# block 1

===== src/rtl/calc_entry_ctrl.sv =====
// Keypad entry sequencer: collects A, operator and B, issues one ALU request and latches the result.
// Optional build macro CALC_CHAIN_EN: an operator key in SHOW chains on the previous result.
module calc_entry_ctrl #(
    parameter int TIMEOUT_CYCLES = 64,
    parameter int MIN_WAIT       = 2
) (
    input  logic       clk,
    input  logic       rst,
    input  logic       key_valid,
    input  logic [3:0] key_code,
    input  logic       alu_done,
    input  logic [7:0] alu_result,
    output logic [3:0] first_nr,
    output logic [3:0] second_nr,
    output logic [3:0] operation,
    output logic       alu_sel,
    output logic       wr_enable,
    output logic [7:0] result_out,
    output logic       result_valid,
    output logic       busy,
    output logic       err
);
    localparam int               CNT_W      = $clog2(TIMEOUT_CYCLES + 1);
    localparam logic [CNT_W-1:0] MIN_WAIT_C = CNT_W'(MIN_WAIT);
    localparam logic [CNT_W-1:0] CNT_LAST   = CNT_W'(TIMEOUT_CYCLES - 1);

    typedef enum logic [2:0] {
        S_IDLE, S_GOT_A, S_GOT_OP, S_GOT_B, S_ISSUE, S_WAIT, S_SHOW, S_ERR
    } state_t;

    state_t           state_q, state_d;
    logic [3:0]       first_nr_q, first_nr_d;
    logic [3:0]       second_nr_q, second_nr_d;
    logic [3:0]       operation_q, operation_d;
    logic             alu_sel_q, alu_sel_d;
    logic             wr_enable_q, wr_enable_d;
    logic [7:0]       result_out_q, result_out_d;
    logic             result_valid_q, result_valid_d;
    logic             busy_q, busy_d;
    logic             err_q, err_d;
    logic [CNT_W-1:0] cnt_q, cnt_d;

    logic key_digit, key_op, key_eq, key_clr, div_by_zero;

    function automatic logic [3:0] op_encode(input logic [3:0] code);
        case (code)
            4'hA:    return 4'b0001;
            4'hB:    return 4'b0010;
            4'hC:    return 4'b0100;
            default: return 4'b0000;
        endcase
    endfunction

    assign key_digit   = key_valid && (key_code <= 4'd9);
    assign key_op      = key_valid && (key_code inside {4'hA, 4'hB, 4'hC});
    assign key_eq      = key_valid && (key_code == 4'hE);
    assign key_clr     = key_valid && (key_code == 4'hD);
    assign div_by_zero = (operation_q == 4'b0100) && (second_nr_q == 4'd0);

    always_comb begin
        state_d        = state_q;
        first_nr_d     = first_nr_q;
        second_nr_d    = second_nr_q;
        operation_d    = operation_q;
        alu_sel_d      = alu_sel_q;
        wr_enable_d    = 1'b0;
        result_out_d   = result_out_q;
        result_valid_d = result_valid_q;
        busy_d         = busy_q;
        err_d          = err_q;
        cnt_d          = cnt_q;

        // Clear wins over everything and drops an in-flight request; the last result stays visible.
        if (key_clr) begin
            state_d        = S_IDLE;
            first_nr_d     = 4'd0;
            second_nr_d    = 4'd0;
            operation_d    = 4'd0;
            alu_sel_d      = 1'b0;
            result_valid_d = 1'b0;
            busy_d         = 1'b0;
            err_d          = 1'b0;
            cnt_d          = '0;
        end else begin
            case (state_q)
                S_IDLE: begin
                    if (key_digit) begin
                        first_nr_d = key_code;
                        state_d    = S_GOT_A;
                    end
                end
                S_GOT_A: begin
                    if (key_digit) begin
                        first_nr_d = key_code;
                    end else if (key_op) begin
                        operation_d = op_encode(key_code);
                        state_d     = S_GOT_OP;
                    end
                end
                S_GOT_OP: begin
                    if (key_op) begin
                        operation_d = op_encode(key_code);
                    end else if (key_digit) begin
                        second_nr_d = key_code;
                        state_d     = S_GOT_B;
                    end
                end
                S_GOT_B: begin
                    if (key_digit) begin
                        second_nr_d = key_code;
                    end else if (key_eq) begin
                        result_valid_d = 1'b0;
                        if (div_by_zero) begin
                            err_d   = 1'b1;
                            state_d = S_ERR;
                        end else begin
                            wr_enable_d = 1'b1;
                            alu_sel_d   = 1'b1;
                            busy_d      = 1'b1;
                            state_d     = S_ISSUE;
                        end
                    end
                end
                S_ISSUE: begin
                    cnt_d   = '0;
                    state_d = S_WAIT;
                end
                S_WAIT: begin
                    // The first MIN_WAIT cycles mask a done level left over from the previous request.
                    if (alu_done && (cnt_q >= MIN_WAIT_C)) begin
                        result_out_d   = alu_result;
                        result_valid_d = 1'b1;
                        alu_sel_d      = 1'b0;
                        busy_d         = 1'b0;
                        cnt_d          = '0;
                        state_d        = S_SHOW;
                    end else if (cnt_q == CNT_LAST) begin
                        err_d          = 1'b1;
                        result_valid_d = 1'b0;
                        alu_sel_d      = 1'b0;
                        busy_d         = 1'b0;
                        cnt_d          = '0;
                        state_d        = S_ERR;
                    end else begin
                        cnt_d = cnt_q + 1'b1;
                    end
                end
                S_SHOW: begin
                    if (key_digit) begin
                        first_nr_d     = key_code;
                        result_valid_d = 1'b0;
                        state_d        = S_GOT_A;
                    end
`ifdef CALC_CHAIN_EN
                    else if (key_op) begin
                        result_valid_d = 1'b0;
                        if (result_out_q <= 8'd15) begin
                            first_nr_d  = result_out_q[3:0];
                            operation_d = op_encode(key_code);
                            state_d     = S_GOT_OP;
                        end else begin
                            err_d   = 1'b1;
                            state_d = S_ERR;
                        end
                    end
`endif
                end
                S_ERR: begin
                    state_d = S_ERR;
                end
                default: begin
                    state_d = S_IDLE;
                end
            endcase
        end
    end

    always_ff @(posedge clk or posedge rst) begin
        if (rst) begin
            state_q        <= S_IDLE;
            first_nr_q     <= 4'd0;
            second_nr_q    <= 4'd0;
            operation_q    <= 4'd0;
            alu_sel_q      <= 1'b0;
            wr_enable_q    <= 1'b0;
            result_out_q   <= 8'd0;
            result_valid_q <= 1'b0;
            busy_q         <= 1'b0;
            err_q          <= 1'b0;
            cnt_q          <= '0;
        end else begin
            state_q        <= state_d;
            first_nr_q     <= first_nr_d;
            second_nr_q    <= second_nr_d;
            operation_q    <= operation_d;
            alu_sel_q      <= alu_sel_d;
            wr_enable_q    <= wr_enable_d;
            result_out_q   <= result_out_d;
            result_valid_q <= result_valid_d;
            busy_q         <= busy_d;
            err_q          <= err_d;
            cnt_q          <= cnt_d;
        end
    end

    assign first_nr     = first_nr_q;
    assign second_nr    = second_nr_q;
    assign operation    = operation_q;
    assign alu_sel      = alu_sel_q;
    assign wr_enable    = wr_enable_q;
    assign result_out   = result_out_q;
    assign result_valid = result_valid_q;
    assign busy         = busy_q;
    assign err          = err_q;

endmodule


===== config.mk =====
export PLATFORM = sky130hd
export DESIGN_NAME = calc_entry_ctrl
export DESIGN_NICKNAME = d
export VERILOG_FILES = /design/src/rtl/calc_entry_ctrl.sv
export SDC_FILE = /design/constraint.sdc
export NUM_CORES = 1
export LEC_CHECK = 0
export ABC_CLOCK_PERIOD_IN_PS = 5100
export CORE_ASPECT_RATIO = 1.25
export CORE_MARGIN = 2
export CORE_UTILIZATION = 35
export CTS_BUF_LIST = sky130_fd_sc_hd__clkbuf_4 sky130_fd_sc_hd__clkbuf_8
export DETAILED_ROUTE_END_ITERATION = 10
export PLACE_DENSITY = 0.63
export SLEW_MARGIN = 20
export SYNTH_ARGS = -nofsm -noshare
export SYNTH_HDL_FRONTEND = slang
export SYNTH_SLANG_ARGS = --single-unit

===== constraint.sdc =====
create_clock -name clk -period 5.1 [get_ports clk]
set_clock_uncertainty 0.1 [all_clocks]
set_input_delay 1.275 -clock clk [delete_from_list [all_inputs] [get_ports clk]]
set_output_delay 1.275 -clock clk [all_outputs]
set_load 0.05 [all_outputs]

# block 2

<file path="src/rtl/time_counter.sv">
// Timekeeping core: 1 s prescaler, binary hh:mm:ss counters, set-mode FSM.
// Optional HOUR12_EN maps the 0-23 internal hour to a 12-hour display plus pm.
module time_counter #(
  parameter int CLK_PER_SEC = 1000
) (
  input  logic       clk,
  input  logic       rst_n,
  input  logic       mode_btn,
  input  logic       inc_btn,
  output logic [5:0] hour,
  output logic [5:0] min,
  output logic [5:0] sec,
  output logic       pm,
  output logic [1:0] mode,
  output logic       sec_pulse
);

  localparam int PW = (CLK_PER_SEC > 2) ? $clog2(CLK_PER_SEC) : 1;
  localparam logic [PW-1:0] PMAX = PW'(CLK_PER_SEC - 1);

  typedef enum logic [1:0] {
    RUN      = 2'b00,
    SET_HOUR = 2'b01,
    SET_MIN  = 2'b10,
    BAD      = 2'b11
  } state_t;

  state_t state, state_nx;

  logic [PW-1:0] presc;
  logic [5:0]    hr_q;
  logic [5:0]    min_q;
  logic [5:0]    sec_q;
  logic          pulse_q;

  logic tick;
  logic inc_ok;
  logic sec_wrap;
  logic min_wrap;

  assign tick     = (state == RUN) && (presc == PMAX);
  assign inc_ok   = inc_btn && !mode_btn;
  assign sec_wrap = (sec_q == 6'd59);
  assign min_wrap = (min_q == 6'd59);

  always_ff @(posedge clk or negedge rst_n) begin
    if (!rst_n) state <= RUN;
    else        state <= state_nx;
  end

  always_comb begin
    state_nx = state;
    unique case (state)
      RUN:      if (mode_btn) state_nx = SET_HOUR;
      SET_HOUR: if (mode_btn) state_nx = SET_MIN;
      SET_MIN:  if (mode_btn) state_nx = RUN;
      default:  state_nx = RUN;
    endcase
  end

  always_comb begin
    mode = state;
  end

  // Prescaler and seconds only move in RUN; leaving SET_MIN restarts the second.
  always_ff @(posedge clk or negedge rst_n) begin
    if (!rst_n) begin
      presc <= '0;
      sec_q <= '0;
    end else if (state == RUN) begin
      if (tick) begin
        presc <= '0;
        sec_q <= sec_wrap ? 6'd0 : sec_q + 6'd1;
      end else begin
        presc <= presc + PW'(1);
      end
    end else if (state == SET_MIN && mode_btn) begin
      presc <= '0;
      sec_q <= '0;
    end
  end

  always_ff @(posedge clk or negedge rst_n) begin
    if (!rst_n) begin
      min_q <= '0;
    end else if (tick && sec_wrap) begin
      min_q <= min_wrap ? 6'd0 : min_q + 6'd1;
    end else if (state == SET_MIN && inc_ok) begin
      min_q <= min_wrap ? 6'd0 : min_q + 6'd1;
    end
  end

  always_ff @(posedge clk or negedge rst_n) begin
    if (!rst_n) begin
      hr_q <= '0;
    end else if (tick && sec_wrap && min_wrap) begin
      hr_q <= (hr_q == 6'd23) ? 6'd0 : hr_q + 6'd1;
    end else if (state == SET_HOUR && inc_ok) begin
      hr_q <= (hr_q == 6'd23) ? 6'd0 : hr_q + 6'd1;
    end
  end

  always_ff @(posedge clk or negedge rst_n) begin
    if (!rst_n) pulse_q <= 1'b0;
    else        pulse_q <= tick;
  end

  assign min       = min_q;
  assign sec       = sec_q;
  assign sec_pulse = pulse_q;

`ifdef HOUR12_EN
  always_comb begin
    hour = hr_q;
    pm   = (hr_q >= 6'd12);
    unique case (1'b1)
      (hr_q == 6'd0): hour = 6'd12;
      (hr_q > 6'd12): hour = hr_q - 6'd12;
      default:        hour = hr_q;
    endcase
  end
`else
  assign hour = hr_q;
  assign pm   = 1'b0;
`endif

endmodule

</file>
<file path="config.mk">
export PLATFORM = sky130hd
export DESIGN_NAME = time_counter
export DESIGN_NICKNAME = d
export VERILOG_FILES = /design/src/rtl/time_counter.sv
export SDC_FILE = /design/constraint.sdc
export NUM_CORES = 1
export LEC_CHECK = 0
export ABC_AREA = 1
export CORE_MARGIN = 3
export CORE_UTILIZATION = 50
export DETAILED_ROUTE_END_ITERATION = 10
export PLACE_DENSITY = 0.82
export SYNTH_ARGS = -nofsm -noshare
export SYNTH_HDL_FRONTEND = slang
export SYNTH_SLANG_ARGS = --single-unit
</file>
<file path="constraint.sdc">
create_clock -name clk -period 2.1 [get_ports clk]
set_clock_uncertainty 0.1 [all_clocks]
set_input_delay 0.63 -clock clk [delete_from_list [all_inputs] [get_ports clk]]
set_output_delay 0.63 -clock clk [all_outputs]
set_load 0.005 [all_outputs]
</file>
# block 3

<file path="config.mk">
export PLATFORM = sky130hd
export DESIGN_NAME = alu_arbiter
export DESIGN_NICKNAME = d
export VERILOG_FILES = /design/src/rtl/alu_arbiter.sv
export SDC_FILE = /design/constraint.sdc
export NUM_CORES = 1
export LEC_CHECK = 0
export CORE_MARGIN = 1
export CORE_UTILIZATION = 39
export DETAILED_ROUTE_END_ITERATION = 10
export PLACE_DENSITY = 0.81
export SLEW_MARGIN = 15
export SYNTH_ARGS = -nofsm -noshare
export SYNTH_HDL_FRONTEND = slang
export SYNTH_SLANG_ARGS = --single-unit
</file>
<file path="constraint.sdc">
create_clock -name i_clk -period 2.8 [get_ports i_clk]
set_clock_uncertainty 0.15 [all_clocks]
set_input_delay 0.28 -clock i_clk [delete_from_list [all_inputs] [get_ports i_clk]]
set_output_delay 0.28 -clock i_clk [all_outputs]
set_load 0.03 [all_outputs]
</file>
<file path="src/rtl/alu_arbiter.sv">
// alu_arbiter
//   Shares one ALU between two requesters. Each requester hands over one
//   operation with a valid/ready handshake. The block drives the ALU ports,
//   waits LATENCY clocks, and returns the result with a valid/ready handshake.
//   Only one operation is in flight at a time. When both requesters are
//   valid together, the one that was not served last wins.
//
// Parameters
//   WIDTH    data width of ALU operands and result
//   LATENCY  clocks from the op appearing on the ALU ports to valid i_alu_data (>=1)
//
// Ports
//   i_clk, i_rst     clock, asynchronous active-high reset
//   i_req_valid[k]   requester k presents {op, arg0, arg1}
//   o_req_ready[k]   requester k's operation is taken this cycle (IDLE only)
//   i_req_op         {op1, op0}, 4 bits each
//   i_req_arg0/1     {a1, a0} / {b1, b0}, WIDTH bits each
//   o_rsp_valid[k]   result for requester k is on o_rsp_data
//   i_rsp_ready[k]   requester k takes the result
//   o_rsp_data       result, held while any o_rsp_valid bit is high
//   o_alu_op/arg0/1  to the ALU inputs
//   i_alu_data       from the ALU output
//   o_busy           high whenever an operation is in flight
module alu_arbiter #(
  parameter int WIDTH   = 16,
  parameter int LATENCY = 1
) (
  input  logic               i_clk,
  input  logic               i_rst,
  input  logic [1:0]         i_req_valid,
  output logic [1:0]         o_req_ready,
  input  logic [7:0]         i_req_op,
  input  logic [2*WIDTH-1:0] i_req_arg0,
  input  logic [2*WIDTH-1:0] i_req_arg1,
  output logic [1:0]         o_rsp_valid,
  input  logic [1:0]         i_rsp_ready,
  output logic [WIDTH-1:0]   o_rsp_data,
  output logic [3:0]         o_alu_op,
  output logic [WIDTH-1:0]   o_alu_arg0,
  output logic [WIDTH-1:0]   o_alu_arg1,
  input  logic [WIDTH-1:0]   i_alu_data,
  output logic               o_busy
);

  localparam logic [3:0] NO_OP = 4'h0;

  localparam logic [1:0] S_IDLE  = 2'd0;
  localparam logic [1:0] S_ISSUE = 2'd1;
  localparam logic [1:0] S_WAIT  = 2'd2;
  localparam logic [1:0] S_RESP  = 2'd3;

  // The counter only ever holds LATENCY-1 down to 0.
  localparam int             CNT_W    = (LATENCY > 1) ? $clog2(LATENCY) : 1;
  localparam logic [CNT_W-1:0] CNT_LOAD = CNT_W'(LATENCY - 1);
  localparam logic [CNT_W-1:0] CNT_ONE  = CNT_W'(1);

  logic [1:0]       state;
  logic             prio;
  logic             gnt;
  logic [CNT_W-1:0] cnt;

  logic any_valid;
  logic grant;

  // Priority only matters when both requesters are valid; otherwise the
  // single valid requester wins.
  assign any_valid = |i_req_valid;
  assign grant     = (&i_req_valid) ? prio : i_req_valid[1];

  // Ready is combinational from valid and only ever offered in IDLE, so a
  // requester sees exactly one ready cycle per accepted operation.
  assign o_req_ready = (!i_rst && state == S_IDLE && any_valid) ? {grant, ~grant} : 2'b00;
  assign o_busy      = (state != S_IDLE);

  always_ff @(posedge i_clk or posedge i_rst) begin
    if (i_rst) begin
      state       <= S_IDLE;
      prio        <= 1'b0;
      gnt         <= 1'b0;
      cnt         <= '0;
      o_rsp_valid <= 2'b00;
      o_rsp_data  <= '0;
      o_alu_op    <= NO_OP;
      o_alu_arg0  <= '0;
      o_alu_arg1  <= '0;
    end else begin
      case (state)
        S_IDLE: begin
          if (any_valid) begin
            o_alu_op   <= grant ? i_req_op[7:4] : i_req_op[3:0];
            o_alu_arg0 <= grant ? i_req_arg0[2*WIDTH-1:WIDTH] : i_req_arg0[WIDTH-1:0];
            o_alu_arg1 <= grant ? i_req_arg1[2*WIDTH-1:WIDTH] : i_req_arg1[WIDTH-1:0];
            gnt        <= grant;
            state      <= S_ISSUE;
          end else begin
            o_alu_op <= NO_OP;
          end
        end
        S_ISSUE: begin
          // The op is shown to the ALU for this single cycle; the args stay
          // put afterwards so the ALU inputs do not toggle needlessly.
          o_alu_op <= NO_OP;
          cnt      <= CNT_LOAD;
          if (LATENCY > 1) begin
            state <= S_WAIT;
          end else begin
            state       <= S_RESP;
            o_rsp_data  <= i_alu_data;
            o_rsp_valid <= {gnt, ~gnt};
          end
        end
        S_WAIT: begin
          // Leaving here as the counter reaches zero puts the sampling edge
          // exactly LATENCY clocks after the op reached the ALU.
          cnt <= cnt - CNT_ONE;
          if (cnt == CNT_ONE) begin
            state       <= S_RESP;
            o_rsp_data  <= i_alu_data;
            o_rsp_valid <= {gnt, ~gnt};
          end
        end
        S_RESP: begin
          // Only the granted requester's ready completes the response.
          if (i_rsp_ready[gnt]) begin
            o_rsp_valid <= 2'b00;
            prio        <= ~gnt;
            state       <= S_IDLE;
          end
        end
        default: state <= S_IDLE;
      endcase
    end
  end

endmodule

</file>
# block 4

**src/rtl/prbs_run_sequencer.sv**
```systemverilog
// rtl/prbs_run_sequencer.sv - PRBS generator run-control FSM (optional error injection: PRBS_SEQ_ERR_INJ_EN)
module prbs_run_sequencer #(
    parameter int SEED_CYC = 4,
    parameter int N_RUN    = 32,
    parameter int N_ERR    = 16
) (
    input  logic             clk,
    input  logic             rst,
    input  logic             start,
    input  logic             stop,
    input  logic [N_RUN-1:0] run_len,
    input  logic [N_ERR-1:0] err_period,
    output logic             prbs_rst,
    output logic             prbs_cke,
    output logic             prbs_inj_err,
    output logic             busy,
    output logic             done,
    output logic [N_RUN-1:0] run_count,
    output logic [N_ERR-1:0] inj_count
);

    localparam int SW = (SEED_CYC > 1) ? $clog2(SEED_CYC) : 1;
    localparam logic [SW-1:0] SEED_LAST = SW'(SEED_CYC - 1);

    typedef enum logic [1:0] {
        S_IDLE,
        S_SEED,
        S_RUN,
        S_DONE
    } state_t;

    state_t           state;
    state_t           state_nxt;
    logic [SW-1:0]    seed_cnt;
    logic [N_RUN-1:0] run_len_q;
    logic             run_start;
    logic             run_last;

    // A run is accepted only from IDLE and only when no stop is pending.
    assign run_start = (state == S_IDLE) && start && !stop;

    // Last RUN cycle: this cycle's increment makes run_count reach the latched length.
    assign run_last = (run_len_q != '0) && ((run_count + N_RUN'(1)) == run_len_q);

    // Next-state decode.
    always_comb begin
        state_nxt = state;
        case (state)
            S_IDLE: begin
                if (run_start) begin
                    state_nxt = S_SEED;
                end
            end
            S_SEED: begin
                if (stop) begin
                    state_nxt = S_IDLE;
                end else if (seed_cnt == SEED_LAST) begin
                    state_nxt = S_RUN;
                end
            end
            S_RUN: begin
                if (stop || run_last) begin
                    state_nxt = S_DONE;
                end
            end
            S_DONE: begin
                state_nxt = S_IDLE;
            end
            default: begin
                state_nxt = S_IDLE;
            end
        endcase
    end

    // State register; control outputs are registered from the next state so they
    // line up with the state they describe.
    always_ff @(posedge clk) begin
        if (rst) begin
            state    <= S_IDLE;
            prbs_rst <= 1'b1;
            prbs_cke <= 1'b0;
            busy     <= 1'b0;
            done     <= 1'b0;
        end else begin
            state    <= state_nxt;
            prbs_rst <= (state_nxt == S_SEED);
            prbs_cke <= (state_nxt == S_SEED) || (state_nxt == S_RUN);
            busy     <= (state_nxt == S_SEED) || (state_nxt == S_RUN);
            done     <= (state_nxt == S_DONE);
        end
    end

    // Seed-phase timer, latched run length and RUN-cycle counter.
    always_ff @(posedge clk) begin
        if (rst) begin
            seed_cnt  <= '0;
            run_len_q <= '0;
            run_count <= '0;
        end else begin
            if (run_start) begin
                seed_cnt  <= '0;
                run_len_q <= run_len;
                run_count <= '0;
            end else if (state == S_SEED) begin
                seed_cnt <= seed_cnt + SW'(1);
            end
            if (state == S_RUN) begin
                run_count <= run_count + N_RUN'(1);
            end
        end
    end

`ifdef PRBS_SEQ_ERR_INJ_EN
    logic [N_ERR-1:0] err_period_q;
    logic [N_ERR-1:0] per_cnt;
    logic [N_ERR-1:0] per_pos;
    logic             inj_hit;

    // Position within the injection period of the upcoming RUN cycle; restarts at 1
    // on entry to RUN and after every injection.
    always_comb begin
        per_pos = ((state == S_RUN) ? per_cnt : '0) + N_ERR'(1);
        inj_hit = (state_nxt == S_RUN) && (err_period_q != '0) && (per_pos == err_period_q);
    end

    // Period counter, injection pulse and saturating injection count.
    always_ff @(posedge clk) begin
        if (rst) begin
            err_period_q <= '0;
            per_cnt      <= '0;
            prbs_inj_err <= 1'b0;
            inj_count    <= '0;
        end else begin
            prbs_inj_err <= inj_hit;
            if (run_start) begin
                err_period_q <= err_period;
                inj_count    <= '0;
            end else if (inj_hit && (inj_count != '1)) begin
                inj_count <= inj_count + N_ERR'(1);
            end
            if ((state_nxt == S_RUN) && (err_period_q != '0) && !inj_hit) begin
                per_cnt <= per_pos;
            end else begin
                per_cnt <= '0;
            end
        end
    end
`else
    logic unused_err_period;

    assign unused_err_period = ^err_period;
    assign prbs_inj_err      = 1'b0;
    assign inj_count         = '0;
`endif

endmodule

```
**config.mk**
```make
export PLATFORM = sky130hd
export DESIGN_NAME = prbs_run_sequencer
export DESIGN_NICKNAME = d
export VERILOG_FILES = /design/src/rtl/prbs_run_sequencer.sv
export SDC_FILE = /design/constraint.sdc
export NUM_CORES = 1
export LEC_CHECK = 0
export ABC_CLOCK_PERIOD_IN_PS = 4100
export CORE_MARGIN = 2
export CORE_UTILIZATION = 55
export DETAILED_ROUTE_END_ITERATION = 7
export DONT_BUFFER_PORTS = 1
export PLACE_DENSITY = 0.7
export SLEW_MARGIN = 30
export SYNTH_ARGS = -nofsm -noshare
export SYNTH_HDL_FRONTEND = slang
export SYNTH_SLANG_ARGS = --single-unit
```
**constraint.sdc**
```tcl
create_clock -name clk -period 4.1 [get_ports clk]
set_clock_uncertainty 0.05 [all_clocks]
set_input_delay 1.025 -clock clk [delete_from_list [all_inputs] [get_ports clk]]
set_output_delay 1.025 -clock clk [all_outputs]
set_load 0.005 [all_outputs]
```
# block 5

[config.mk]
export PLATFORM = sky130hd
export DESIGN_NAME = icache
export DESIGN_NICKNAME = d
export VERILOG_FILES = /design/src/rtl/icache_pkg.sv /design/src/rtl/icache_data_array.sv /design/src/rtl/icache.sv
export SDC_FILE = /design/constraint.sdc
export NUM_CORES = 2
export LEC_CHECK = 0
export CORE_MARGIN = 2
export CORE_UTILIZATION = 45
export CTS_CLUSTER_SIZE = 40
export DETAILED_ROUTE_END_ITERATION = 12
export PLACE_DENSITY_LB_ADDON = 0.15
export SYNTH_ARGS = -nofsm -noshare
export SYNTH_HDL_FRONTEND = slang
export SYNTH_SLANG_ARGS = --single-unit
[constraint.sdc]
create_clock -name clk -period 14.05 [get_ports clk]
set_clock_uncertainty 0.05 [all_clocks]
set_input_delay 2.1075 -clock clk [delete_from_list [all_inputs] [get_ports clk]]
set_output_delay 2.1075 -clock clk [all_outputs]
set_load 0.02 [all_outputs]
[src/rtl/icache_pkg.sv]
// icache_pkg: shared state encoding and default geometry for the direct-mapped instruction cache.
package icache_pkg;
    localparam int NUM_LINES_DEF      = 16;
    localparam int WORDS_PER_LINE_DEF = 4;
    localparam int OFFSET_W           = $clog2(WORDS_PER_LINE_DEF);
    localparam int INDEX_W            = $clog2(NUM_LINES_DEF);
    localparam int TAG_W              = 30 - OFFSET_W - INDEX_W;
    typedef enum logic [1:0] {S_IDLE, S_RESP, S_REFILL, S_FILL} state_t;
endpackage

[src/rtl/icache_data_array.sv]
// icache_data_array: line word storage, one synchronous write port and one combinational read port.
module icache_data_array #(
    parameter int NUM_LINES      = 16,
    parameter int WORDS_PER_LINE = 4
) (
    input  logic                              clk,
    input  logic                              we_i,
    input  logic [$clog2(NUM_LINES)-1:0]      widx_i,
    input  logic [$clog2(WORDS_PER_LINE)-1:0] wword_i,
    input  logic [31:0]                       wdata_i,
    input  logic [$clog2(NUM_LINES)-1:0]      ridx_i,
    input  logic [$clog2(WORDS_PER_LINE)-1:0] rword_i,
    output logic [31:0]                       rdata_o
);
    logic [31:0] mem_q [NUM_LINES*WORDS_PER_LINE];

    always_ff @(posedge clk)
        if (we_i) mem_q[{widx_i, wword_i}] <= wdata_i;

    assign rdata_o = mem_q[{ridx_i, rword_i}];
endmodule

[src/rtl/icache.sv]
// icache: direct-mapped instruction cache with 4-beat line refill and global invalidate.
module icache
    import icache_pkg::*;
#(
    parameter int NUM_LINES      = NUM_LINES_DEF,
    parameter int WORDS_PER_LINE = WORDS_PER_LINE_DEF
) (
    input  logic        clk,
    input  logic        rst_n,
    input  logic        icache_en_i,
    input  logic [31:0] icache_addr_i,
    output logic [31:0] icache_rdata_o,
    output logic        icache_rvalid_o,
    input  logic        inv_i,
    output logic        mem_req_o,
    output logic [31:0] mem_addr_o,
    input  logic        mem_gnt_i,
    input  logic        mem_rvalid_i,
    input  logic [31:0] mem_rdata_i
);
    localparam int OW = $clog2(WORDS_PER_LINE);
    localparam int IW = $clog2(NUM_LINES);
    localparam int TW = 30 - OW - IW;

    state_t               state_q, state_d;
    logic [31:0]          req_addr_q, req_addr_d, rdata_q, rdata_d, rd_word;
    logic [OW-1:0]        beat_q, beat_d, lk_off;
    logic                 inv_pend_q, inv_pend_d;
    logic [NUM_LINES-1:0] valid_q, valid_d;
    logic [TW-1:0]        tag_q [NUM_LINES];
    logic [TW-1:0]        lk_tag;
    logic [IW-1:0]        lk_idx, f_idx;
    logic                 hit, fill_we, last, unused;

    assign lk_off  = icache_addr_i[2 +: OW];
    assign lk_idx  = icache_addr_i[2+OW +: IW];
    assign lk_tag  = icache_addr_i[31 -: TW];
    assign f_idx   = req_addr_q[2+OW +: IW];
    assign hit     = valid_q[lk_idx] && tag_q[lk_idx] == lk_tag;
    assign fill_we = state_q == S_FILL && mem_rvalid_i;
    assign last    = fill_we && beat_q == '1;
    assign unused  = ^{icache_addr_i[1:0], req_addr_q[1:0]};

    icache_data_array #(.NUM_LINES(NUM_LINES), .WORDS_PER_LINE(WORDS_PER_LINE)) u_data (
        .clk     (clk),
        .we_i    (fill_we),
        .widx_i  (f_idx),
        .wword_i (beat_q),
        .wdata_i (mem_rdata_i),
        .ridx_i  (lk_idx),
        .rword_i (lk_off),
        .rdata_o (rd_word)
    );

    assign icache_rvalid_o = state_q == S_RESP && icache_en_i && icache_addr_i[31:2] == req_addr_q[31:2];
    assign icache_rdata_o  = rdata_q;
    assign mem_req_o       = state_q == S_REFILL;
    assign mem_addr_o      = {req_addr_q[31:OW+2], {(OW+2){1'b0}}};

    always_comb begin
        state_d    = state_q;
        req_addr_d = req_addr_q;
        rdata_d    = rdata_q;
        beat_d     = beat_q;
        inv_pend_d = inv_pend_q || (inv_i && (state_q == S_REFILL || state_q == S_FILL));
        valid_d    = inv_i ? '0 : valid_q;
        case (state_q)
            S_IDLE: if (icache_en_i) begin
                req_addr_d = icache_addr_i;
                inv_pend_d = 1'b0;
                state_d    = hit ? S_RESP : S_REFILL;
                rdata_d    = hit ? rd_word : rdata_q;
            end
            S_RESP: state_d = S_IDLE;
            S_REFILL: if (mem_gnt_i) begin
                state_d = S_FILL;
                beat_d  = '0;
            end
            S_FILL: if (mem_rvalid_i) begin
                beat_d  = beat_q + 1'b1;
                rdata_d = beat_q == req_addr_q[2 +: OW] ? mem_rdata_i : rdata_q;
                if (last) begin
                    state_d = S_RESP;
                    // an invalidate anywhere in the refill keeps the new line invalid
                    if (!inv_i && !inv_pend_q) valid_d[f_idx] = 1'b1;
                end
            end
            default: state_d = S_IDLE;
        endcase
    end

    always_ff @(posedge clk or negedge rst_n)
        if (!rst_n) begin
            state_q    <= S_IDLE;
            req_addr_q <= '0;
            rdata_q    <= '0;
            beat_q     <= '0;
            inv_pend_q <= 1'b0;
            valid_q    <= '0;
        end else begin
            state_q    <= state_d;
            req_addr_q <= req_addr_d;
            rdata_q    <= rdata_d;
            beat_q     <= beat_d;
            inv_pend_q <= inv_pend_d;
            valid_q    <= valid_d;
        end

    always_ff @(posedge clk)
        if (last) tag_q[f_idx] <= req_addr_q[31 -: TW];
endmodule
### Routed clock nets over the placement, block 1

The bar under the picture is 20 µm long.
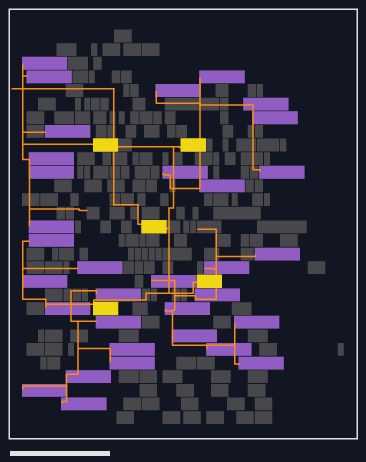
clock-net drivers -> yellow  # count 5
flip-flops -> purple  # count 33
clock wires -> orange  # length 448 µm
routed clock nets = 6
Clk. pwr: 0.258 mW
clock network power share: 0.182
clk ins delay skew pair: 290 ps

==> results_dict.tcl, block 1 <==
# collected from the flow reports
set metrics [dict create \
    hpwl_mm 3.21 \
    outcome "finished clean" \
    flop_cell "dfrtp_1" \
    arrival_ps 3440 \
    fin_crit_sh 0.659 \
    met1_usage 0.190 \
    ys_sh_xor 0.00943 \
    die_y_um 85.4 \
    cts_buffers 5 \
    synth.distinct_cells 53 \
    dp_cells 282 \
    power_mw 1.42 \
    grt_util_met3 0.0333 \
    yosysTopAreaCellShare 0.445 \
    ys_async_sr_fraction 1.00 \
    drt_iter0_drc 79 \
    chipArea_mm2 0.00591 \
    viasPerCell 5.50 \
    setup_ws_ps 1740 \
    cts_root_buffer "clkbuf_8" \
    cp-endpoint "result_out[5]$_DFFE_PP0P_" \
    ys_cells 192 \
    syn_avg_cell_area_um2 9.67 \
    internal_power_mw 0.775 \
    cp_num_cells 5 \
    pin_count 41 \
    r2r_start "cnt_q[1]$_DFFE_PP0P_" \
]
==> block 1: metrics by stage <==
stage	instance area [µm²]	util
6_report	2390	0.470
5_1_grt	2390	0.470
4_1_cts	2390	0.470
3_5_place_dp	2270	0.447
3_3_place_gp	2270	0.447
2_1_floorplan	1860	-
==> block 1: how the worst min path moves through the flow <==
stage / startpoint / endpoint / depth (start not counted)
after floorplan: cnt_q[5]$_DFFE_PP0P_ / cnt_q[5]$_DFFE_PP0P_ / 1
after global placement: err$_DFFE_PP0P_ / err$_DFFE_PP0P_ / 2
after detailed placement: err$_DFFE_PP0P_ / err$_DFFE_PP0P_ / 2
after CTS: err$_DFFE_PP0P_ / err$_DFFE_PP0P_ / 2
after global routing: result_out[2]$_DFFE_PP0P_ / result_out[2]$_DFFE_PP0P_ / 1
final: err$_DFFE_PP0P_ / err$_DFFE_PP0P_ / 2
==> block 1: final cells by class <==
class	instances	share of cell area
Clock buffer	6	0.0346
Timing Repair Buffer	40	0.167
Clock inverter	2	0.0157
Sequential cell	33	0.346
Multi-Input combinational cell	137	0.389
Tap cell	62	0.0325
Inverter	10	0.0157
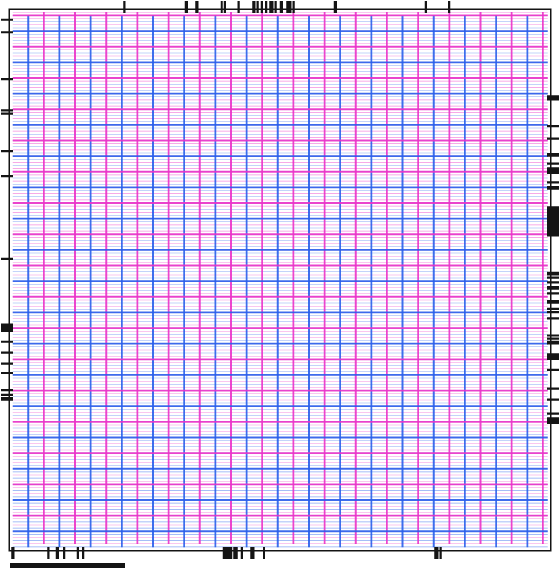
*Floorplan with the power grid, block 5*
The bar under the picture is 100 µm long. Pins as bars on the die edge.
VSS -> blue
VDD -> magenta
rows = 171
signal pins = 136

==> results_dict.tcl, block 5 <==
# collected from the flow reports
set metrics [dict create \
    setup_viol_count_final 0 \
    synthAdderAreaFrac 0.000128 \
    post-route-min-period_ps 6730 \
    path_cells "clkdlybuf4s50_1 > xor2_1 > nor4_1 > nand4_1 > nor4_1 > clkdlybuf4s50_1" \
    worst_hold_path_type "reg -> reg" \
    postCtsHoldBufs 0 \
    viasPerCell 6.07 \
    crit_path_max_fanout 5 \
    top_cell "edfxtp_1" \
    crit_family "buffers and inverters" \
    grt_pass1_vias 47500 \
    ys_top_cells_by_area "edfxtp_1 75%, mux4_2 15%, dfrtp_1 2.1%" \
    grt_max_degree 96 \
    yosysTopAreaCellShare 0.748 \
    ys_async_sr_fraction 0.0330 \
    synth.distinct_cells 60 \
    power_density_mw_per_mm2 160 \
    power_switching_mw 4.37 \
    busiest_layer "met2" \
    top_register "u_data.mem_q" \
    outcome "finished clean" \
    die_w_um 470 \
    hold-path-cell-count 1 \
    lay_top_cells "2,432 x edfxtp_1, 633 x mux4_2, 285 x clkbuf_16" \
    internal_power_mw 13.4 \
    endpoint_kind "primary output" \
    ant_nets 0 \
    setup_tns_ps 0 \
]
block 5: how the worst max path moves through the flow:
stage	endpoint	slack [ps]	cells after the start
after floorplan	icache_rvalid_o	6810	14
after global placement	icache_rdata_o[0]$_DFFE_PN0P_	6530	13
after detailed placement	icache_rdata_o[0]$_DFFE_PN0P_	6520	13
after CTS	icache_rvalid_o	7360	6
after global routing	icache_rvalid_o	7240	6
final	icache_rvalid_o	7320	6
block 5: power groups by stage:
stage          Sequential (mW)  Combinational (mW)  Clock [mW]
3_3_place_gp              9.10                1.88           0
3_5_place_dp              9.11                1.90           0
2_1_floorplan             9.02                1.01           0
4_1_cts                   8.96                1.90        7.09
5_1_grt                   8.99                1.98        7.38
6_report                  8.95                1.89        6.96
block 5: area by class of cell:
class                      count  area [µm²]
multi-input combinational   1568       21700
sequential                  2515       75100
tap                         2854        3570
clock buffer                 340        7450
timing repair buffer         285        2370
inverter                       7        26.3
antenna                        4        10.0
clock inverter               133        1130
fill                       17100      105000
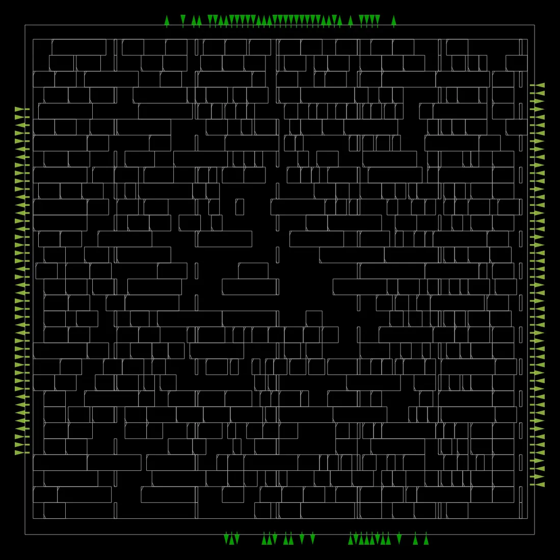
*Placed standard cells, block 3*
Post-Layout Cell Count: 528
fin util: 0.676
CORE AREA: 0.00687 mm²

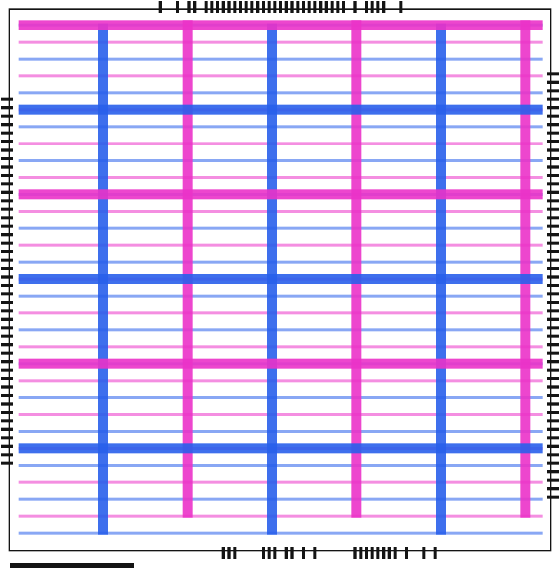
*Floorplan with the power grid, block 3*
The bar under the picture is 20 µm long. Pins as bars on the die edge.
VDD -> magenta
VSS -> blue
met1 rails = 31
rows = 30

==> results_dict.tcl, block 3 <==
# collected from the flow reports
set metrics [dict create \
    outcome "finished clean" \
    place_congestion 0.810 \
    final_cell_area_mm2 0.00465 \
    grt_max_degree 60 \
    syn_avg_cell_area_um2 10.1 \
    switching_share 0.411 \
    wl_met3_um 812 \
    hold_viol 0 \
    powerSeq_mw 1.54 \
    io_buffers 150 \
    maxSlewViolCount 0 \
    lay_top_cells "148 x clkdlybuf4s50_1, 59 x dfrtp_1, 35 x o21ai_0" \
    post-route-min-period_ps 2380 \
    arrival_ps 1950 \
    powerComb_mw 3.00 \
    endpoint_kind "primary output" \
    wl_met1_mm 3.51 \
    synthTopCellsByCount "59 x dfrtp_1, 35 x o21ai_0, 33 x a21oi_1, 33 x nor2_1, 32 x a31oi_1" \
    final_common_cell "clkdlybuf4s50_1" \
    ys_chip_area_mm2 0.00280 \
    crit_path_max_fanout 6 \
]
## block 3: cell type report
type / instances / area, µm² / area share
tap: 96 / 120 / 0.0259
multi-input combinational: 190 / 1210 / 0.260
inverter: 7 / 26.3 / 0.00566
sequential: 59 / 1480 / 0.318
timing repair buffer: 160 / 1570 / 0.338
clock buffer: 11 / 141 / 0.0304
clock inverter: 5 / 100 / 0.0215
## block 3: logic make-up (layout without fill, tap and decap cells)
group,after synthesis,after routing,synth area share
simple gates,50,50,0.0808
buf+inv,28,183,0.0424
flops,59,59,0.527
compound gates,113,113,0.235
mux,21,21,0.0875
fa+ha+maj,6,6,0.0268
## block 3: per-stage QoR
| step | hold WS, ps | setup slack (ps) | power, mW |
|---|---|---|---|
| 2_1_floorplan | 262 | 335 | 3.33 |
| 4_1_cts | 346 | 392 | 5.52 |
| 6_report | 343 | 420 | 5.48 |
| 3_5_place_dp | 335 | 522 | 4.56 |
| 3_3_place_gp | 322 | 612 | 4.47 |
| 5_1_grt | 363 | 325 | 5.81 |
## block 3: sequential cells by signal (all words and copies together) (netlist names)
name and cells:
prio 1, gnt 1, o_alu_arg0 16, o_alu_arg1 16
o_rsp_valid 2, o_alu_op 4, cnt 1, state 2
o_rsp_data 16
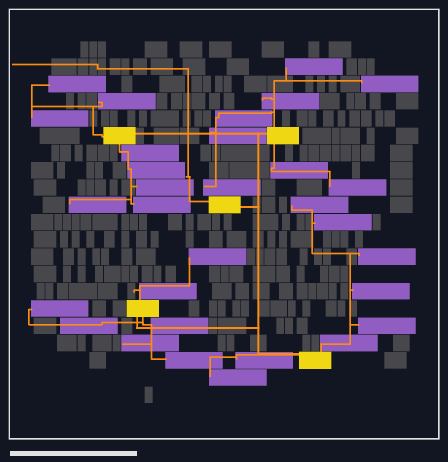
*Routed clock nets over the placement, block 2*
The bar under the picture is 20 µm long.
flip-flops -> purple  # count 31
clock wires -> orange  # length 396 µm
clock-net drivers -> yellow  # count 5
routed clock nets = 6

==> results_dict.tcl, block 2 <==
# collected from the flow reports
set metrics [dict create \
    syn_nets 251 \
    syn_inst 243 \
    first_pass_iters 5 \
    outcome "finished clean" \
    cts_tree "done" \
    ys_sh_xor 0.0418 \
    slowest_delay_ps 540 \
    syn_avg_cell_area_um2 7.76 \
    reg2reg_depth 7 \
    synth.distinct_cells 29 \
    synth.logic.top_family "simple AND/OR/NAND/NOR gates" \
    cts_buffers 5 \
    grt_pass1_vias 1455 \
    path_class "reg -> out" \
    synthTopCellsByCount "78 x nand2_1, 34 x nand3_1, 31 x dfrtp_1, 19 x inv_1, 14 x nor2_1" \
    fin_crit_sh 0.959 \
    path_cells "clkdlybuf4s50_1" \
    clk_path_buf_depth 2 \
    synthAoiAreaFrac 0.0518 \
    cts_root_buffer "clkbuf_8" \
    edf_count 0 \
    p_leak_nw 1.06 \
    pin_count 26 \
    setup_viol_count_final 0 \
    setup_tns_ps 0 \
    chipArea_mm2 0.00454 \
    setup_ws_ps 85.4 \
    required_ps 1370 \
]
## block 2: per-layer routing
metal  vias up  wire length (µm)  global-route usage
li1        852                 -                   -
met4         0                51              0.0633
met3         6               194              0.0566
met1       747              1830               0.264
met2        44              1640               0.276
met5         -                 0                   0
## block 2: cell type report
cell class | instances | area share
Multi-Input combinational cell | 186 | 0.446
Inverter | 25 | 0.0415
Timing Repair Buffer | 26 | 0.113
Sequential cell | 31 | 0.343
Tap cell | 46 | 0.0254
Clock buffer | 6 | 0.0321
## block 2: power by group
part	internal (mW)	leakage (nW)	switching, mW
clock	0.220	0.0371	0.196
sequential	0.779	0.415	0.263
combinational	0.458	0.603	0.527
total	1.46	1.06	0.986
## block 2: final timing paths
kind	to	slack, ps	startpoint
worst max-delay path	hour[2]	90	hour[2]$_DFFE_PN0P_
worst min-delay path	presc[0]$_DFFE_PN0P_	410	presc[0]$_DFFE_PN0P_
worst max register to register	hour[2]$_DFFE_PN0P_	440	sec[0]$_DFFE_PN0P_
worst min register to register	presc[0]$_DFFE_PN0P_	410	presc[0]$_DFFE_PN0P_
max in group asynchronous	presc[2]$_DFFE_PN0P_	980	rst_n
min in group asynchronous	presc[7]$_DFFE_PN0P_	640	rst_n
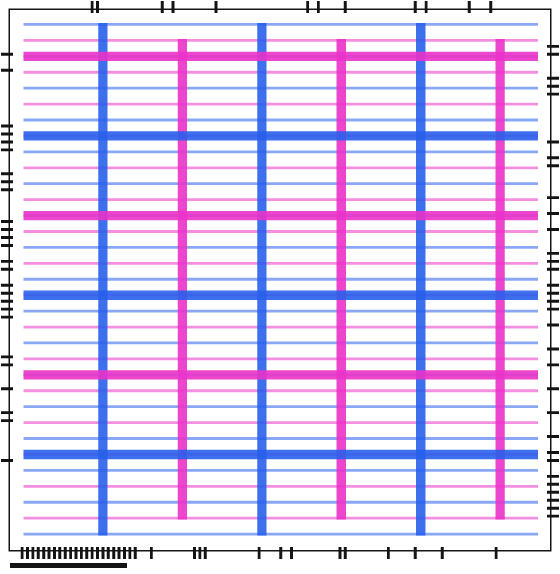
*Floorplan with the power grid, block 4*
The bar under the picture is 20 µm long. Pins as bars on the die edge.
VSS -> blue
VDD -> magenta
met4 straps = 6
met1 rails = 33
signal pins = 105
rows = 32
met5 straps = 6

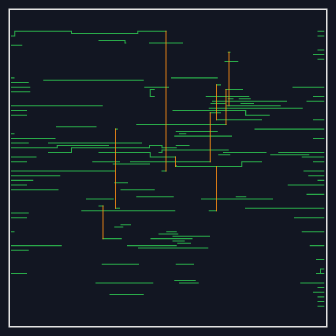
*Signal wires by layer, block 4*
Only two layers are drawn.
M3 -> green  # wire length 1,150 µm
M4 -> orange  # wire length 139 µm

==> results_dict.tcl, block 4 <==
# collected from the flow reports
set metrics [dict create \
    ant_nets 0 \
    synthAdderAreaFrac 0.0117 \
    hold_slack_ps 436 \
    maxCapViolCount 0 \
    seqCellArea_mm2 0.00142 \
    numSynthFlops 71 \
    maxSlewViolCount 0 \
    power_density_mw_per_mm2 313 \
    ir_drop_mv 0.189 \
    worstMarginPinSlew_ps 656 \
    rsz0062_at_grt "false" \
    crit_path_max_fanout 8 \
    yosysTopAreaCellShare 0.332 \
    final_util 0.582 \
    die_w_um 92.2 \
    postCtsSetupRepairBufs 0 \
    n_clock_buffer 10 \
    inv_count 5 \
    endpoint_kind "flip-flop" \
    outcome "finished clean" \
    setup_ws_ps 597 \
    synthAoiAreaFrac 0.180 \
    dominant_cells "combinational gates" \
    first_pass_iters 5 \
    lay_top_cells "103 x nand2_1, 71 x a21oi_1, 71 x dfxtp_1" \
    ys_top_cells_by_area "dfxtp_1 33%, nand2_1 9.0%, a21oi_1 8.3%" \
    area_delta_synth_final_pct 4.03 \
    setup_viol_count_final 0 \
    cp-start-kind "flip-flop" \
]
[block 4: flip-flops by register name, indices dropped and copies added (netlist names)]
register and cells:
busy 1, run_len_q 32, state 2, run_count 32, prbs_rst 1, seed_cnt 2
done 1
[block 4: worst reg2reg max path: stages (launching register included)]
cell and delay, ps:
dfxtp_1 480, ha_1 310, nand3_2 180, or4_1 670, xnor2_2 160, o21ai_1 80
or4_1 560, nor4_2 170, nand4b_1 230, nand2_1 170, ha_1 230, nor2b_1 120
[block 4: how the worst max path moves through the flow]
stage,start,endpoint,slack [ps]
after floorplan,run_count[0]$_SDFFE_PP0P_,busy$_SDFF_PP0_,1020
after CTS,run_count[0]$_SDFFE_PP0P_,busy$_SDFF_PP0_,570
final,run_count[0]$_SDFFE_PP0P_,busy$_SDFF_PP0_,600
after detailed placement,run_count[0]$_SDFFE_PP0P_,busy$_SDFF_PP0_,580
after global routing,run_count[0]$_SDFFE_PP0P_,busy$_SDFF_PP0_,380
after global placement,run_count[0]$_SDFFE_PP0P_,busy$_SDFF_PP0_,640
[block 4: routing by layer]
layer  vias up  wire length (µm)  track usage
li1       1969                 -            -
met5         -                 0            0
met4         0               139       0.0896
met1      1871              4750        0.362
met3        18              1150       0.0764
met2       186              5100        0.425

==> notes/layouts.md <==
Pictures saved along the way, in no particular order.

Cells colored by class.
Plate I
The bar under the picture is 20 µm long.
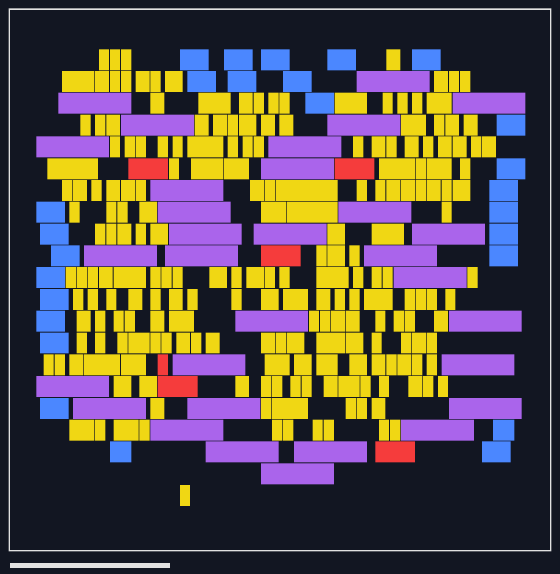
Plate II
The bar under the picture is 20 µm long.
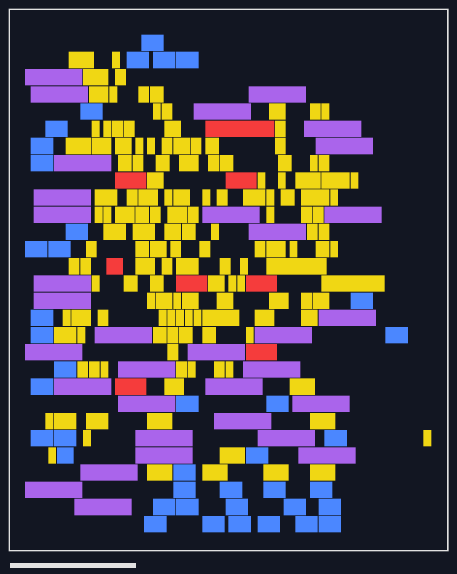
Plate III
The bar under the picture is 100 µm long.
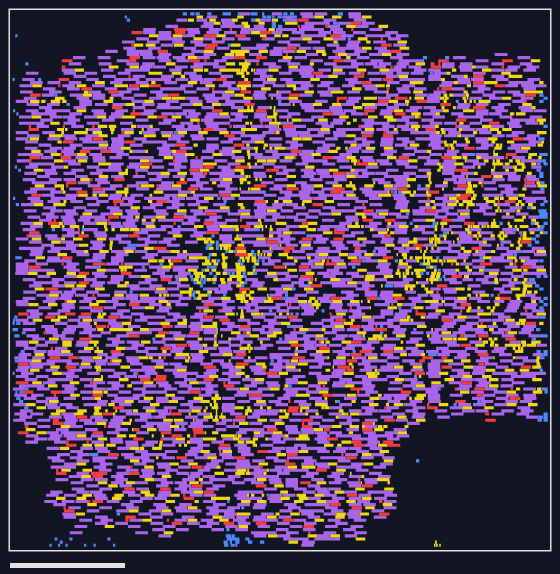
Plate IV
The bar under the picture is 20 µm long.
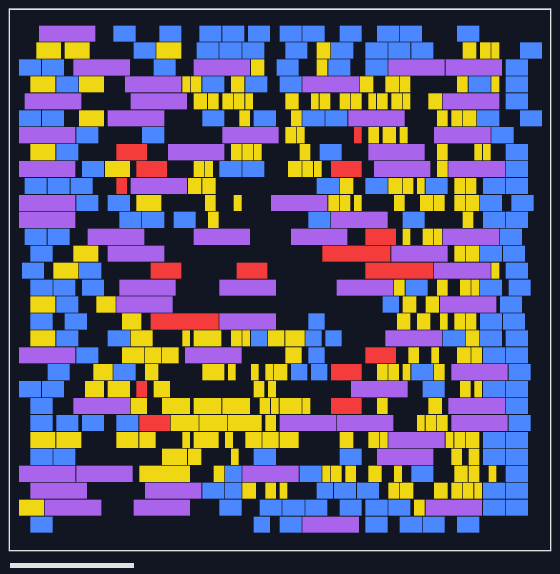
Plate V
The bar under the picture is 20 µm long.
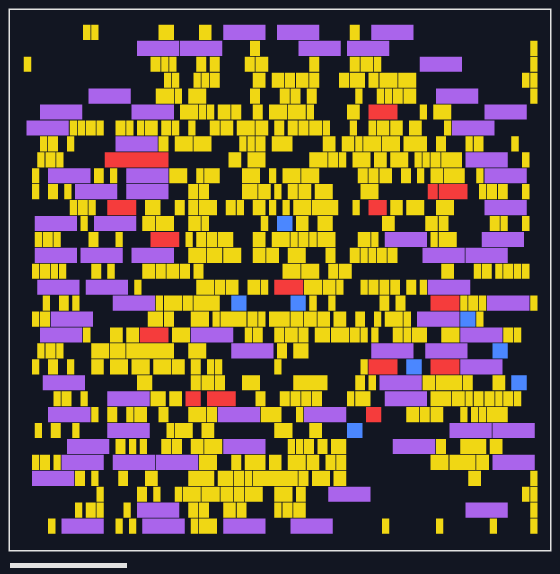
block 4: Plate V
block 5: Plate III
block 2: Plate I
block 1: Plate II
block 3: Plate IV

Key to Plate I:
sequential cells -> purple  # cells 31
remaining buffers and delay cells -> blue  # cells 26
clock drivers and dummy loads -> red  # cells 6
remaining logic cells -> yellow  # cells 211


# block 6

==> src/rtl/cgra_exec_pkg.sv <==
// Shared state encoding and sizing helpers for the CGRA execution controller.
package cgra_exec_pkg;

    localparam int unsigned ST_W = 3;

    localparam logic [ST_W-1:0] ST_IDLE    = 3'd0;
    localparam logic [ST_W-1:0] ST_RUN     = 3'd1;
    localparam logic [ST_W-1:0] ST_DRAIN   = 3'd2;
    localparam logic [ST_W-1:0] ST_WAIT_WR = 3'd3;
    localparam logic [ST_W-1:0] ST_DONE    = 3'd4;

    function automatic int unsigned clog2(input int unsigned v);
        int unsigned r;
        r = 0;
        while ((32'd1 << r) < v) r = r + 1;
        return r;
    endfunction

    // Drain counter only ever holds 0 .. n-1, but never narrower than one bit.
    function automatic int unsigned drain_cnt_width(input int unsigned n);
        return (n <= 1) ? 1 : clog2(n);
    endfunction

endpackage

==> src/rtl/cgra_sat_counter.sv <==
// Saturating up-counter with synchronous clear; sticks at all-ones.
module cgra_sat_counter #(
    parameter int unsigned WIDTH = 32
) (
    input  logic             clk,
    input  logic             rst,
    input  logic             clr,
    input  logic             inc,
    output logic [WIDTH-1:0] count
);

    logic [WIDTH-1:0] r_count;

    always_ff @(posedge clk or posedge rst) begin
        if (rst) begin
            r_count <= '0;
        end else if (clr) begin
            r_count <= '0;
        end else if (inc && !(&r_count)) begin
            r_count <= r_count + WIDTH'(1);
        end
    end

    assign count = r_count;

endmodule

==> src/rtl/cgra_exec_ctrl.sv <==
// Multi-channel CGRA execution controller: arms on start, gates the CGRA enable
// on stream readiness, drains the pipeline, then waits for every output to finish.
module cgra_exec_ctrl
    import cgra_exec_pkg::*;
#(
    parameter int unsigned NUM_IN       = 1,
    parameter int unsigned NUM_OUT      = 1,
    parameter int unsigned DRAIN_CYCLES = 16,
    parameter int unsigned CNT_WIDTH    = 32
) (
    input  logic                 clk,
    input  logic                 rst,
    input  logic                 start,
    input  logic                 abort,
    input  logic [NUM_IN-1:0]    read_fifo_mask,
    input  logic [NUM_OUT-1:0]   write_fifo_mask,
    input  logic [NUM_IN-1:0]    available_pop,
    input  logic [NUM_OUT-1:0]   available_push,
    input  logic [NUM_IN-1:0]    read_fifo_done,
    input  logic [NUM_OUT-1:0]   write_fifo_done,
    output logic                 en,
    output logic [NUM_IN-1:0]    en_fecth_data,
    output logic                 done,
    output logic [CNT_WIDTH-1:0] exec_cycles,
    output logic [CNT_WIDTH-1:0] stall_cycles
);

    localparam int unsigned DCW = drain_cnt_width(DRAIN_CYCLES);

    logic [ST_W-1:0]    r_state;
    logic [ST_W-1:0]    w_next_state;
    logic [NUM_IN-1:0]  r_rmask;
    logic [NUM_IN-1:0]  r_rd_done;
    logic [NUM_OUT-1:0] r_wmask;
    logic [NUM_OUT-1:0] r_wr_done;
    logic [DCW-1:0]     r_drain_cnt;
    logic               r_done;

    logic               w_accept;
    logic               w_active;
    logic               w_in_ok_all;
    logic               w_out_ok_all;
    logic               w_rd_exhausted;
    logic               w_wr_all_done;
    logic               w_drain_last;
    logic               w_en;
    logic [NUM_IN-1:0]  w_fetch;

    assign w_in_ok_all    = &(~r_rmask | available_pop | r_rd_done);
    assign w_out_ok_all   = &(~r_wmask | available_push);
    assign w_rd_exhausted = &(~r_rmask | (r_rd_done & ~available_pop));
    assign w_wr_all_done  = &(~r_wmask | r_wr_done);
    assign w_accept       = start & ~abort & ((r_state == ST_IDLE) | (r_state == ST_DONE));
    assign w_active       = (r_state == ST_RUN) | (r_state == ST_DRAIN);

    // Last drain cycle is the one that issues the DRAIN_CYCLES-th enable.
    assign w_drain_last = (DRAIN_CYCLES == 0) ||
                          (w_out_ok_all &&
                           (({1'b0, r_drain_cnt} + (DCW+1)'(1)) == (DCW+1)'(DRAIN_CYCLES)));

    always_ff @(posedge clk or posedge rst) begin
        if (rst) begin
            r_state <= ST_IDLE;
        end else begin
            r_state <= w_next_state;
        end
    end

    always_comb begin
        w_next_state = r_state;
        w_en         = 1'b0;
        w_fetch      = '0;
        case (r_state)
            ST_IDLE, ST_DONE: begin
                if (start) w_next_state = ST_RUN;
            end
            ST_RUN: begin
                w_en    = w_in_ok_all & w_out_ok_all;
                w_fetch = r_rmask & ~r_rd_done;
                if (w_rd_exhausted) w_next_state = ST_DRAIN;
            end
            ST_DRAIN: begin
                w_en = w_out_ok_all;
                if (w_drain_last) w_next_state = ST_WAIT_WR;
            end
            ST_WAIT_WR: begin
                if (w_wr_all_done) w_next_state = ST_DONE;
            end
            default: w_next_state = ST_IDLE;
        endcase
        if (abort) begin
            w_next_state = ST_IDLE;
            w_en         = 1'b0;
            w_fetch      = '0;
        end
    end

    // Channel masks, sticky done flags, drain counter and the held done flag.
    always_ff @(posedge clk or posedge rst) begin
        if (rst) begin
            r_rmask     <= '0;
            r_wmask     <= '0;
            r_rd_done   <= '0;
            r_wr_done   <= '0;
            r_drain_cnt <= '0;
            r_done      <= 1'b0;
        end else begin
            r_done <= (w_next_state == ST_DONE);
            if (w_accept) begin
                r_rmask     <= read_fifo_mask;
                r_wmask     <= write_fifo_mask;
                r_rd_done   <= '0;
                r_wr_done   <= '0;
                r_drain_cnt <= '0;
            end else begin
                if (r_state != ST_IDLE) begin
                    r_rd_done <= r_rd_done | read_fifo_done;
                    r_wr_done <= r_wr_done | write_fifo_done;
                end
                if ((r_state == ST_DRAIN) && w_en) begin
                    r_drain_cnt <= r_drain_cnt + DCW'(1);
                end
            end
        end
    end

    cgra_sat_counter #(.WIDTH(CNT_WIDTH)) u_exec_cnt (
        .clk   (clk),
        .rst   (rst),
        .clr   (w_accept),
        .inc   (w_active),
        .count (exec_cycles)
    );

    cgra_sat_counter #(.WIDTH(CNT_WIDTH)) u_stall_cnt (
        .clk   (clk),
        .rst   (rst),
        .clr   (w_accept),
        .inc   (w_active & ~w_en),
        .count (stall_cycles)
    );

    assign en            = w_en;
    assign en_fecth_data = w_fetch;
    assign done          = r_done;

endmodule

==> config.mk <==
export PLATFORM = sky130hd
export DESIGN_NAME = cgra_exec_ctrl
export DESIGN_NICKNAME = d
export VERILOG_FILES = /design/src/rtl/cgra_exec_pkg.sv /design/src/rtl/cgra_sat_counter.sv /design/src/rtl/cgra_exec_ctrl.sv
export SDC_FILE = /design/constraint.sdc
export NUM_CORES = 1
export LEC_CHECK = 0
export CAP_MARGIN = 20
export CORE_ASPECT_RATIO = 0.8
export CORE_MARGIN = 8
export CORE_UTILIZATION = 40
export CTS_CLUSTER_SIZE = 28
export DETAILED_ROUTE_END_ITERATION = 8
export MAX_ROUTING_LAYER = met4
export PLACE_DENSITY = 0.67
export SETUP_SLACK_MARGIN = 0.4
export SLEW_MARGIN = 20
export SYNTH_ARGS = -nofsm -noshare
export SYNTH_HDL_FRONTEND = slang
export SYNTH_SLANG_ARGS = --single-unit
==> constraint.sdc <==
create_clock -name clk -period 2.7 [get_ports clk]
set_input_delay 0.54 -clock clk [delete_from_list [all_inputs] [get_ports clk]]
set_output_delay 0.54 -clock clk [all_outputs]
set_load 0.05 [all_outputs]
# block 7

--- src/rtl/reg_file_param.sv ---
// Parametrised 2-read/1-write register file: registered reads with write-first bypass and a bulk-clear engine.
// Optional RF_ZERO_REG_EN: entry 0 reads as zero and ignores writes.
module reg_file_param #(
  parameter int DATA_W = 8,
  parameter int ADDR_W = 4
) (
  input  logic              clk,
  input  logic              reset_n,
  input  logic              wr_en,
  input  logic [ADDR_W-1:0] wr_addr,
  input  logic [DATA_W-1:0] wr_data,
  output logic              wr_rej,
  input  logic              rd_en1,
  input  logic [ADDR_W-1:0] rd_addr1,
  output logic [DATA_W-1:0] rd_data1,
  output logic              rd_valid1,
  input  logic              rd_en2,
  input  logic [ADDR_W-1:0] rd_addr2,
  output logic [DATA_W-1:0] rd_data2,
  output logic              rd_valid2,
  input  logic              clr_req,
  output logic              clr_busy,
  output logic              clr_done
);

  localparam int DEPTH = 1 << ADDR_W;
  localparam logic [ADDR_W-1:0] LAST_IDX = ADDR_W'(DEPTH - 1);
  localparam logic [ADDR_W-1:0] ZERO_IDX = {ADDR_W{1'b0}};
  localparam logic [DATA_W-1:0] ZERO_DAT = {DATA_W{1'b0}};

  typedef enum logic [1:0] {
    ST_IDLE  = 2'd0,
    ST_CLEAR = 2'd1,
    ST_DONE  = 2'd2
  } state_t;

  state_t            state_r, state_next_s;
  logic [ADDR_W-1:0] cnt_r, cnt_next_s;
  logic [DATA_W-1:0] mem_r [DEPTH];
  logic              wr_acc_s;
  logic [DATA_W-1:0] rd_next1_s, rd_next2_s;

  // Read value as seen at this edge: zero while clearing, new write data on address match.
  function automatic logic [DATA_W-1:0] rd_pick(
    input logic              clearing,
    input logic              wr_acc,
    input logic [ADDR_W-1:0] wa,
    input logic [DATA_W-1:0] wd,
    input logic [ADDR_W-1:0] ra,
    input logic [DATA_W-1:0] stored
  );
    logic [DATA_W-1:0] v;
    if (clearing) begin
      v = ZERO_DAT;
    end else if (wr_acc && (wa == ra)) begin
      v = wd;
    end else begin
      v = stored;
    end
`ifdef RF_ZERO_REG_EN
    if (ra == ZERO_IDX) begin
      v = ZERO_DAT;
    end else begin
      v = v;
    end
`endif
    return v;
  endfunction

  // Write acceptance: blocked during clear (and for entry 0 when it is hardwired).
  always_comb begin
    wr_acc_s = wr_en && (state_r != ST_CLEAR);
`ifdef RF_ZERO_REG_EN
    if (wr_addr == ZERO_IDX) begin
      wr_acc_s = 1'b0;
    end else begin
      wr_acc_s = wr_acc_s;
    end
`endif
  end

  // Next read data for both ports.
  always_comb begin
    rd_next1_s = rd_pick(state_r == ST_CLEAR, wr_acc_s, wr_addr, wr_data, rd_addr1, mem_r[rd_addr1]);
    rd_next2_s = rd_pick(state_r == ST_CLEAR, wr_acc_s, wr_addr, wr_data, rd_addr2, mem_r[rd_addr2]);
  end

  // Clear FSM next-state and counter.
  always_comb begin
    state_next_s = state_r;
    cnt_next_s   = cnt_r;
    case (state_r)
      ST_IDLE: begin
        if (clr_req) begin
          state_next_s = ST_CLEAR;
          cnt_next_s   = ZERO_IDX;
        end else begin
          state_next_s = ST_IDLE;
        end
      end
      ST_CLEAR: begin
        cnt_next_s = cnt_r + ADDR_W'(1);
        if (cnt_r == LAST_IDX) begin
          state_next_s = ST_DONE;
        end else begin
          state_next_s = ST_CLEAR;
        end
      end
      ST_DONE:  state_next_s = ST_IDLE;
      default:  state_next_s = ST_IDLE;
    endcase
  end

  // FSM state, counter and handshake outputs.
  always_ff @(posedge clk or negedge reset_n) begin
    if (!reset_n) begin
      state_r  <= ST_IDLE;
      cnt_r    <= ZERO_IDX;
      clr_busy <= 1'b0;
      clr_done <= 1'b0;
      wr_rej   <= 1'b0;
    end else begin
      state_r  <= state_next_s;
      cnt_r    <= cnt_next_s;
      clr_busy <= (state_next_s == ST_CLEAR);
      clr_done <= (state_next_s == ST_DONE);
      wr_rej   <= wr_en && (state_r == ST_CLEAR);
    end
  end

  // Storage array: clear engine owns the write port while walking entries.
  always_ff @(posedge clk or negedge reset_n) begin
    if (!reset_n) begin
      for (int i = 0; i < DEPTH; i++) begin
        mem_r[i] <= ZERO_DAT;
      end
    end else if (state_r == ST_CLEAR) begin
      mem_r[cnt_r] <= ZERO_DAT;
    end else if (wr_acc_s) begin
      mem_r[wr_addr] <= wr_data;
    end
  end

  // Registered read ports; data holds when not enabled.
  always_ff @(posedge clk or negedge reset_n) begin
    if (!reset_n) begin
      rd_data1  <= ZERO_DAT;
      rd_valid1 <= 1'b0;
      rd_data2  <= ZERO_DAT;
      rd_valid2 <= 1'b0;
    end else begin
      rd_valid1 <= rd_en1;
      rd_valid2 <= rd_en2;
      if (rd_en1) begin
        rd_data1 <= rd_next1_s;
      end
      if (rd_en2) begin
        rd_data2 <= rd_next2_s;
      end
    end
  end

endmodule

--- config.mk ---
export PLATFORM = sky130hd
export DESIGN_NAME = reg_file_param
export DESIGN_NICKNAME = d
export VERILOG_FILES = /design/src/rtl/reg_file_param.sv
export SDC_FILE = /design/constraint.sdc
export NUM_CORES = 1
export LEC_CHECK = 0
export CAP_MARGIN = 40
export CORE_AREA = 2 2 115 117
export DETAILED_ROUTE_END_ITERATION = 6
export DIE_AREA = 0 0 117 119
export PLACE_DENSITY = 0.95
export SYNTH_ARGS = -nofsm -noshare
export SYNTH_HDL_FRONTEND = slang
export SYNTH_SLANG_ARGS = --single-unit
--- constraint.sdc ---
create_clock -name clk -period 3.3 [get_ports clk]
set_input_delay 0.66 -clock clk [delete_from_list [all_inputs] [get_ports clk]]
set_output_delay 0.66 -clock clk [all_outputs]
set_load 0.05 [all_outputs]
# block 8

$ cat config.mk
export PLATFORM = sky130hd
export DESIGN_NAME = pipe_ctrl
export DESIGN_NICKNAME = d
export VERILOG_FILES = /design/src/rtl/pipe_pkg.sv /design/src/rtl/pipe_fwd.sv /design/src/rtl/pipe_ctrl.sv
export SDC_FILE = /design/constraint.sdc
export NUM_CORES = 1
export LEC_CHECK = 0
export ABC_CLOCK_PERIOD_IN_PS = 3800
export CORE_MARGIN = 2
export CORE_UTILIZATION = 40
export CTS_CLUSTER_SIZE = 25
export DETAILED_ROUTE_END_ITERATION = 8
export MAX_ROUTING_LAYER = met4
export PLACE_DENSITY_LB_ADDON = 0.1
export SLEW_MARGIN = 20
export SYNTH_ARGS = -nofsm -noshare
export SYNTH_HDL_FRONTEND = slang
export SYNTH_SLANG_ARGS = --single-unit
$ cat constraint.sdc
create_clock -name i_clk -period 3.8 [get_ports i_clk]
set_input_delay 1.14 -clock i_clk [delete_from_list [all_inputs] [get_ports i_clk]]
set_output_delay 1.14 -clock i_clk [all_outputs]
set_load 0.05 [all_outputs]
$ cat src/rtl/pipe_pkg.sv
// Shared types and constants for the pipeline sequencing controller.
// Latency: n/a (declarations only).
// Backpressure: n/a.
//
// Contents: controller state enum, default drain length, x0 register index.
package pipe_pkg;

  // Cycles a break/trap needs after leaving ID to retire through EX, MEM, WB.
  localparam int PIPE_DRAIN_CYCLES = 3;

  // Width of the drain down-counter; comfortably covers any realistic depth.
  localparam int DRAIN_CNT_W = 8;

  // Hard-wired zero register; never a forwarding or hazard source.
  localparam logic [4:0] X0 = 5'd0;

  typedef enum logic [1:0] {
    RUN       = 2'd0,
    DMEM_WAIT = 2'd1,
    DRAIN     = 2'd2,
    HALTED    = 2'd3
  } pipe_state_e;

endpackage

$ cat src/rtl/pipe_fwd.sv
// Per-operand forwarding match: decides whether an EX-stage source comes from EX/MEM or MEM/WB.
// Latency: purely combinational; the caller registers the result on ID/EX advance.
// Backpressure: none; evaluated every cycle.
//
// Ports:
//   i_rs_addr / i_rs_used          ID source register and whether it is read
//   i_ex_rd_waddr / _wen / _mem_read   producer currently in EX
//   i_mem_rd_waddr / _wen          producer currently in MEM
//   o_alu_nxt / o_mem_nxt          forward-from-ALU / forward-from-MEM for next cycle
module pipe_fwd
  import pipe_pkg::*;
(
  input  logic [4:0] i_rs_addr,
  input  logic       i_rs_used,
  input  logic [4:0] i_ex_rd_waddr,
  input  logic       i_ex_rd_wen,
  input  logic       i_ex_mem_read,
  input  logic [4:0] i_mem_rd_waddr,
  input  logic       i_mem_rd_wen,
  output logic       o_alu_nxt,
  output logic       o_mem_nxt
);

  always_comb begin
    // A load in EX has no ALU result to forward; that case is a load-use stall instead.
    o_alu_nxt = i_rs_used & i_ex_rd_wen & ~i_ex_mem_read &
                (i_ex_rd_waddr != X0) & (i_ex_rd_waddr == i_rs_addr);
    // The younger producer (EX) wins when both stages write the same register.
    o_mem_nxt = i_rs_used & i_mem_rd_wen & (i_mem_rd_waddr != X0) &
                (i_mem_rd_waddr == i_rs_addr) & ~o_alu_nxt;
  end

endmodule

$ cat src/rtl/pipe_ctrl.sv
// Five-stage pipeline sequencer: stage-register holds/flushes, registered EX forwarding selects,
// Latency: holds/flushes combinational (same cycle); forwarding selects and o_halted one cycle.
// Backpressure: i_dmem_busy freezes every stage register, the drain counter and forwarding flags.
//
// Ports:
//   i_clk, i_rst_n                   clock, asynchronous active-low reset
//   i_id_*                           decoded ID instruction (valid, sources, halt)
//   i_ex_*, i_mem_*                  destinations of the EX and MEM instructions, redirect
//   i_dmem_busy                      data memory not ready
//   o_*_hold, o_*_flush              stage-register controls
//   o_frwd_*                         registered EX operand selects
//   o_halted                         core stopped after break/trap retired
//   o_stall_cnt, o_flush_cnt         performance counters
// Optional feature macro: PIPE_CTRL_PERF_EN enables the two performance counters;
// without it both counter outputs are constant zero.
module pipe_ctrl
  import pipe_pkg::*;
#(
  parameter int DRAIN_CYCLES = PIPE_DRAIN_CYCLES
) (
  input  logic        i_clk,
  input  logic        i_rst_n,
  input  logic        i_id_vld,
  input  logic [4:0]  i_id_rs1_raddr,
  input  logic [4:0]  i_id_rs2_raddr,
  input  logic        i_id_rs1_used,
  input  logic        i_id_rs2_used,
  input  logic        i_id_halt,
  input  logic [4:0]  i_ex_rd_waddr,
  input  logic        i_ex_rd_wen,
  input  logic        i_ex_mem_read,
  input  logic        i_ex_redirect,
  input  logic [4:0]  i_mem_rd_waddr,
  input  logic        i_mem_rd_wen,
  input  logic        i_dmem_busy,
  output logic        o_pc_hold,
  output logic        o_if_id_hold,
  output logic        o_id_ex_hold,
  output logic        o_ex_mem_hold,
  output logic        o_if_id_flush,
  output logic        o_id_ex_flush,
  output logic        o_frwd_alu_op1,
  output logic        o_frwd_alu_op2,
  output logic        o_frwd_mem_op1,
  output logic        o_frwd_mem_op2,
  output logic        o_halted,
  output logic [31:0] o_stall_cnt,
  output logic [31:0] o_flush_cnt
);

  localparam logic [DRAIN_CNT_W-1:0] DRAIN_LD = DRAIN_CNT_W'(DRAIN_CYCLES);

  pipe_state_e state_q, state_d;
  // State to resume after a data-memory stall (only RUN or DRAIN are ever saved).
  pipe_state_e saved_q, saved_d;
  pipe_state_e eff_state;
  logic [DRAIN_CNT_W-1:0] drain_cnt_q, drain_cnt_d;

  // Forwarding flags packed as {alu_op1, alu_op2, mem_op1, mem_op2}.
  logic [3:0] frwd_q, frwd_d;
  logic       alu1_nxt, alu2_nxt, mem1_nxt, mem2_nxt;
  logic       load_use;

  pipe_fwd u_fwd_op1 (
    .i_rs_addr      (i_id_rs1_raddr),
    .i_rs_used      (i_id_rs1_used),
    .i_ex_rd_waddr  (i_ex_rd_waddr),
    .i_ex_rd_wen    (i_ex_rd_wen),
    .i_ex_mem_read  (i_ex_mem_read),
    .i_mem_rd_waddr (i_mem_rd_waddr),
    .i_mem_rd_wen   (i_mem_rd_wen),
    .o_alu_nxt      (alu1_nxt),
    .o_mem_nxt      (mem1_nxt)
  );

  pipe_fwd u_fwd_op2 (
    .i_rs_addr      (i_id_rs2_raddr),
    .i_rs_used      (i_id_rs2_used),
    .i_ex_rd_waddr  (i_ex_rd_waddr),
    .i_ex_rd_wen    (i_ex_rd_wen),
    .i_ex_mem_read  (i_ex_mem_read),
    .i_mem_rd_waddr (i_mem_rd_waddr),
    .i_mem_rd_wen   (i_mem_rd_wen),
    .o_alu_nxt      (alu2_nxt),
    .o_mem_nxt      (mem2_nxt)
  );

  always_comb begin
    load_use = i_id_vld & i_ex_mem_read & i_ex_rd_wen & (i_ex_rd_waddr != X0) &
               ((i_id_rs1_used & (i_id_rs1_raddr == i_ex_rd_waddr)) |
                (i_id_rs2_used & (i_id_rs2_raddr == i_ex_rd_waddr)));
  end

  // Next-state and stage controls.
  always_comb begin
    state_d       = state_q;
    saved_d       = saved_q;
    drain_cnt_d   = drain_cnt_q;
    o_pc_hold     = 1'b0;
    o_if_id_hold  = 1'b0;
    o_id_ex_hold  = 1'b0;
    o_ex_mem_hold = 1'b0;
    o_if_id_flush = 1'b0;
    o_id_ex_flush = 1'b0;
    // Once a stall clears, the cycle behaves as the state it interrupted.
    eff_state     = (state_q == DMEM_WAIT) ? saved_q : state_q;

    if (state_q == HALTED) begin
      o_pc_hold     = 1'b1;
      o_if_id_hold  = 1'b1;
      o_id_ex_hold  = 1'b1;
      o_ex_mem_hold = 1'b1;
    end else if (i_dmem_busy) begin
      o_pc_hold     = 1'b1;
      o_if_id_hold  = 1'b1;
      o_id_ex_hold  = 1'b1;
      o_ex_mem_hold = 1'b1;
      state_d       = DMEM_WAIT;
      if (state_q != DMEM_WAIT) begin
        saved_d = state_q;
      end
    end else begin
      state_d = eff_state;
      if (eff_state == DRAIN) begin
        // Stop fetch and keep bubbling ID while the break/trap retires.
        o_pc_hold     = 1'b1;
        o_if_id_flush = 1'b1;
        if (drain_cnt_q <= DRAIN_CNT_W'(1)) begin
          drain_cnt_d = '0;
          state_d     = HALTED;
        end else begin
          drain_cnt_d = drain_cnt_q - DRAIN_CNT_W'(1);
        end
      end else if (i_ex_redirect) begin
        // ID and IF hold wrong-path work, so any stall or halt there is moot.
        o_if_id_flush = 1'b1;
        o_id_ex_flush = 1'b1;
      end else if (load_use) begin
        o_pc_hold     = 1'b1;
        o_if_id_hold  = 1'b1;
        o_id_ex_flush = 1'b1;
      end else if (i_id_halt & i_id_vld) begin
        if (DRAIN_LD == '0) begin
          state_d = HALTED;
        end else begin
          state_d     = DRAIN;
          drain_cnt_d = DRAIN_LD;
        end
      end
    end
  end

  always_comb begin
    frwd_d = frwd_q;
    if (o_id_ex_flush) begin
      frwd_d = 4'b0000;
    end else if (!o_id_ex_hold) begin
      frwd_d = {alu1_nxt, alu2_nxt, mem1_nxt, mem2_nxt};
    end
  end

  always_ff @(posedge i_clk or negedge i_rst_n) begin
    if (!i_rst_n) begin
      state_q     <= RUN;
      saved_q     <= RUN;
      drain_cnt_q <= '0;
      frwd_q      <= 4'b0000;
    end else begin
      state_q     <= state_d;
      saved_q     <= saved_d;
      drain_cnt_q <= drain_cnt_d;
      frwd_q      <= frwd_d;
    end
  end

  assign o_frwd_alu_op1 = frwd_q[3];
  assign o_frwd_alu_op2 = frwd_q[2];
  assign o_frwd_mem_op1 = frwd_q[1];
  assign o_frwd_mem_op2 = frwd_q[0];
  assign o_halted       = (state_q == HALTED);

`ifdef PIPE_CTRL_PERF_EN
  logic [31:0] stall_cnt_q, stall_cnt_d;
  logic [31:0] flush_cnt_q, flush_cnt_d;

  // Events are recovered from the stage controls: a load-use stall is the only case with
  // pc_hold plus id_ex_flush, a redirect the only one flushing both registers.
  always_comb begin
    stall_cnt_d = stall_cnt_q;
    flush_cnt_d = flush_cnt_q;
    if (state_q != HALTED) begin
      if (i_dmem_busy | (o_pc_hold & o_id_ex_flush)) begin
        stall_cnt_d = stall_cnt_q + 32'd1;
      end
      if (o_if_id_flush & o_id_ex_flush) begin
        flush_cnt_d = flush_cnt_q + 32'd1;
      end
    end
  end

  always_ff @(posedge i_clk or negedge i_rst_n) begin
    if (!i_rst_n) begin
      stall_cnt_q <= '0;
      flush_cnt_q <= '0;
    end else begin
      stall_cnt_q <= stall_cnt_d;
      flush_cnt_q <= flush_cnt_d;
    end
  end

  assign o_stall_cnt = stall_cnt_q;
  assign o_flush_cnt = flush_cnt_q;
`else
  assign o_stall_cnt = 32'd0;
  assign o_flush_cnt = 32'd0;
`endif

endmodule

# block 9

## src/rtl/multi_debouncer_if.sv

```systemverilog
// -----------------------------------------------------------------------------
// multi_debouncer_if
//   Bundles the debounce enable, raw inputs and all per-channel results of
//   multi_debouncer so the block can be wired with a single port.
//
//   Signals (CHANNELS wide unless noted):
//     en      1 bit   debounce enable; counting freezes while low
//     din             raw asynchronous inputs
//     dout            debounced levels
//     rise            one-cycle pulse on dout 0->1
//     fall            one-cycle pulse on dout 1->0
//     stable          candidate equals dout and its counter is saturated
//     busy    1 bit   some channel has a candidate different from dout
//
//   Modports:
//     master  drives en/din, observes results (user logic or testbench)
//     slave   the debouncer itself
// -----------------------------------------------------------------------------
interface multi_debouncer_if #(
    parameter int CHANNELS = 2
);
    logic                en;
    logic [CHANNELS-1:0] din;
    logic [CHANNELS-1:0] dout;
    logic [CHANNELS-1:0] rise;
    logic [CHANNELS-1:0] fall;
    logic [CHANNELS-1:0] stable;
    logic                busy;

    modport master (
        output en,
        output din,
        input  dout,
        input  rise,
        input  fall,
        input  stable,
        input  busy
    );

    modport slave (
        input  en,
        input  din,
        output dout,
        output rise,
        output fall,
        output stable,
        output busy
    );
endinterface

```

## src/rtl/multi_debouncer.sv

```systemverilog
// -----------------------------------------------------------------------------
// multi_debouncer
//   CHANNELS independent debouncers (e.g. PS/2 clock and data). Each raw input
//   is brought in through a 2-flop synchronizer; a channel's output follows
//   the synchronized level only after that level has been seen unchanged for
//   DELAY+1 enabled cycles. Any change restarts the count at the new level.
//
//   Ports:
//     clk    single clock for all logic
//     rst_n  asynchronous active-low reset; everything returns to INIT
//     bus    multi_debouncer_if.slave: en, din in; dout, rise, fall,
//            stable, busy out (all outputs registered)
//
//   Parameters:
//     CHANNELS  number of channels, 1..32
//     DELAY     stable-sample count before an output may change, 1..65535
//     INIT      per-channel reset level (idle-high by default)
// -----------------------------------------------------------------------------
module multi_debouncer #(
    parameter int                  CHANNELS = 2,
    parameter int                  DELAY    = 19,
    parameter logic [CHANNELS-1:0] INIT     = '1
) (
    input logic              clk,
    input logic              rst_n,
    multi_debouncer_if.slave bus
);

    localparam int               CNT_W   = $clog2(DELAY + 1);
    localparam logic [CNT_W-1:0] CNT_MAX = CNT_W'(DELAY);

    // Saturating increment: the counter parks at DELAY and never wraps.
    function automatic logic [CNT_W-1:0] sat_inc(input logic [CNT_W-1:0] c);
        if (c >= CNT_MAX) return CNT_MAX;
        return c + 1'b1;
    endfunction

    logic [CHANNELS-1:0] s1;
    logic [CHANNELS-1:0] s2;
    logic [CHANNELS-1:0] cand;
    logic [CHANNELS-1:0] dout;
    logic [CHANNELS-1:0] rise;
    logic [CHANNELS-1:0] fall;
    logic [CHANNELS-1:0] stable;
    logic                busy;
    logic [CNT_W-1:0]    cnt [CHANNELS];

    logic [CHANNELS-1:0] cand_nxt;
    logic [CHANNELS-1:0] dout_nxt;
    logic [CHANNELS-1:0] rise_nxt;
    logic [CHANNELS-1:0] fall_nxt;
    logic [CHANNELS-1:0] stable_nxt;
    logic                busy_nxt;
    logic [CNT_W-1:0]    cnt_nxt [CHANNELS];

    // Synchronizer: the only logic that touches the raw inputs.
    always_ff @(posedge clk or negedge rst_n) begin
        if (!rst_n) begin
            s1 <= INIT;
            s2 <= INIT;
        end else begin
            s1 <= bus.din;
            s2 <= s1;
        end
    end

    // Per-channel candidate/counter update. A level change reloads the
    // candidate even while disabled, so the count restarts from the level
    // actually present once enable returns.
    always_comb begin
        cand_nxt   = cand;
        dout_nxt   = dout;
        rise_nxt   = '0;
        fall_nxt   = '0;
        stable_nxt = '0;
        cnt_nxt    = cnt;
        for (int i = 0; i < CHANNELS; i++) begin
            if (s2[i] != cand[i]) begin
                cand_nxt[i] = s2[i];
                cnt_nxt[i]  = '0;
            end else if (bus.en) begin
                cnt_nxt[i] = sat_inc(cnt[i]);
                if (cnt[i] == CNT_MAX) begin
                    dout_nxt[i] = cand[i];
                    rise_nxt[i] = cand[i] & ~dout[i];
                    fall_nxt[i] = ~cand[i] & dout[i];
                end
            end
            // Status is computed from next-state values so it lines up with
            // the registered dout/cand it describes.
            stable_nxt[i] = (cand_nxt[i] == dout_nxt[i]) && (cnt_nxt[i] == CNT_MAX);
        end
        busy_nxt = |(cand_nxt ^ dout_nxt);
    end

    // Candidate, counter and registered outputs.
    always_ff @(posedge clk or negedge rst_n) begin
        if (!rst_n) begin
            cand   <= INIT;
            dout   <= INIT;
            rise   <= '0;
            fall   <= '0;
            stable <= '1;
            busy   <= 1'b0;
            for (int i = 0; i < CHANNELS; i++) begin
                cnt[i] <= CNT_MAX;
            end
        end else begin
            cand   <= cand_nxt;
            dout   <= dout_nxt;
            rise   <= rise_nxt;
            fall   <= fall_nxt;
            stable <= stable_nxt;
            busy   <= busy_nxt;
            cnt    <= cnt_nxt;
        end
    end

    assign bus.dout   = dout;
    assign bus.rise   = rise;
    assign bus.fall   = fall;
    assign bus.stable = stable;
    assign bus.busy   = busy;

endmodule

```

## src/flat_wrapper.sv

```systemverilog
// flat-port wrapper written by rule: the top's interface ports become plain ports
module multi_debouncer_flat 
#(
    parameter int                  CHANNELS = 2,
    parameter int                  DELAY    = 19,
    parameter logic [CHANNELS-1:0] INIT     = '1
)
  (clk, rst_n, bus_en, bus_din, bus_dout, bus_rise, bus_fall, bus_stable, bus_busy);
  multi_debouncer_if #(.CHANNELS(CHANNELS)) bus_i ();
  input logic clk;
  input logic rst_n;
  input wire logic [$bits(bus_i.en)-1:0] bus_en;
  input wire logic [$bits(bus_i.din)-1:0] bus_din;
  output wire logic [$bits(bus_i.dout)-1:0] bus_dout;
  output wire logic [$bits(bus_i.rise)-1:0] bus_rise;
  output wire logic [$bits(bus_i.fall)-1:0] bus_fall;
  output wire logic [$bits(bus_i.stable)-1:0] bus_stable;
  output wire logic [$bits(bus_i.busy)-1:0] bus_busy;
  assign bus_i.en = bus_en;
  assign bus_i.din = bus_din;
  assign bus_dout = bus_i.dout;
  assign bus_rise = bus_i.rise;
  assign bus_fall = bus_i.fall;
  assign bus_stable = bus_i.stable;
  assign bus_busy = bus_i.busy;
  multi_debouncer #(.CHANNELS(CHANNELS), .DELAY(DELAY), .INIT(INIT)) u_core (.clk(clk), .rst_n(rst_n), .bus(bus_i));
endmodule
```

## config.mk

```make
export PLATFORM = sky130hd
export DESIGN_NAME = multi_debouncer_flat
export DESIGN_NICKNAME = d
export VERILOG_FILES = /design/src/rtl/multi_debouncer_if.sv /design/src/rtl/multi_debouncer.sv /design/src/flat_wrapper.sv
export SDC_FILE = /design/constraint.sdc
export NUM_CORES = 1
export LEC_CHECK = 0
export CAP_MARGIN = 20
export CORE_UTILIZATION = 54
export CTS_CLUSTER_DIAMETER = 200
export CTS_CLUSTER_SIZE = 12
export DETAILED_ROUTE_END_ITERATION = 12
export PLACE_DENSITY_LB_ADDON = 0.05
export SLEW_MARGIN = 5
export SYNTH_ARGS = -nofsm -noshare
export SYNTH_HDL_FRONTEND = slang
export SYNTH_SLANG_ARGS = --single-unit
```

## constraint.sdc

```tcl
create_clock -name clk -period 2.9 [get_ports clk]
set_clock_uncertainty 0.1 [all_clocks]
set_input_delay 0.87 -clock clk [delete_from_list [all_inputs] [get_ports clk]]
set_output_delay 0.87 -clock clk [all_outputs]
set_load 0.01 [all_outputs]
```

### Signal wires by layer, block 7

Only two layers are drawn.
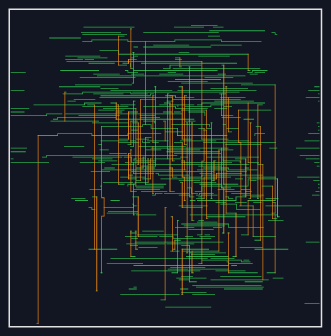
M3 -> green  # wire length 3,740 µm
M4 -> orange  # wire length 1,770 µm

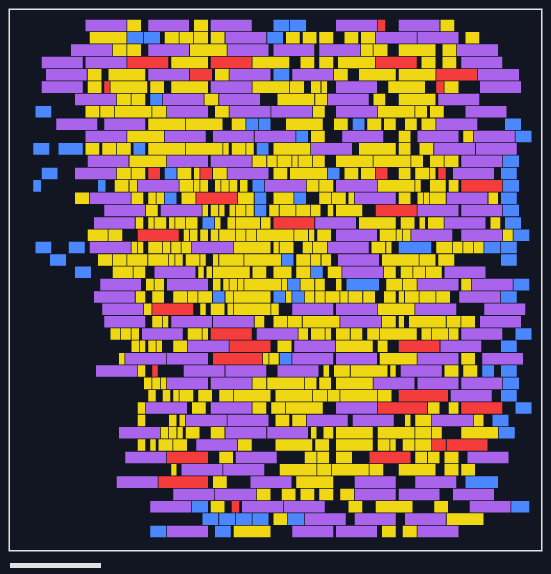
*Cells colored by class, block 7*
The bar under the picture is 20 µm long.
remaining buffers and delay cells -> blue  # cells 73
clock drivers and dummy loads -> red  # cells 32
remaining logic cells -> yellow  # cells 407
sequential cells -> purple  # cells 155

==> results_dict.tcl, block 7 <==
# collected from the flow reports
set metrics [dict create \
    fillers 735 \
    area_delta_synth_final_pct 16.1 \
    slowest_delay_ps 770 \
    r2r_start "state_r[1]$_DFF_PN0_" \
    syn_avg_cell_area_um2 13.1 \
    p_clk_mw 2.06 \
    max_slew_margin 0.330 \
    path_cells "clkdlybuf4s50_1 > buf_4 > mux4_2 > a22oi_1 > nand2_1 > a221o_1" \
    dp_cells 811 \
    dominant_cells "combinational gates" \
    nNonClkBuffers 73 \
    syn_inst 614 \
    switching_share 0.334 \
    dr_total_vias 6732 \
    outcome "finished clean" \
    yosys_warnings 0 \
    yosysTopAreaCell "dfrtp_1" \
    seq_share 0.415 \
    grt_max_degree 87 \
    top_regs "mem_r (128), rd_data1 (8), rd_data2 (8)" \
    worstSkewPairLatency_ps 430 \
]
[block 7: through the flow]
stage | total power [mW] | hold slack (ps) | utilization
detailed placement | 4.71 | 500 | 0.677
finish | 6.90 | 267 | 0.725
CTS | 6.79 | 310 | 0.725
global route | 7.10 | 326 | 0.725
floorplan | 4.02 | 364 | -
global placement | 4.57 | 495 | 0.676
[block 7: worst max path at each step]
stage | endpoint | slack, ps
floorplan | rd_data2[6]$_DFFE_PN0P_ | 1080
global placement | rd_data1[4]$_DFFE_PN0P_ | 410
detailed placement | rd_data1[4]$_DFFE_PN0P_ | 360
CTS | rd_data1[5]$_DFFE_PN0P_ | 820
global route | rd_data2[2]$_DFFE_PN0P_ | 690
finish | rd_data2[2]$_DFFE_PN0P_ | 700
[block 7: cell families after synthesis]
kind of cell	share of synthesized area
AOI/OAI and AO/OA	0.203
xor gates and xnor gates	0.00871
adders and majority gates	0.00622
buffers and inverters	0.0328
DFF	0.482
muxes	0.179
and+or+nand+nor	0.0879
[block 7: critical path: cells and delay by family]
kind | cells | cell delay [ps]
buffers and inverters | 2 | 1040
and+or+nand+nor | 1 | 120
AOI/OAI and AO/OA | 2 | 710
muxes | 1 | 380
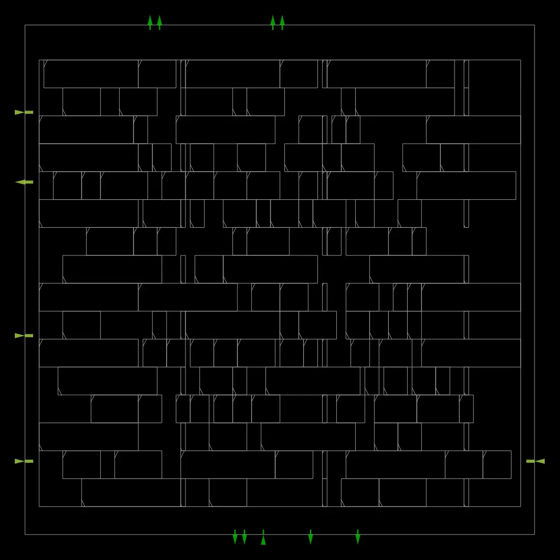
*Placed standard cells, block 9*
fin util: 0.691
Fill cells: 165
Post-Layout Cell Count: 153
seq_cells: 25
flop share of the area: 0.457

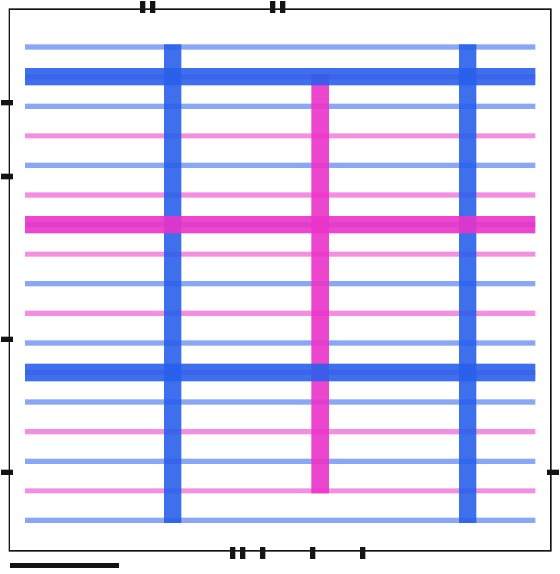
*Floorplan with the power grid, block 9*
The bar under the picture is 10 µm long. Pins as bars on the die edge.
VDD -> magenta
VSS -> blue
signal pins = 14
met5 straps = 3
met1 rails = 17
rows = 16
CORE AREA: 0.00204 mm²
die height: 49.7 µm

==> results_dict.tcl, block 9 <==
# collected from the flow reports
set metrics [dict create \
    powerSeq_mw 0.419 \
    path_class "reg -> out" \
    viasPerCell 5.71 \
    drive_gt1_frac 0.230 \
    cts_sinks 25 \
    path_cells "clkdlybuf4s50_1" \
    cp_slowest_cell "dfstp_2" \
    h-tree-depth 1 \
    post-route-min-period_ps 2390 \
    clk_pin_slew_ps 130 \
    placed_area_mm2 0.00139 \
    reg2reg_depth 6 \
    p_leak_nw 0.589 \
    final_cell_area_mm2 0.00141 \
    yosysTopAreaCell "dfstp_2" \
    ir_drop_mv 0.353 \
    crit_start "u_core.bus.dout[0]$_DFF_PN1_" \
    top_cell "dfstp_2" \
    fp-utilization 0.600 \
    maxSlewViolCount 0 \
    flop_cell "dfstp_2" \
    outcome "finished clean" \
    grt_pass1_wl_mm 3.89 \
]
## block 9: per-layer routing
metal	routed length, µm	global-route usage	vias to the layer above	share of wire
li1	-	-	434	-
met1	1020	0.277	425	0.46
met2	1060	0.338	10	0.48
met3	63	0.0432	5	0.029
met4	51	0.114	0	0.023
met5	0	0	-	0
## block 9: through the flow
step	setup slack [ps]	util	hold slack [ps]	cells	total power [mW]
6_report	506	0.691	267	153	0.693
5_1_grt	422	0.691	276	153	0.734
4_1_cts	489	0.691	269	153	0.701
3_5_place_dp	272	0.678	249	149	0.545
3_3_place_gp	283	0.678	251	149	0.538
2_1_floorplan	693	-	245	110	0.500
## block 9: final cells by class
class | instances | share of cell area
Tap cell | 27 | 0.0239
Clock buffer | 4 | 0.0186
Multi-Input combinational cell | 73 | 0.373
Inverter | 9 | 0.0239
Sequential cell | 25 | 0.457
Timing Repair Buffer | 15 | 0.103
## block 9: state kept, by name, summed over array words and instances, names as in the netlist
register           flops
u_core.cand            2
u_core.s2              2
u_core.bus.rise        2
u_core.s1              2
u_core.cnt            10
u_core.bus.dout        2
u_core.bus.fall        2
u_core.bus.busy        1
u_core.bus.stable      2
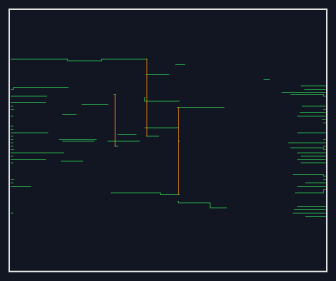
*Signal wires by layer, block 6*
Only two layers are drawn.
M4 -> orange  # wire length 87.7 µm
M3 -> green  # wire length 634 µm
Routed wire per std cell: 15.5 µm
gr usage total: 0.162

==> results_dict.tcl, block 6 <==
# collected from the flow reports
set metrics [dict create \
    outcome "finished clean" \
    r2r_end "u_stall_cnt.count[25]$_DFFE_PP0P_" \
    place_congestion 0.856 \
    ctsResizeCount 0 \
    cp-endpoint "en" \
    seqCellArea_mm2 0.00192 \
    syn-cell-area_mm2 0.00406 \
    cts_buffers 9 \
    endpoint_kind "primary output" \
    synthAoiAreaFrac 0.0636 \
    placed_area_mm2 0.00513 \
    ant_nets 0 \
    cp-start-kind "primary input" \
    met2_length_mm 4.45 \
    highest_layer "met4" \
    nets 538 \
    r2r_start "u_stall_cnt.count[13]$_DFFE_PP0P_" \
    dr_total_vias 3559 \
]
## block 6: cell usage after synthesis, drive strengths merged (4+ instances only)
| cell | instances |
|---|---|
| dfrtp | 76 |
| nor2 | 59 |
| nand2 | 45 |
| nand4 | 32 |
| nand3 | 30 |
| xor2 | 27 |
| clkbuf | 16 |
| and3 | 15 |
| xnor2 | 15 |
| mux2i | 12 |
| nor3 | 12 |
| nor4 | 12 |
| inv | 11 |
| a21oi | 10 |
| o21ai | 8 |
| or3 | 7 |
| and2 | 5 |
| and4 | 5 |
| ha | 4 |
| nand2b | 4 |
| o211ai | 4 |
| o31ai | 4 |
## block 6: cell type report
type                    count  area share
clock inverters             4      0.0135
multi-input cells         333       0.380
inverters                  11     0.00822
well taps                 140      0.0319
flip-flops and latches     76       0.351
clock buffers              12      0.0450
repair buffers             93       0.170
## block 6: sequential cells by signal, indices dropped and copies added (netlist names)
| signal | cells |
|---|---|
| u_exec_cnt.count | 32 |
| u_stall_cnt.count | 32 |
| r_drain_cnt | 4 |
| r_state | 3 |
| done | 1 |
| r_rd_done | 1 |
| r_rmask | 1 |
| r_wmask | 1 |
| r_wr_done | 1 |
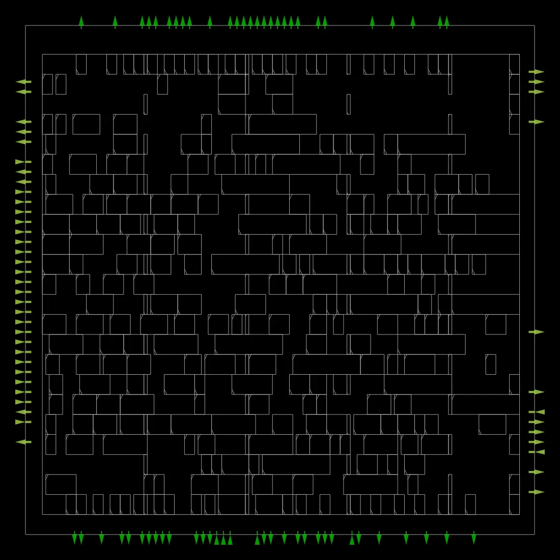
*Placed standard cells, block 8*
Tap Count: 50
flop share of the area: 0.184

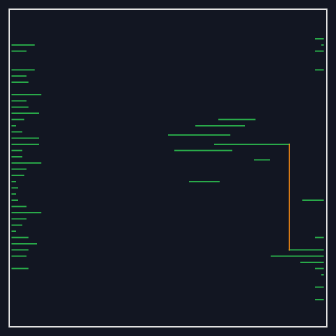
*Signal wires by layer, block 8*
Only two layers are drawn.
M3 -> green  # wire length 217 µm
M4 -> orange  # wire length 23.1 µm
DRT Wirelength: 3.77 mm
Routed wire per std cell: 11.7 µm

==> results_dict.tcl, block 8 <==
# collected from the flow reports
set metrics [dict create \
    ys_chip_area_mm2 0.00170 \
    power_mw 0.545 \
    synthMuxAreaShare 0.00662 \
    ys_cells 210 \
    postCtsHoldBufs 0 \
    clk_pin_slew_ps 60 \
    p_clk_mw 0.123 \
    worstSkewPairLatency_ps 240 \
    ys_top_cells_by_area "buf_4 29%, dfrtp_1 24%, xor2_1 8.2%" \
    drt_iter0_drc 79 \
    worst_hold_path_type "reg -> reg" \
    ys_sh_xor 0.103 \
    setup_ws_ps 53.1 \
    setup_viol_count_final 0 \
    viasPerCell 4.50 \
    clk_path_buf_depth 2 \
    p_clk_frac 0.226 \
    outcome "finished clean" \
    synthTopCellsByCount "65 x buf_4, 16 x dfrtp_1, 16 x xor2_1, 14 x nand2_1, 12 x o21ai_0" \
    yosysTopAreaCellShare 0.287 \
    route.detailed.drc 0 \
    io_buffers 41 \
    max_freq_ghz 0.267 \
    numSynthFlops 16 \
    chipArea_mm2 0.00479 \
    cts_sinks 16 \
    yosys_warnings 0 \
    p_leak_nw 1.01 \
]
block 8: worst max path at each step:
stage / startpoint / endpoint / slack (ps) / cells past startpoint
after floorplan: i_ex_rd_waddr[1] / o_pc_hold / 0.9 / 5
after global placement: i_ex_rd_waddr[1] / o_pc_hold / -230 / 7
after CTS: i_ex_rd_waddr[0] / o_id_ex_flush / -3 / 8
after detailed placement: i_ex_rd_waddr[1] / o_id_ex_flush / -280 / 9
after global routing: i_ex_rd_waddr[3] / o_pc_hold / -20 / 8
final: i_id_rs2_raddr[4] / o_id_ex_flush / 50 / 8
block 8: repair_timing:
| item | 4_1_cts | 5_1_grt |
|---|---|---|
| pin swaps | 8 | 9 |
| setup endpoints to repair | 3 | 3 |
| setup buffers | 2 | 0 |
| resized | 22 | 25 |
block 8: sequential cells by signal (all words and copies together) (netlist names):
register	flops
drain_cnt_q	8
frwd_q	4
saved_q	2
state_q	2
block 8: area by class of cell:
type,count,area [µm²]
Fill cell,408,1880
Multi-Input combinational cell,182,1070
Timing Repair Buffer,63,568
Sequential cell,16,400
Tap cell,50,62.6
Clock buffer,3,41.3
Inverter,8,30.0


==> gallery <==
Cells colored by class.
image #1
The bar under the picture is 50 µm long.
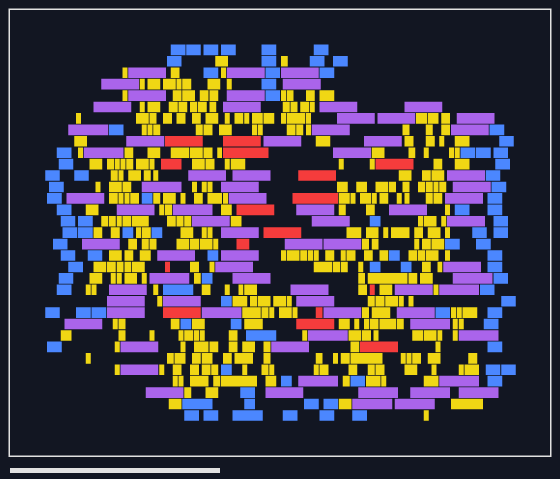
image #2
The bar under the picture is 20 µm long.
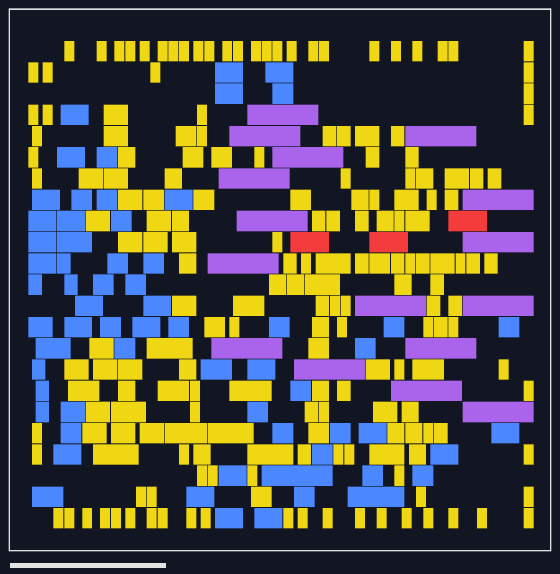
image #3
The bar under the picture is 10 µm long.
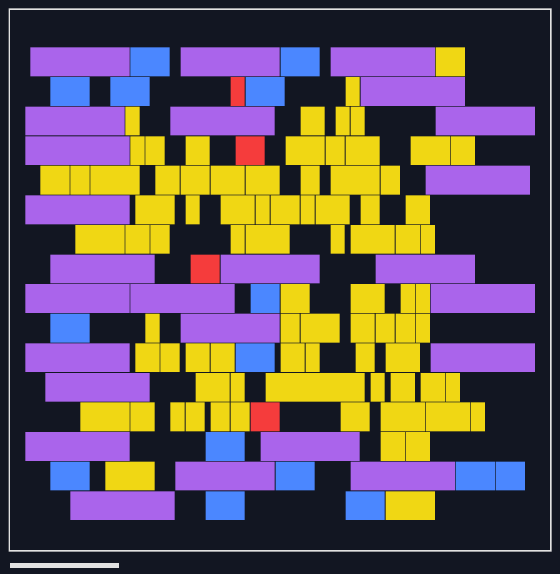
| picture | from |
|---|---|
| image #3 | block 9 |
| image #1 | block 6 |
| image #2 | block 8 |
- fewest cells: image #3
- largest die: image #1


==> notes/layouts.md <==
Pictures saved along the way, in no particular order.

Floorplan with the power grid.
panel A
The bar under the picture is 20 µm long. Pins as bars on the die edge.
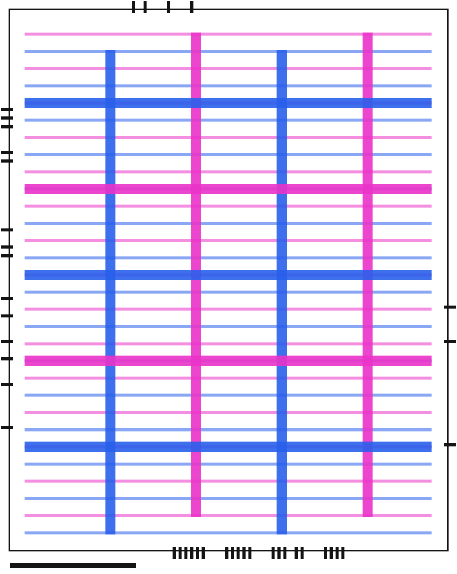
panel B
The bar under the picture is 20 µm long. Pins as bars on the die edge.
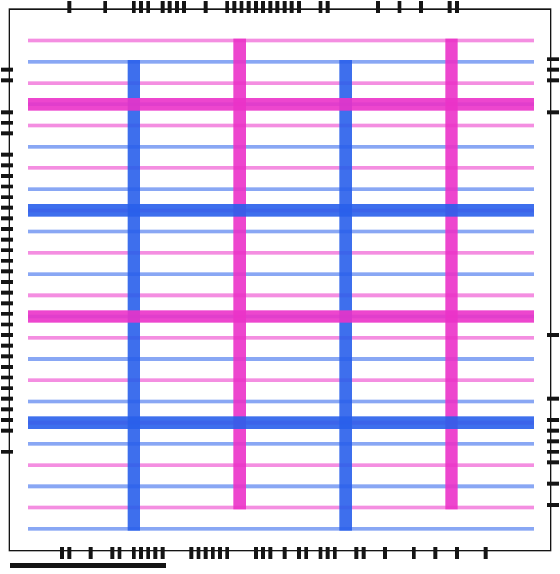
panel C
The bar under the picture is 20 µm long. Pins as bars on the die edge.
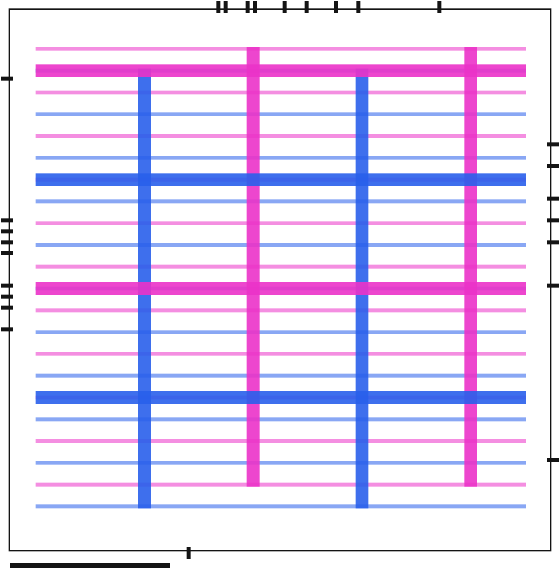
panel D
The bar under the picture is 50 µm long. Pins as bars on the die edge.
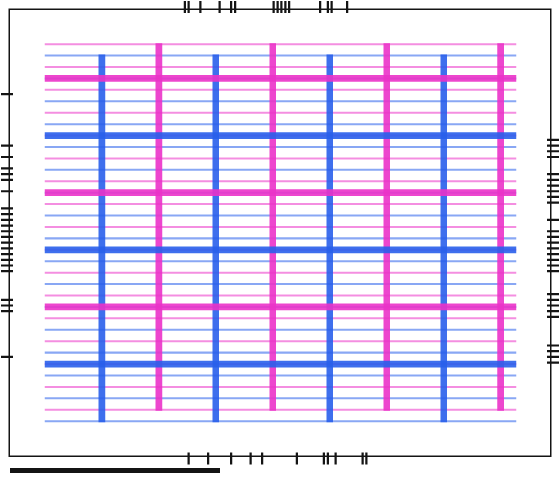
panel E
The bar under the picture is 20 µm long. Pins as bars on the die edge.
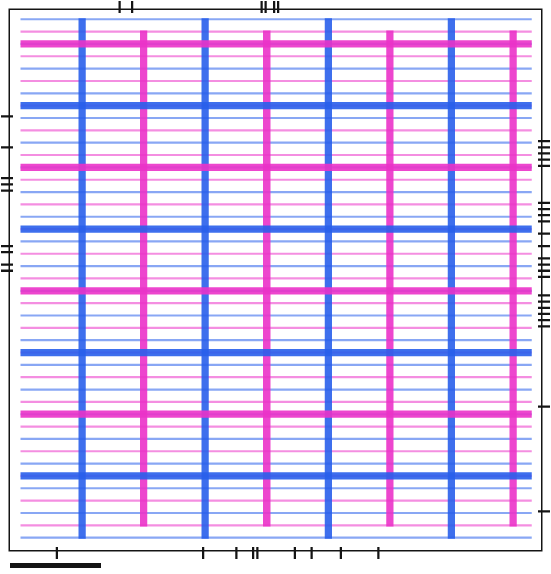
For block 6, see panel D.
For block 1, see panel A.
For block 2, see panel C.
For block 7, see panel E.
For block 8, see panel B.

Power and IR drop assume default switching activity.
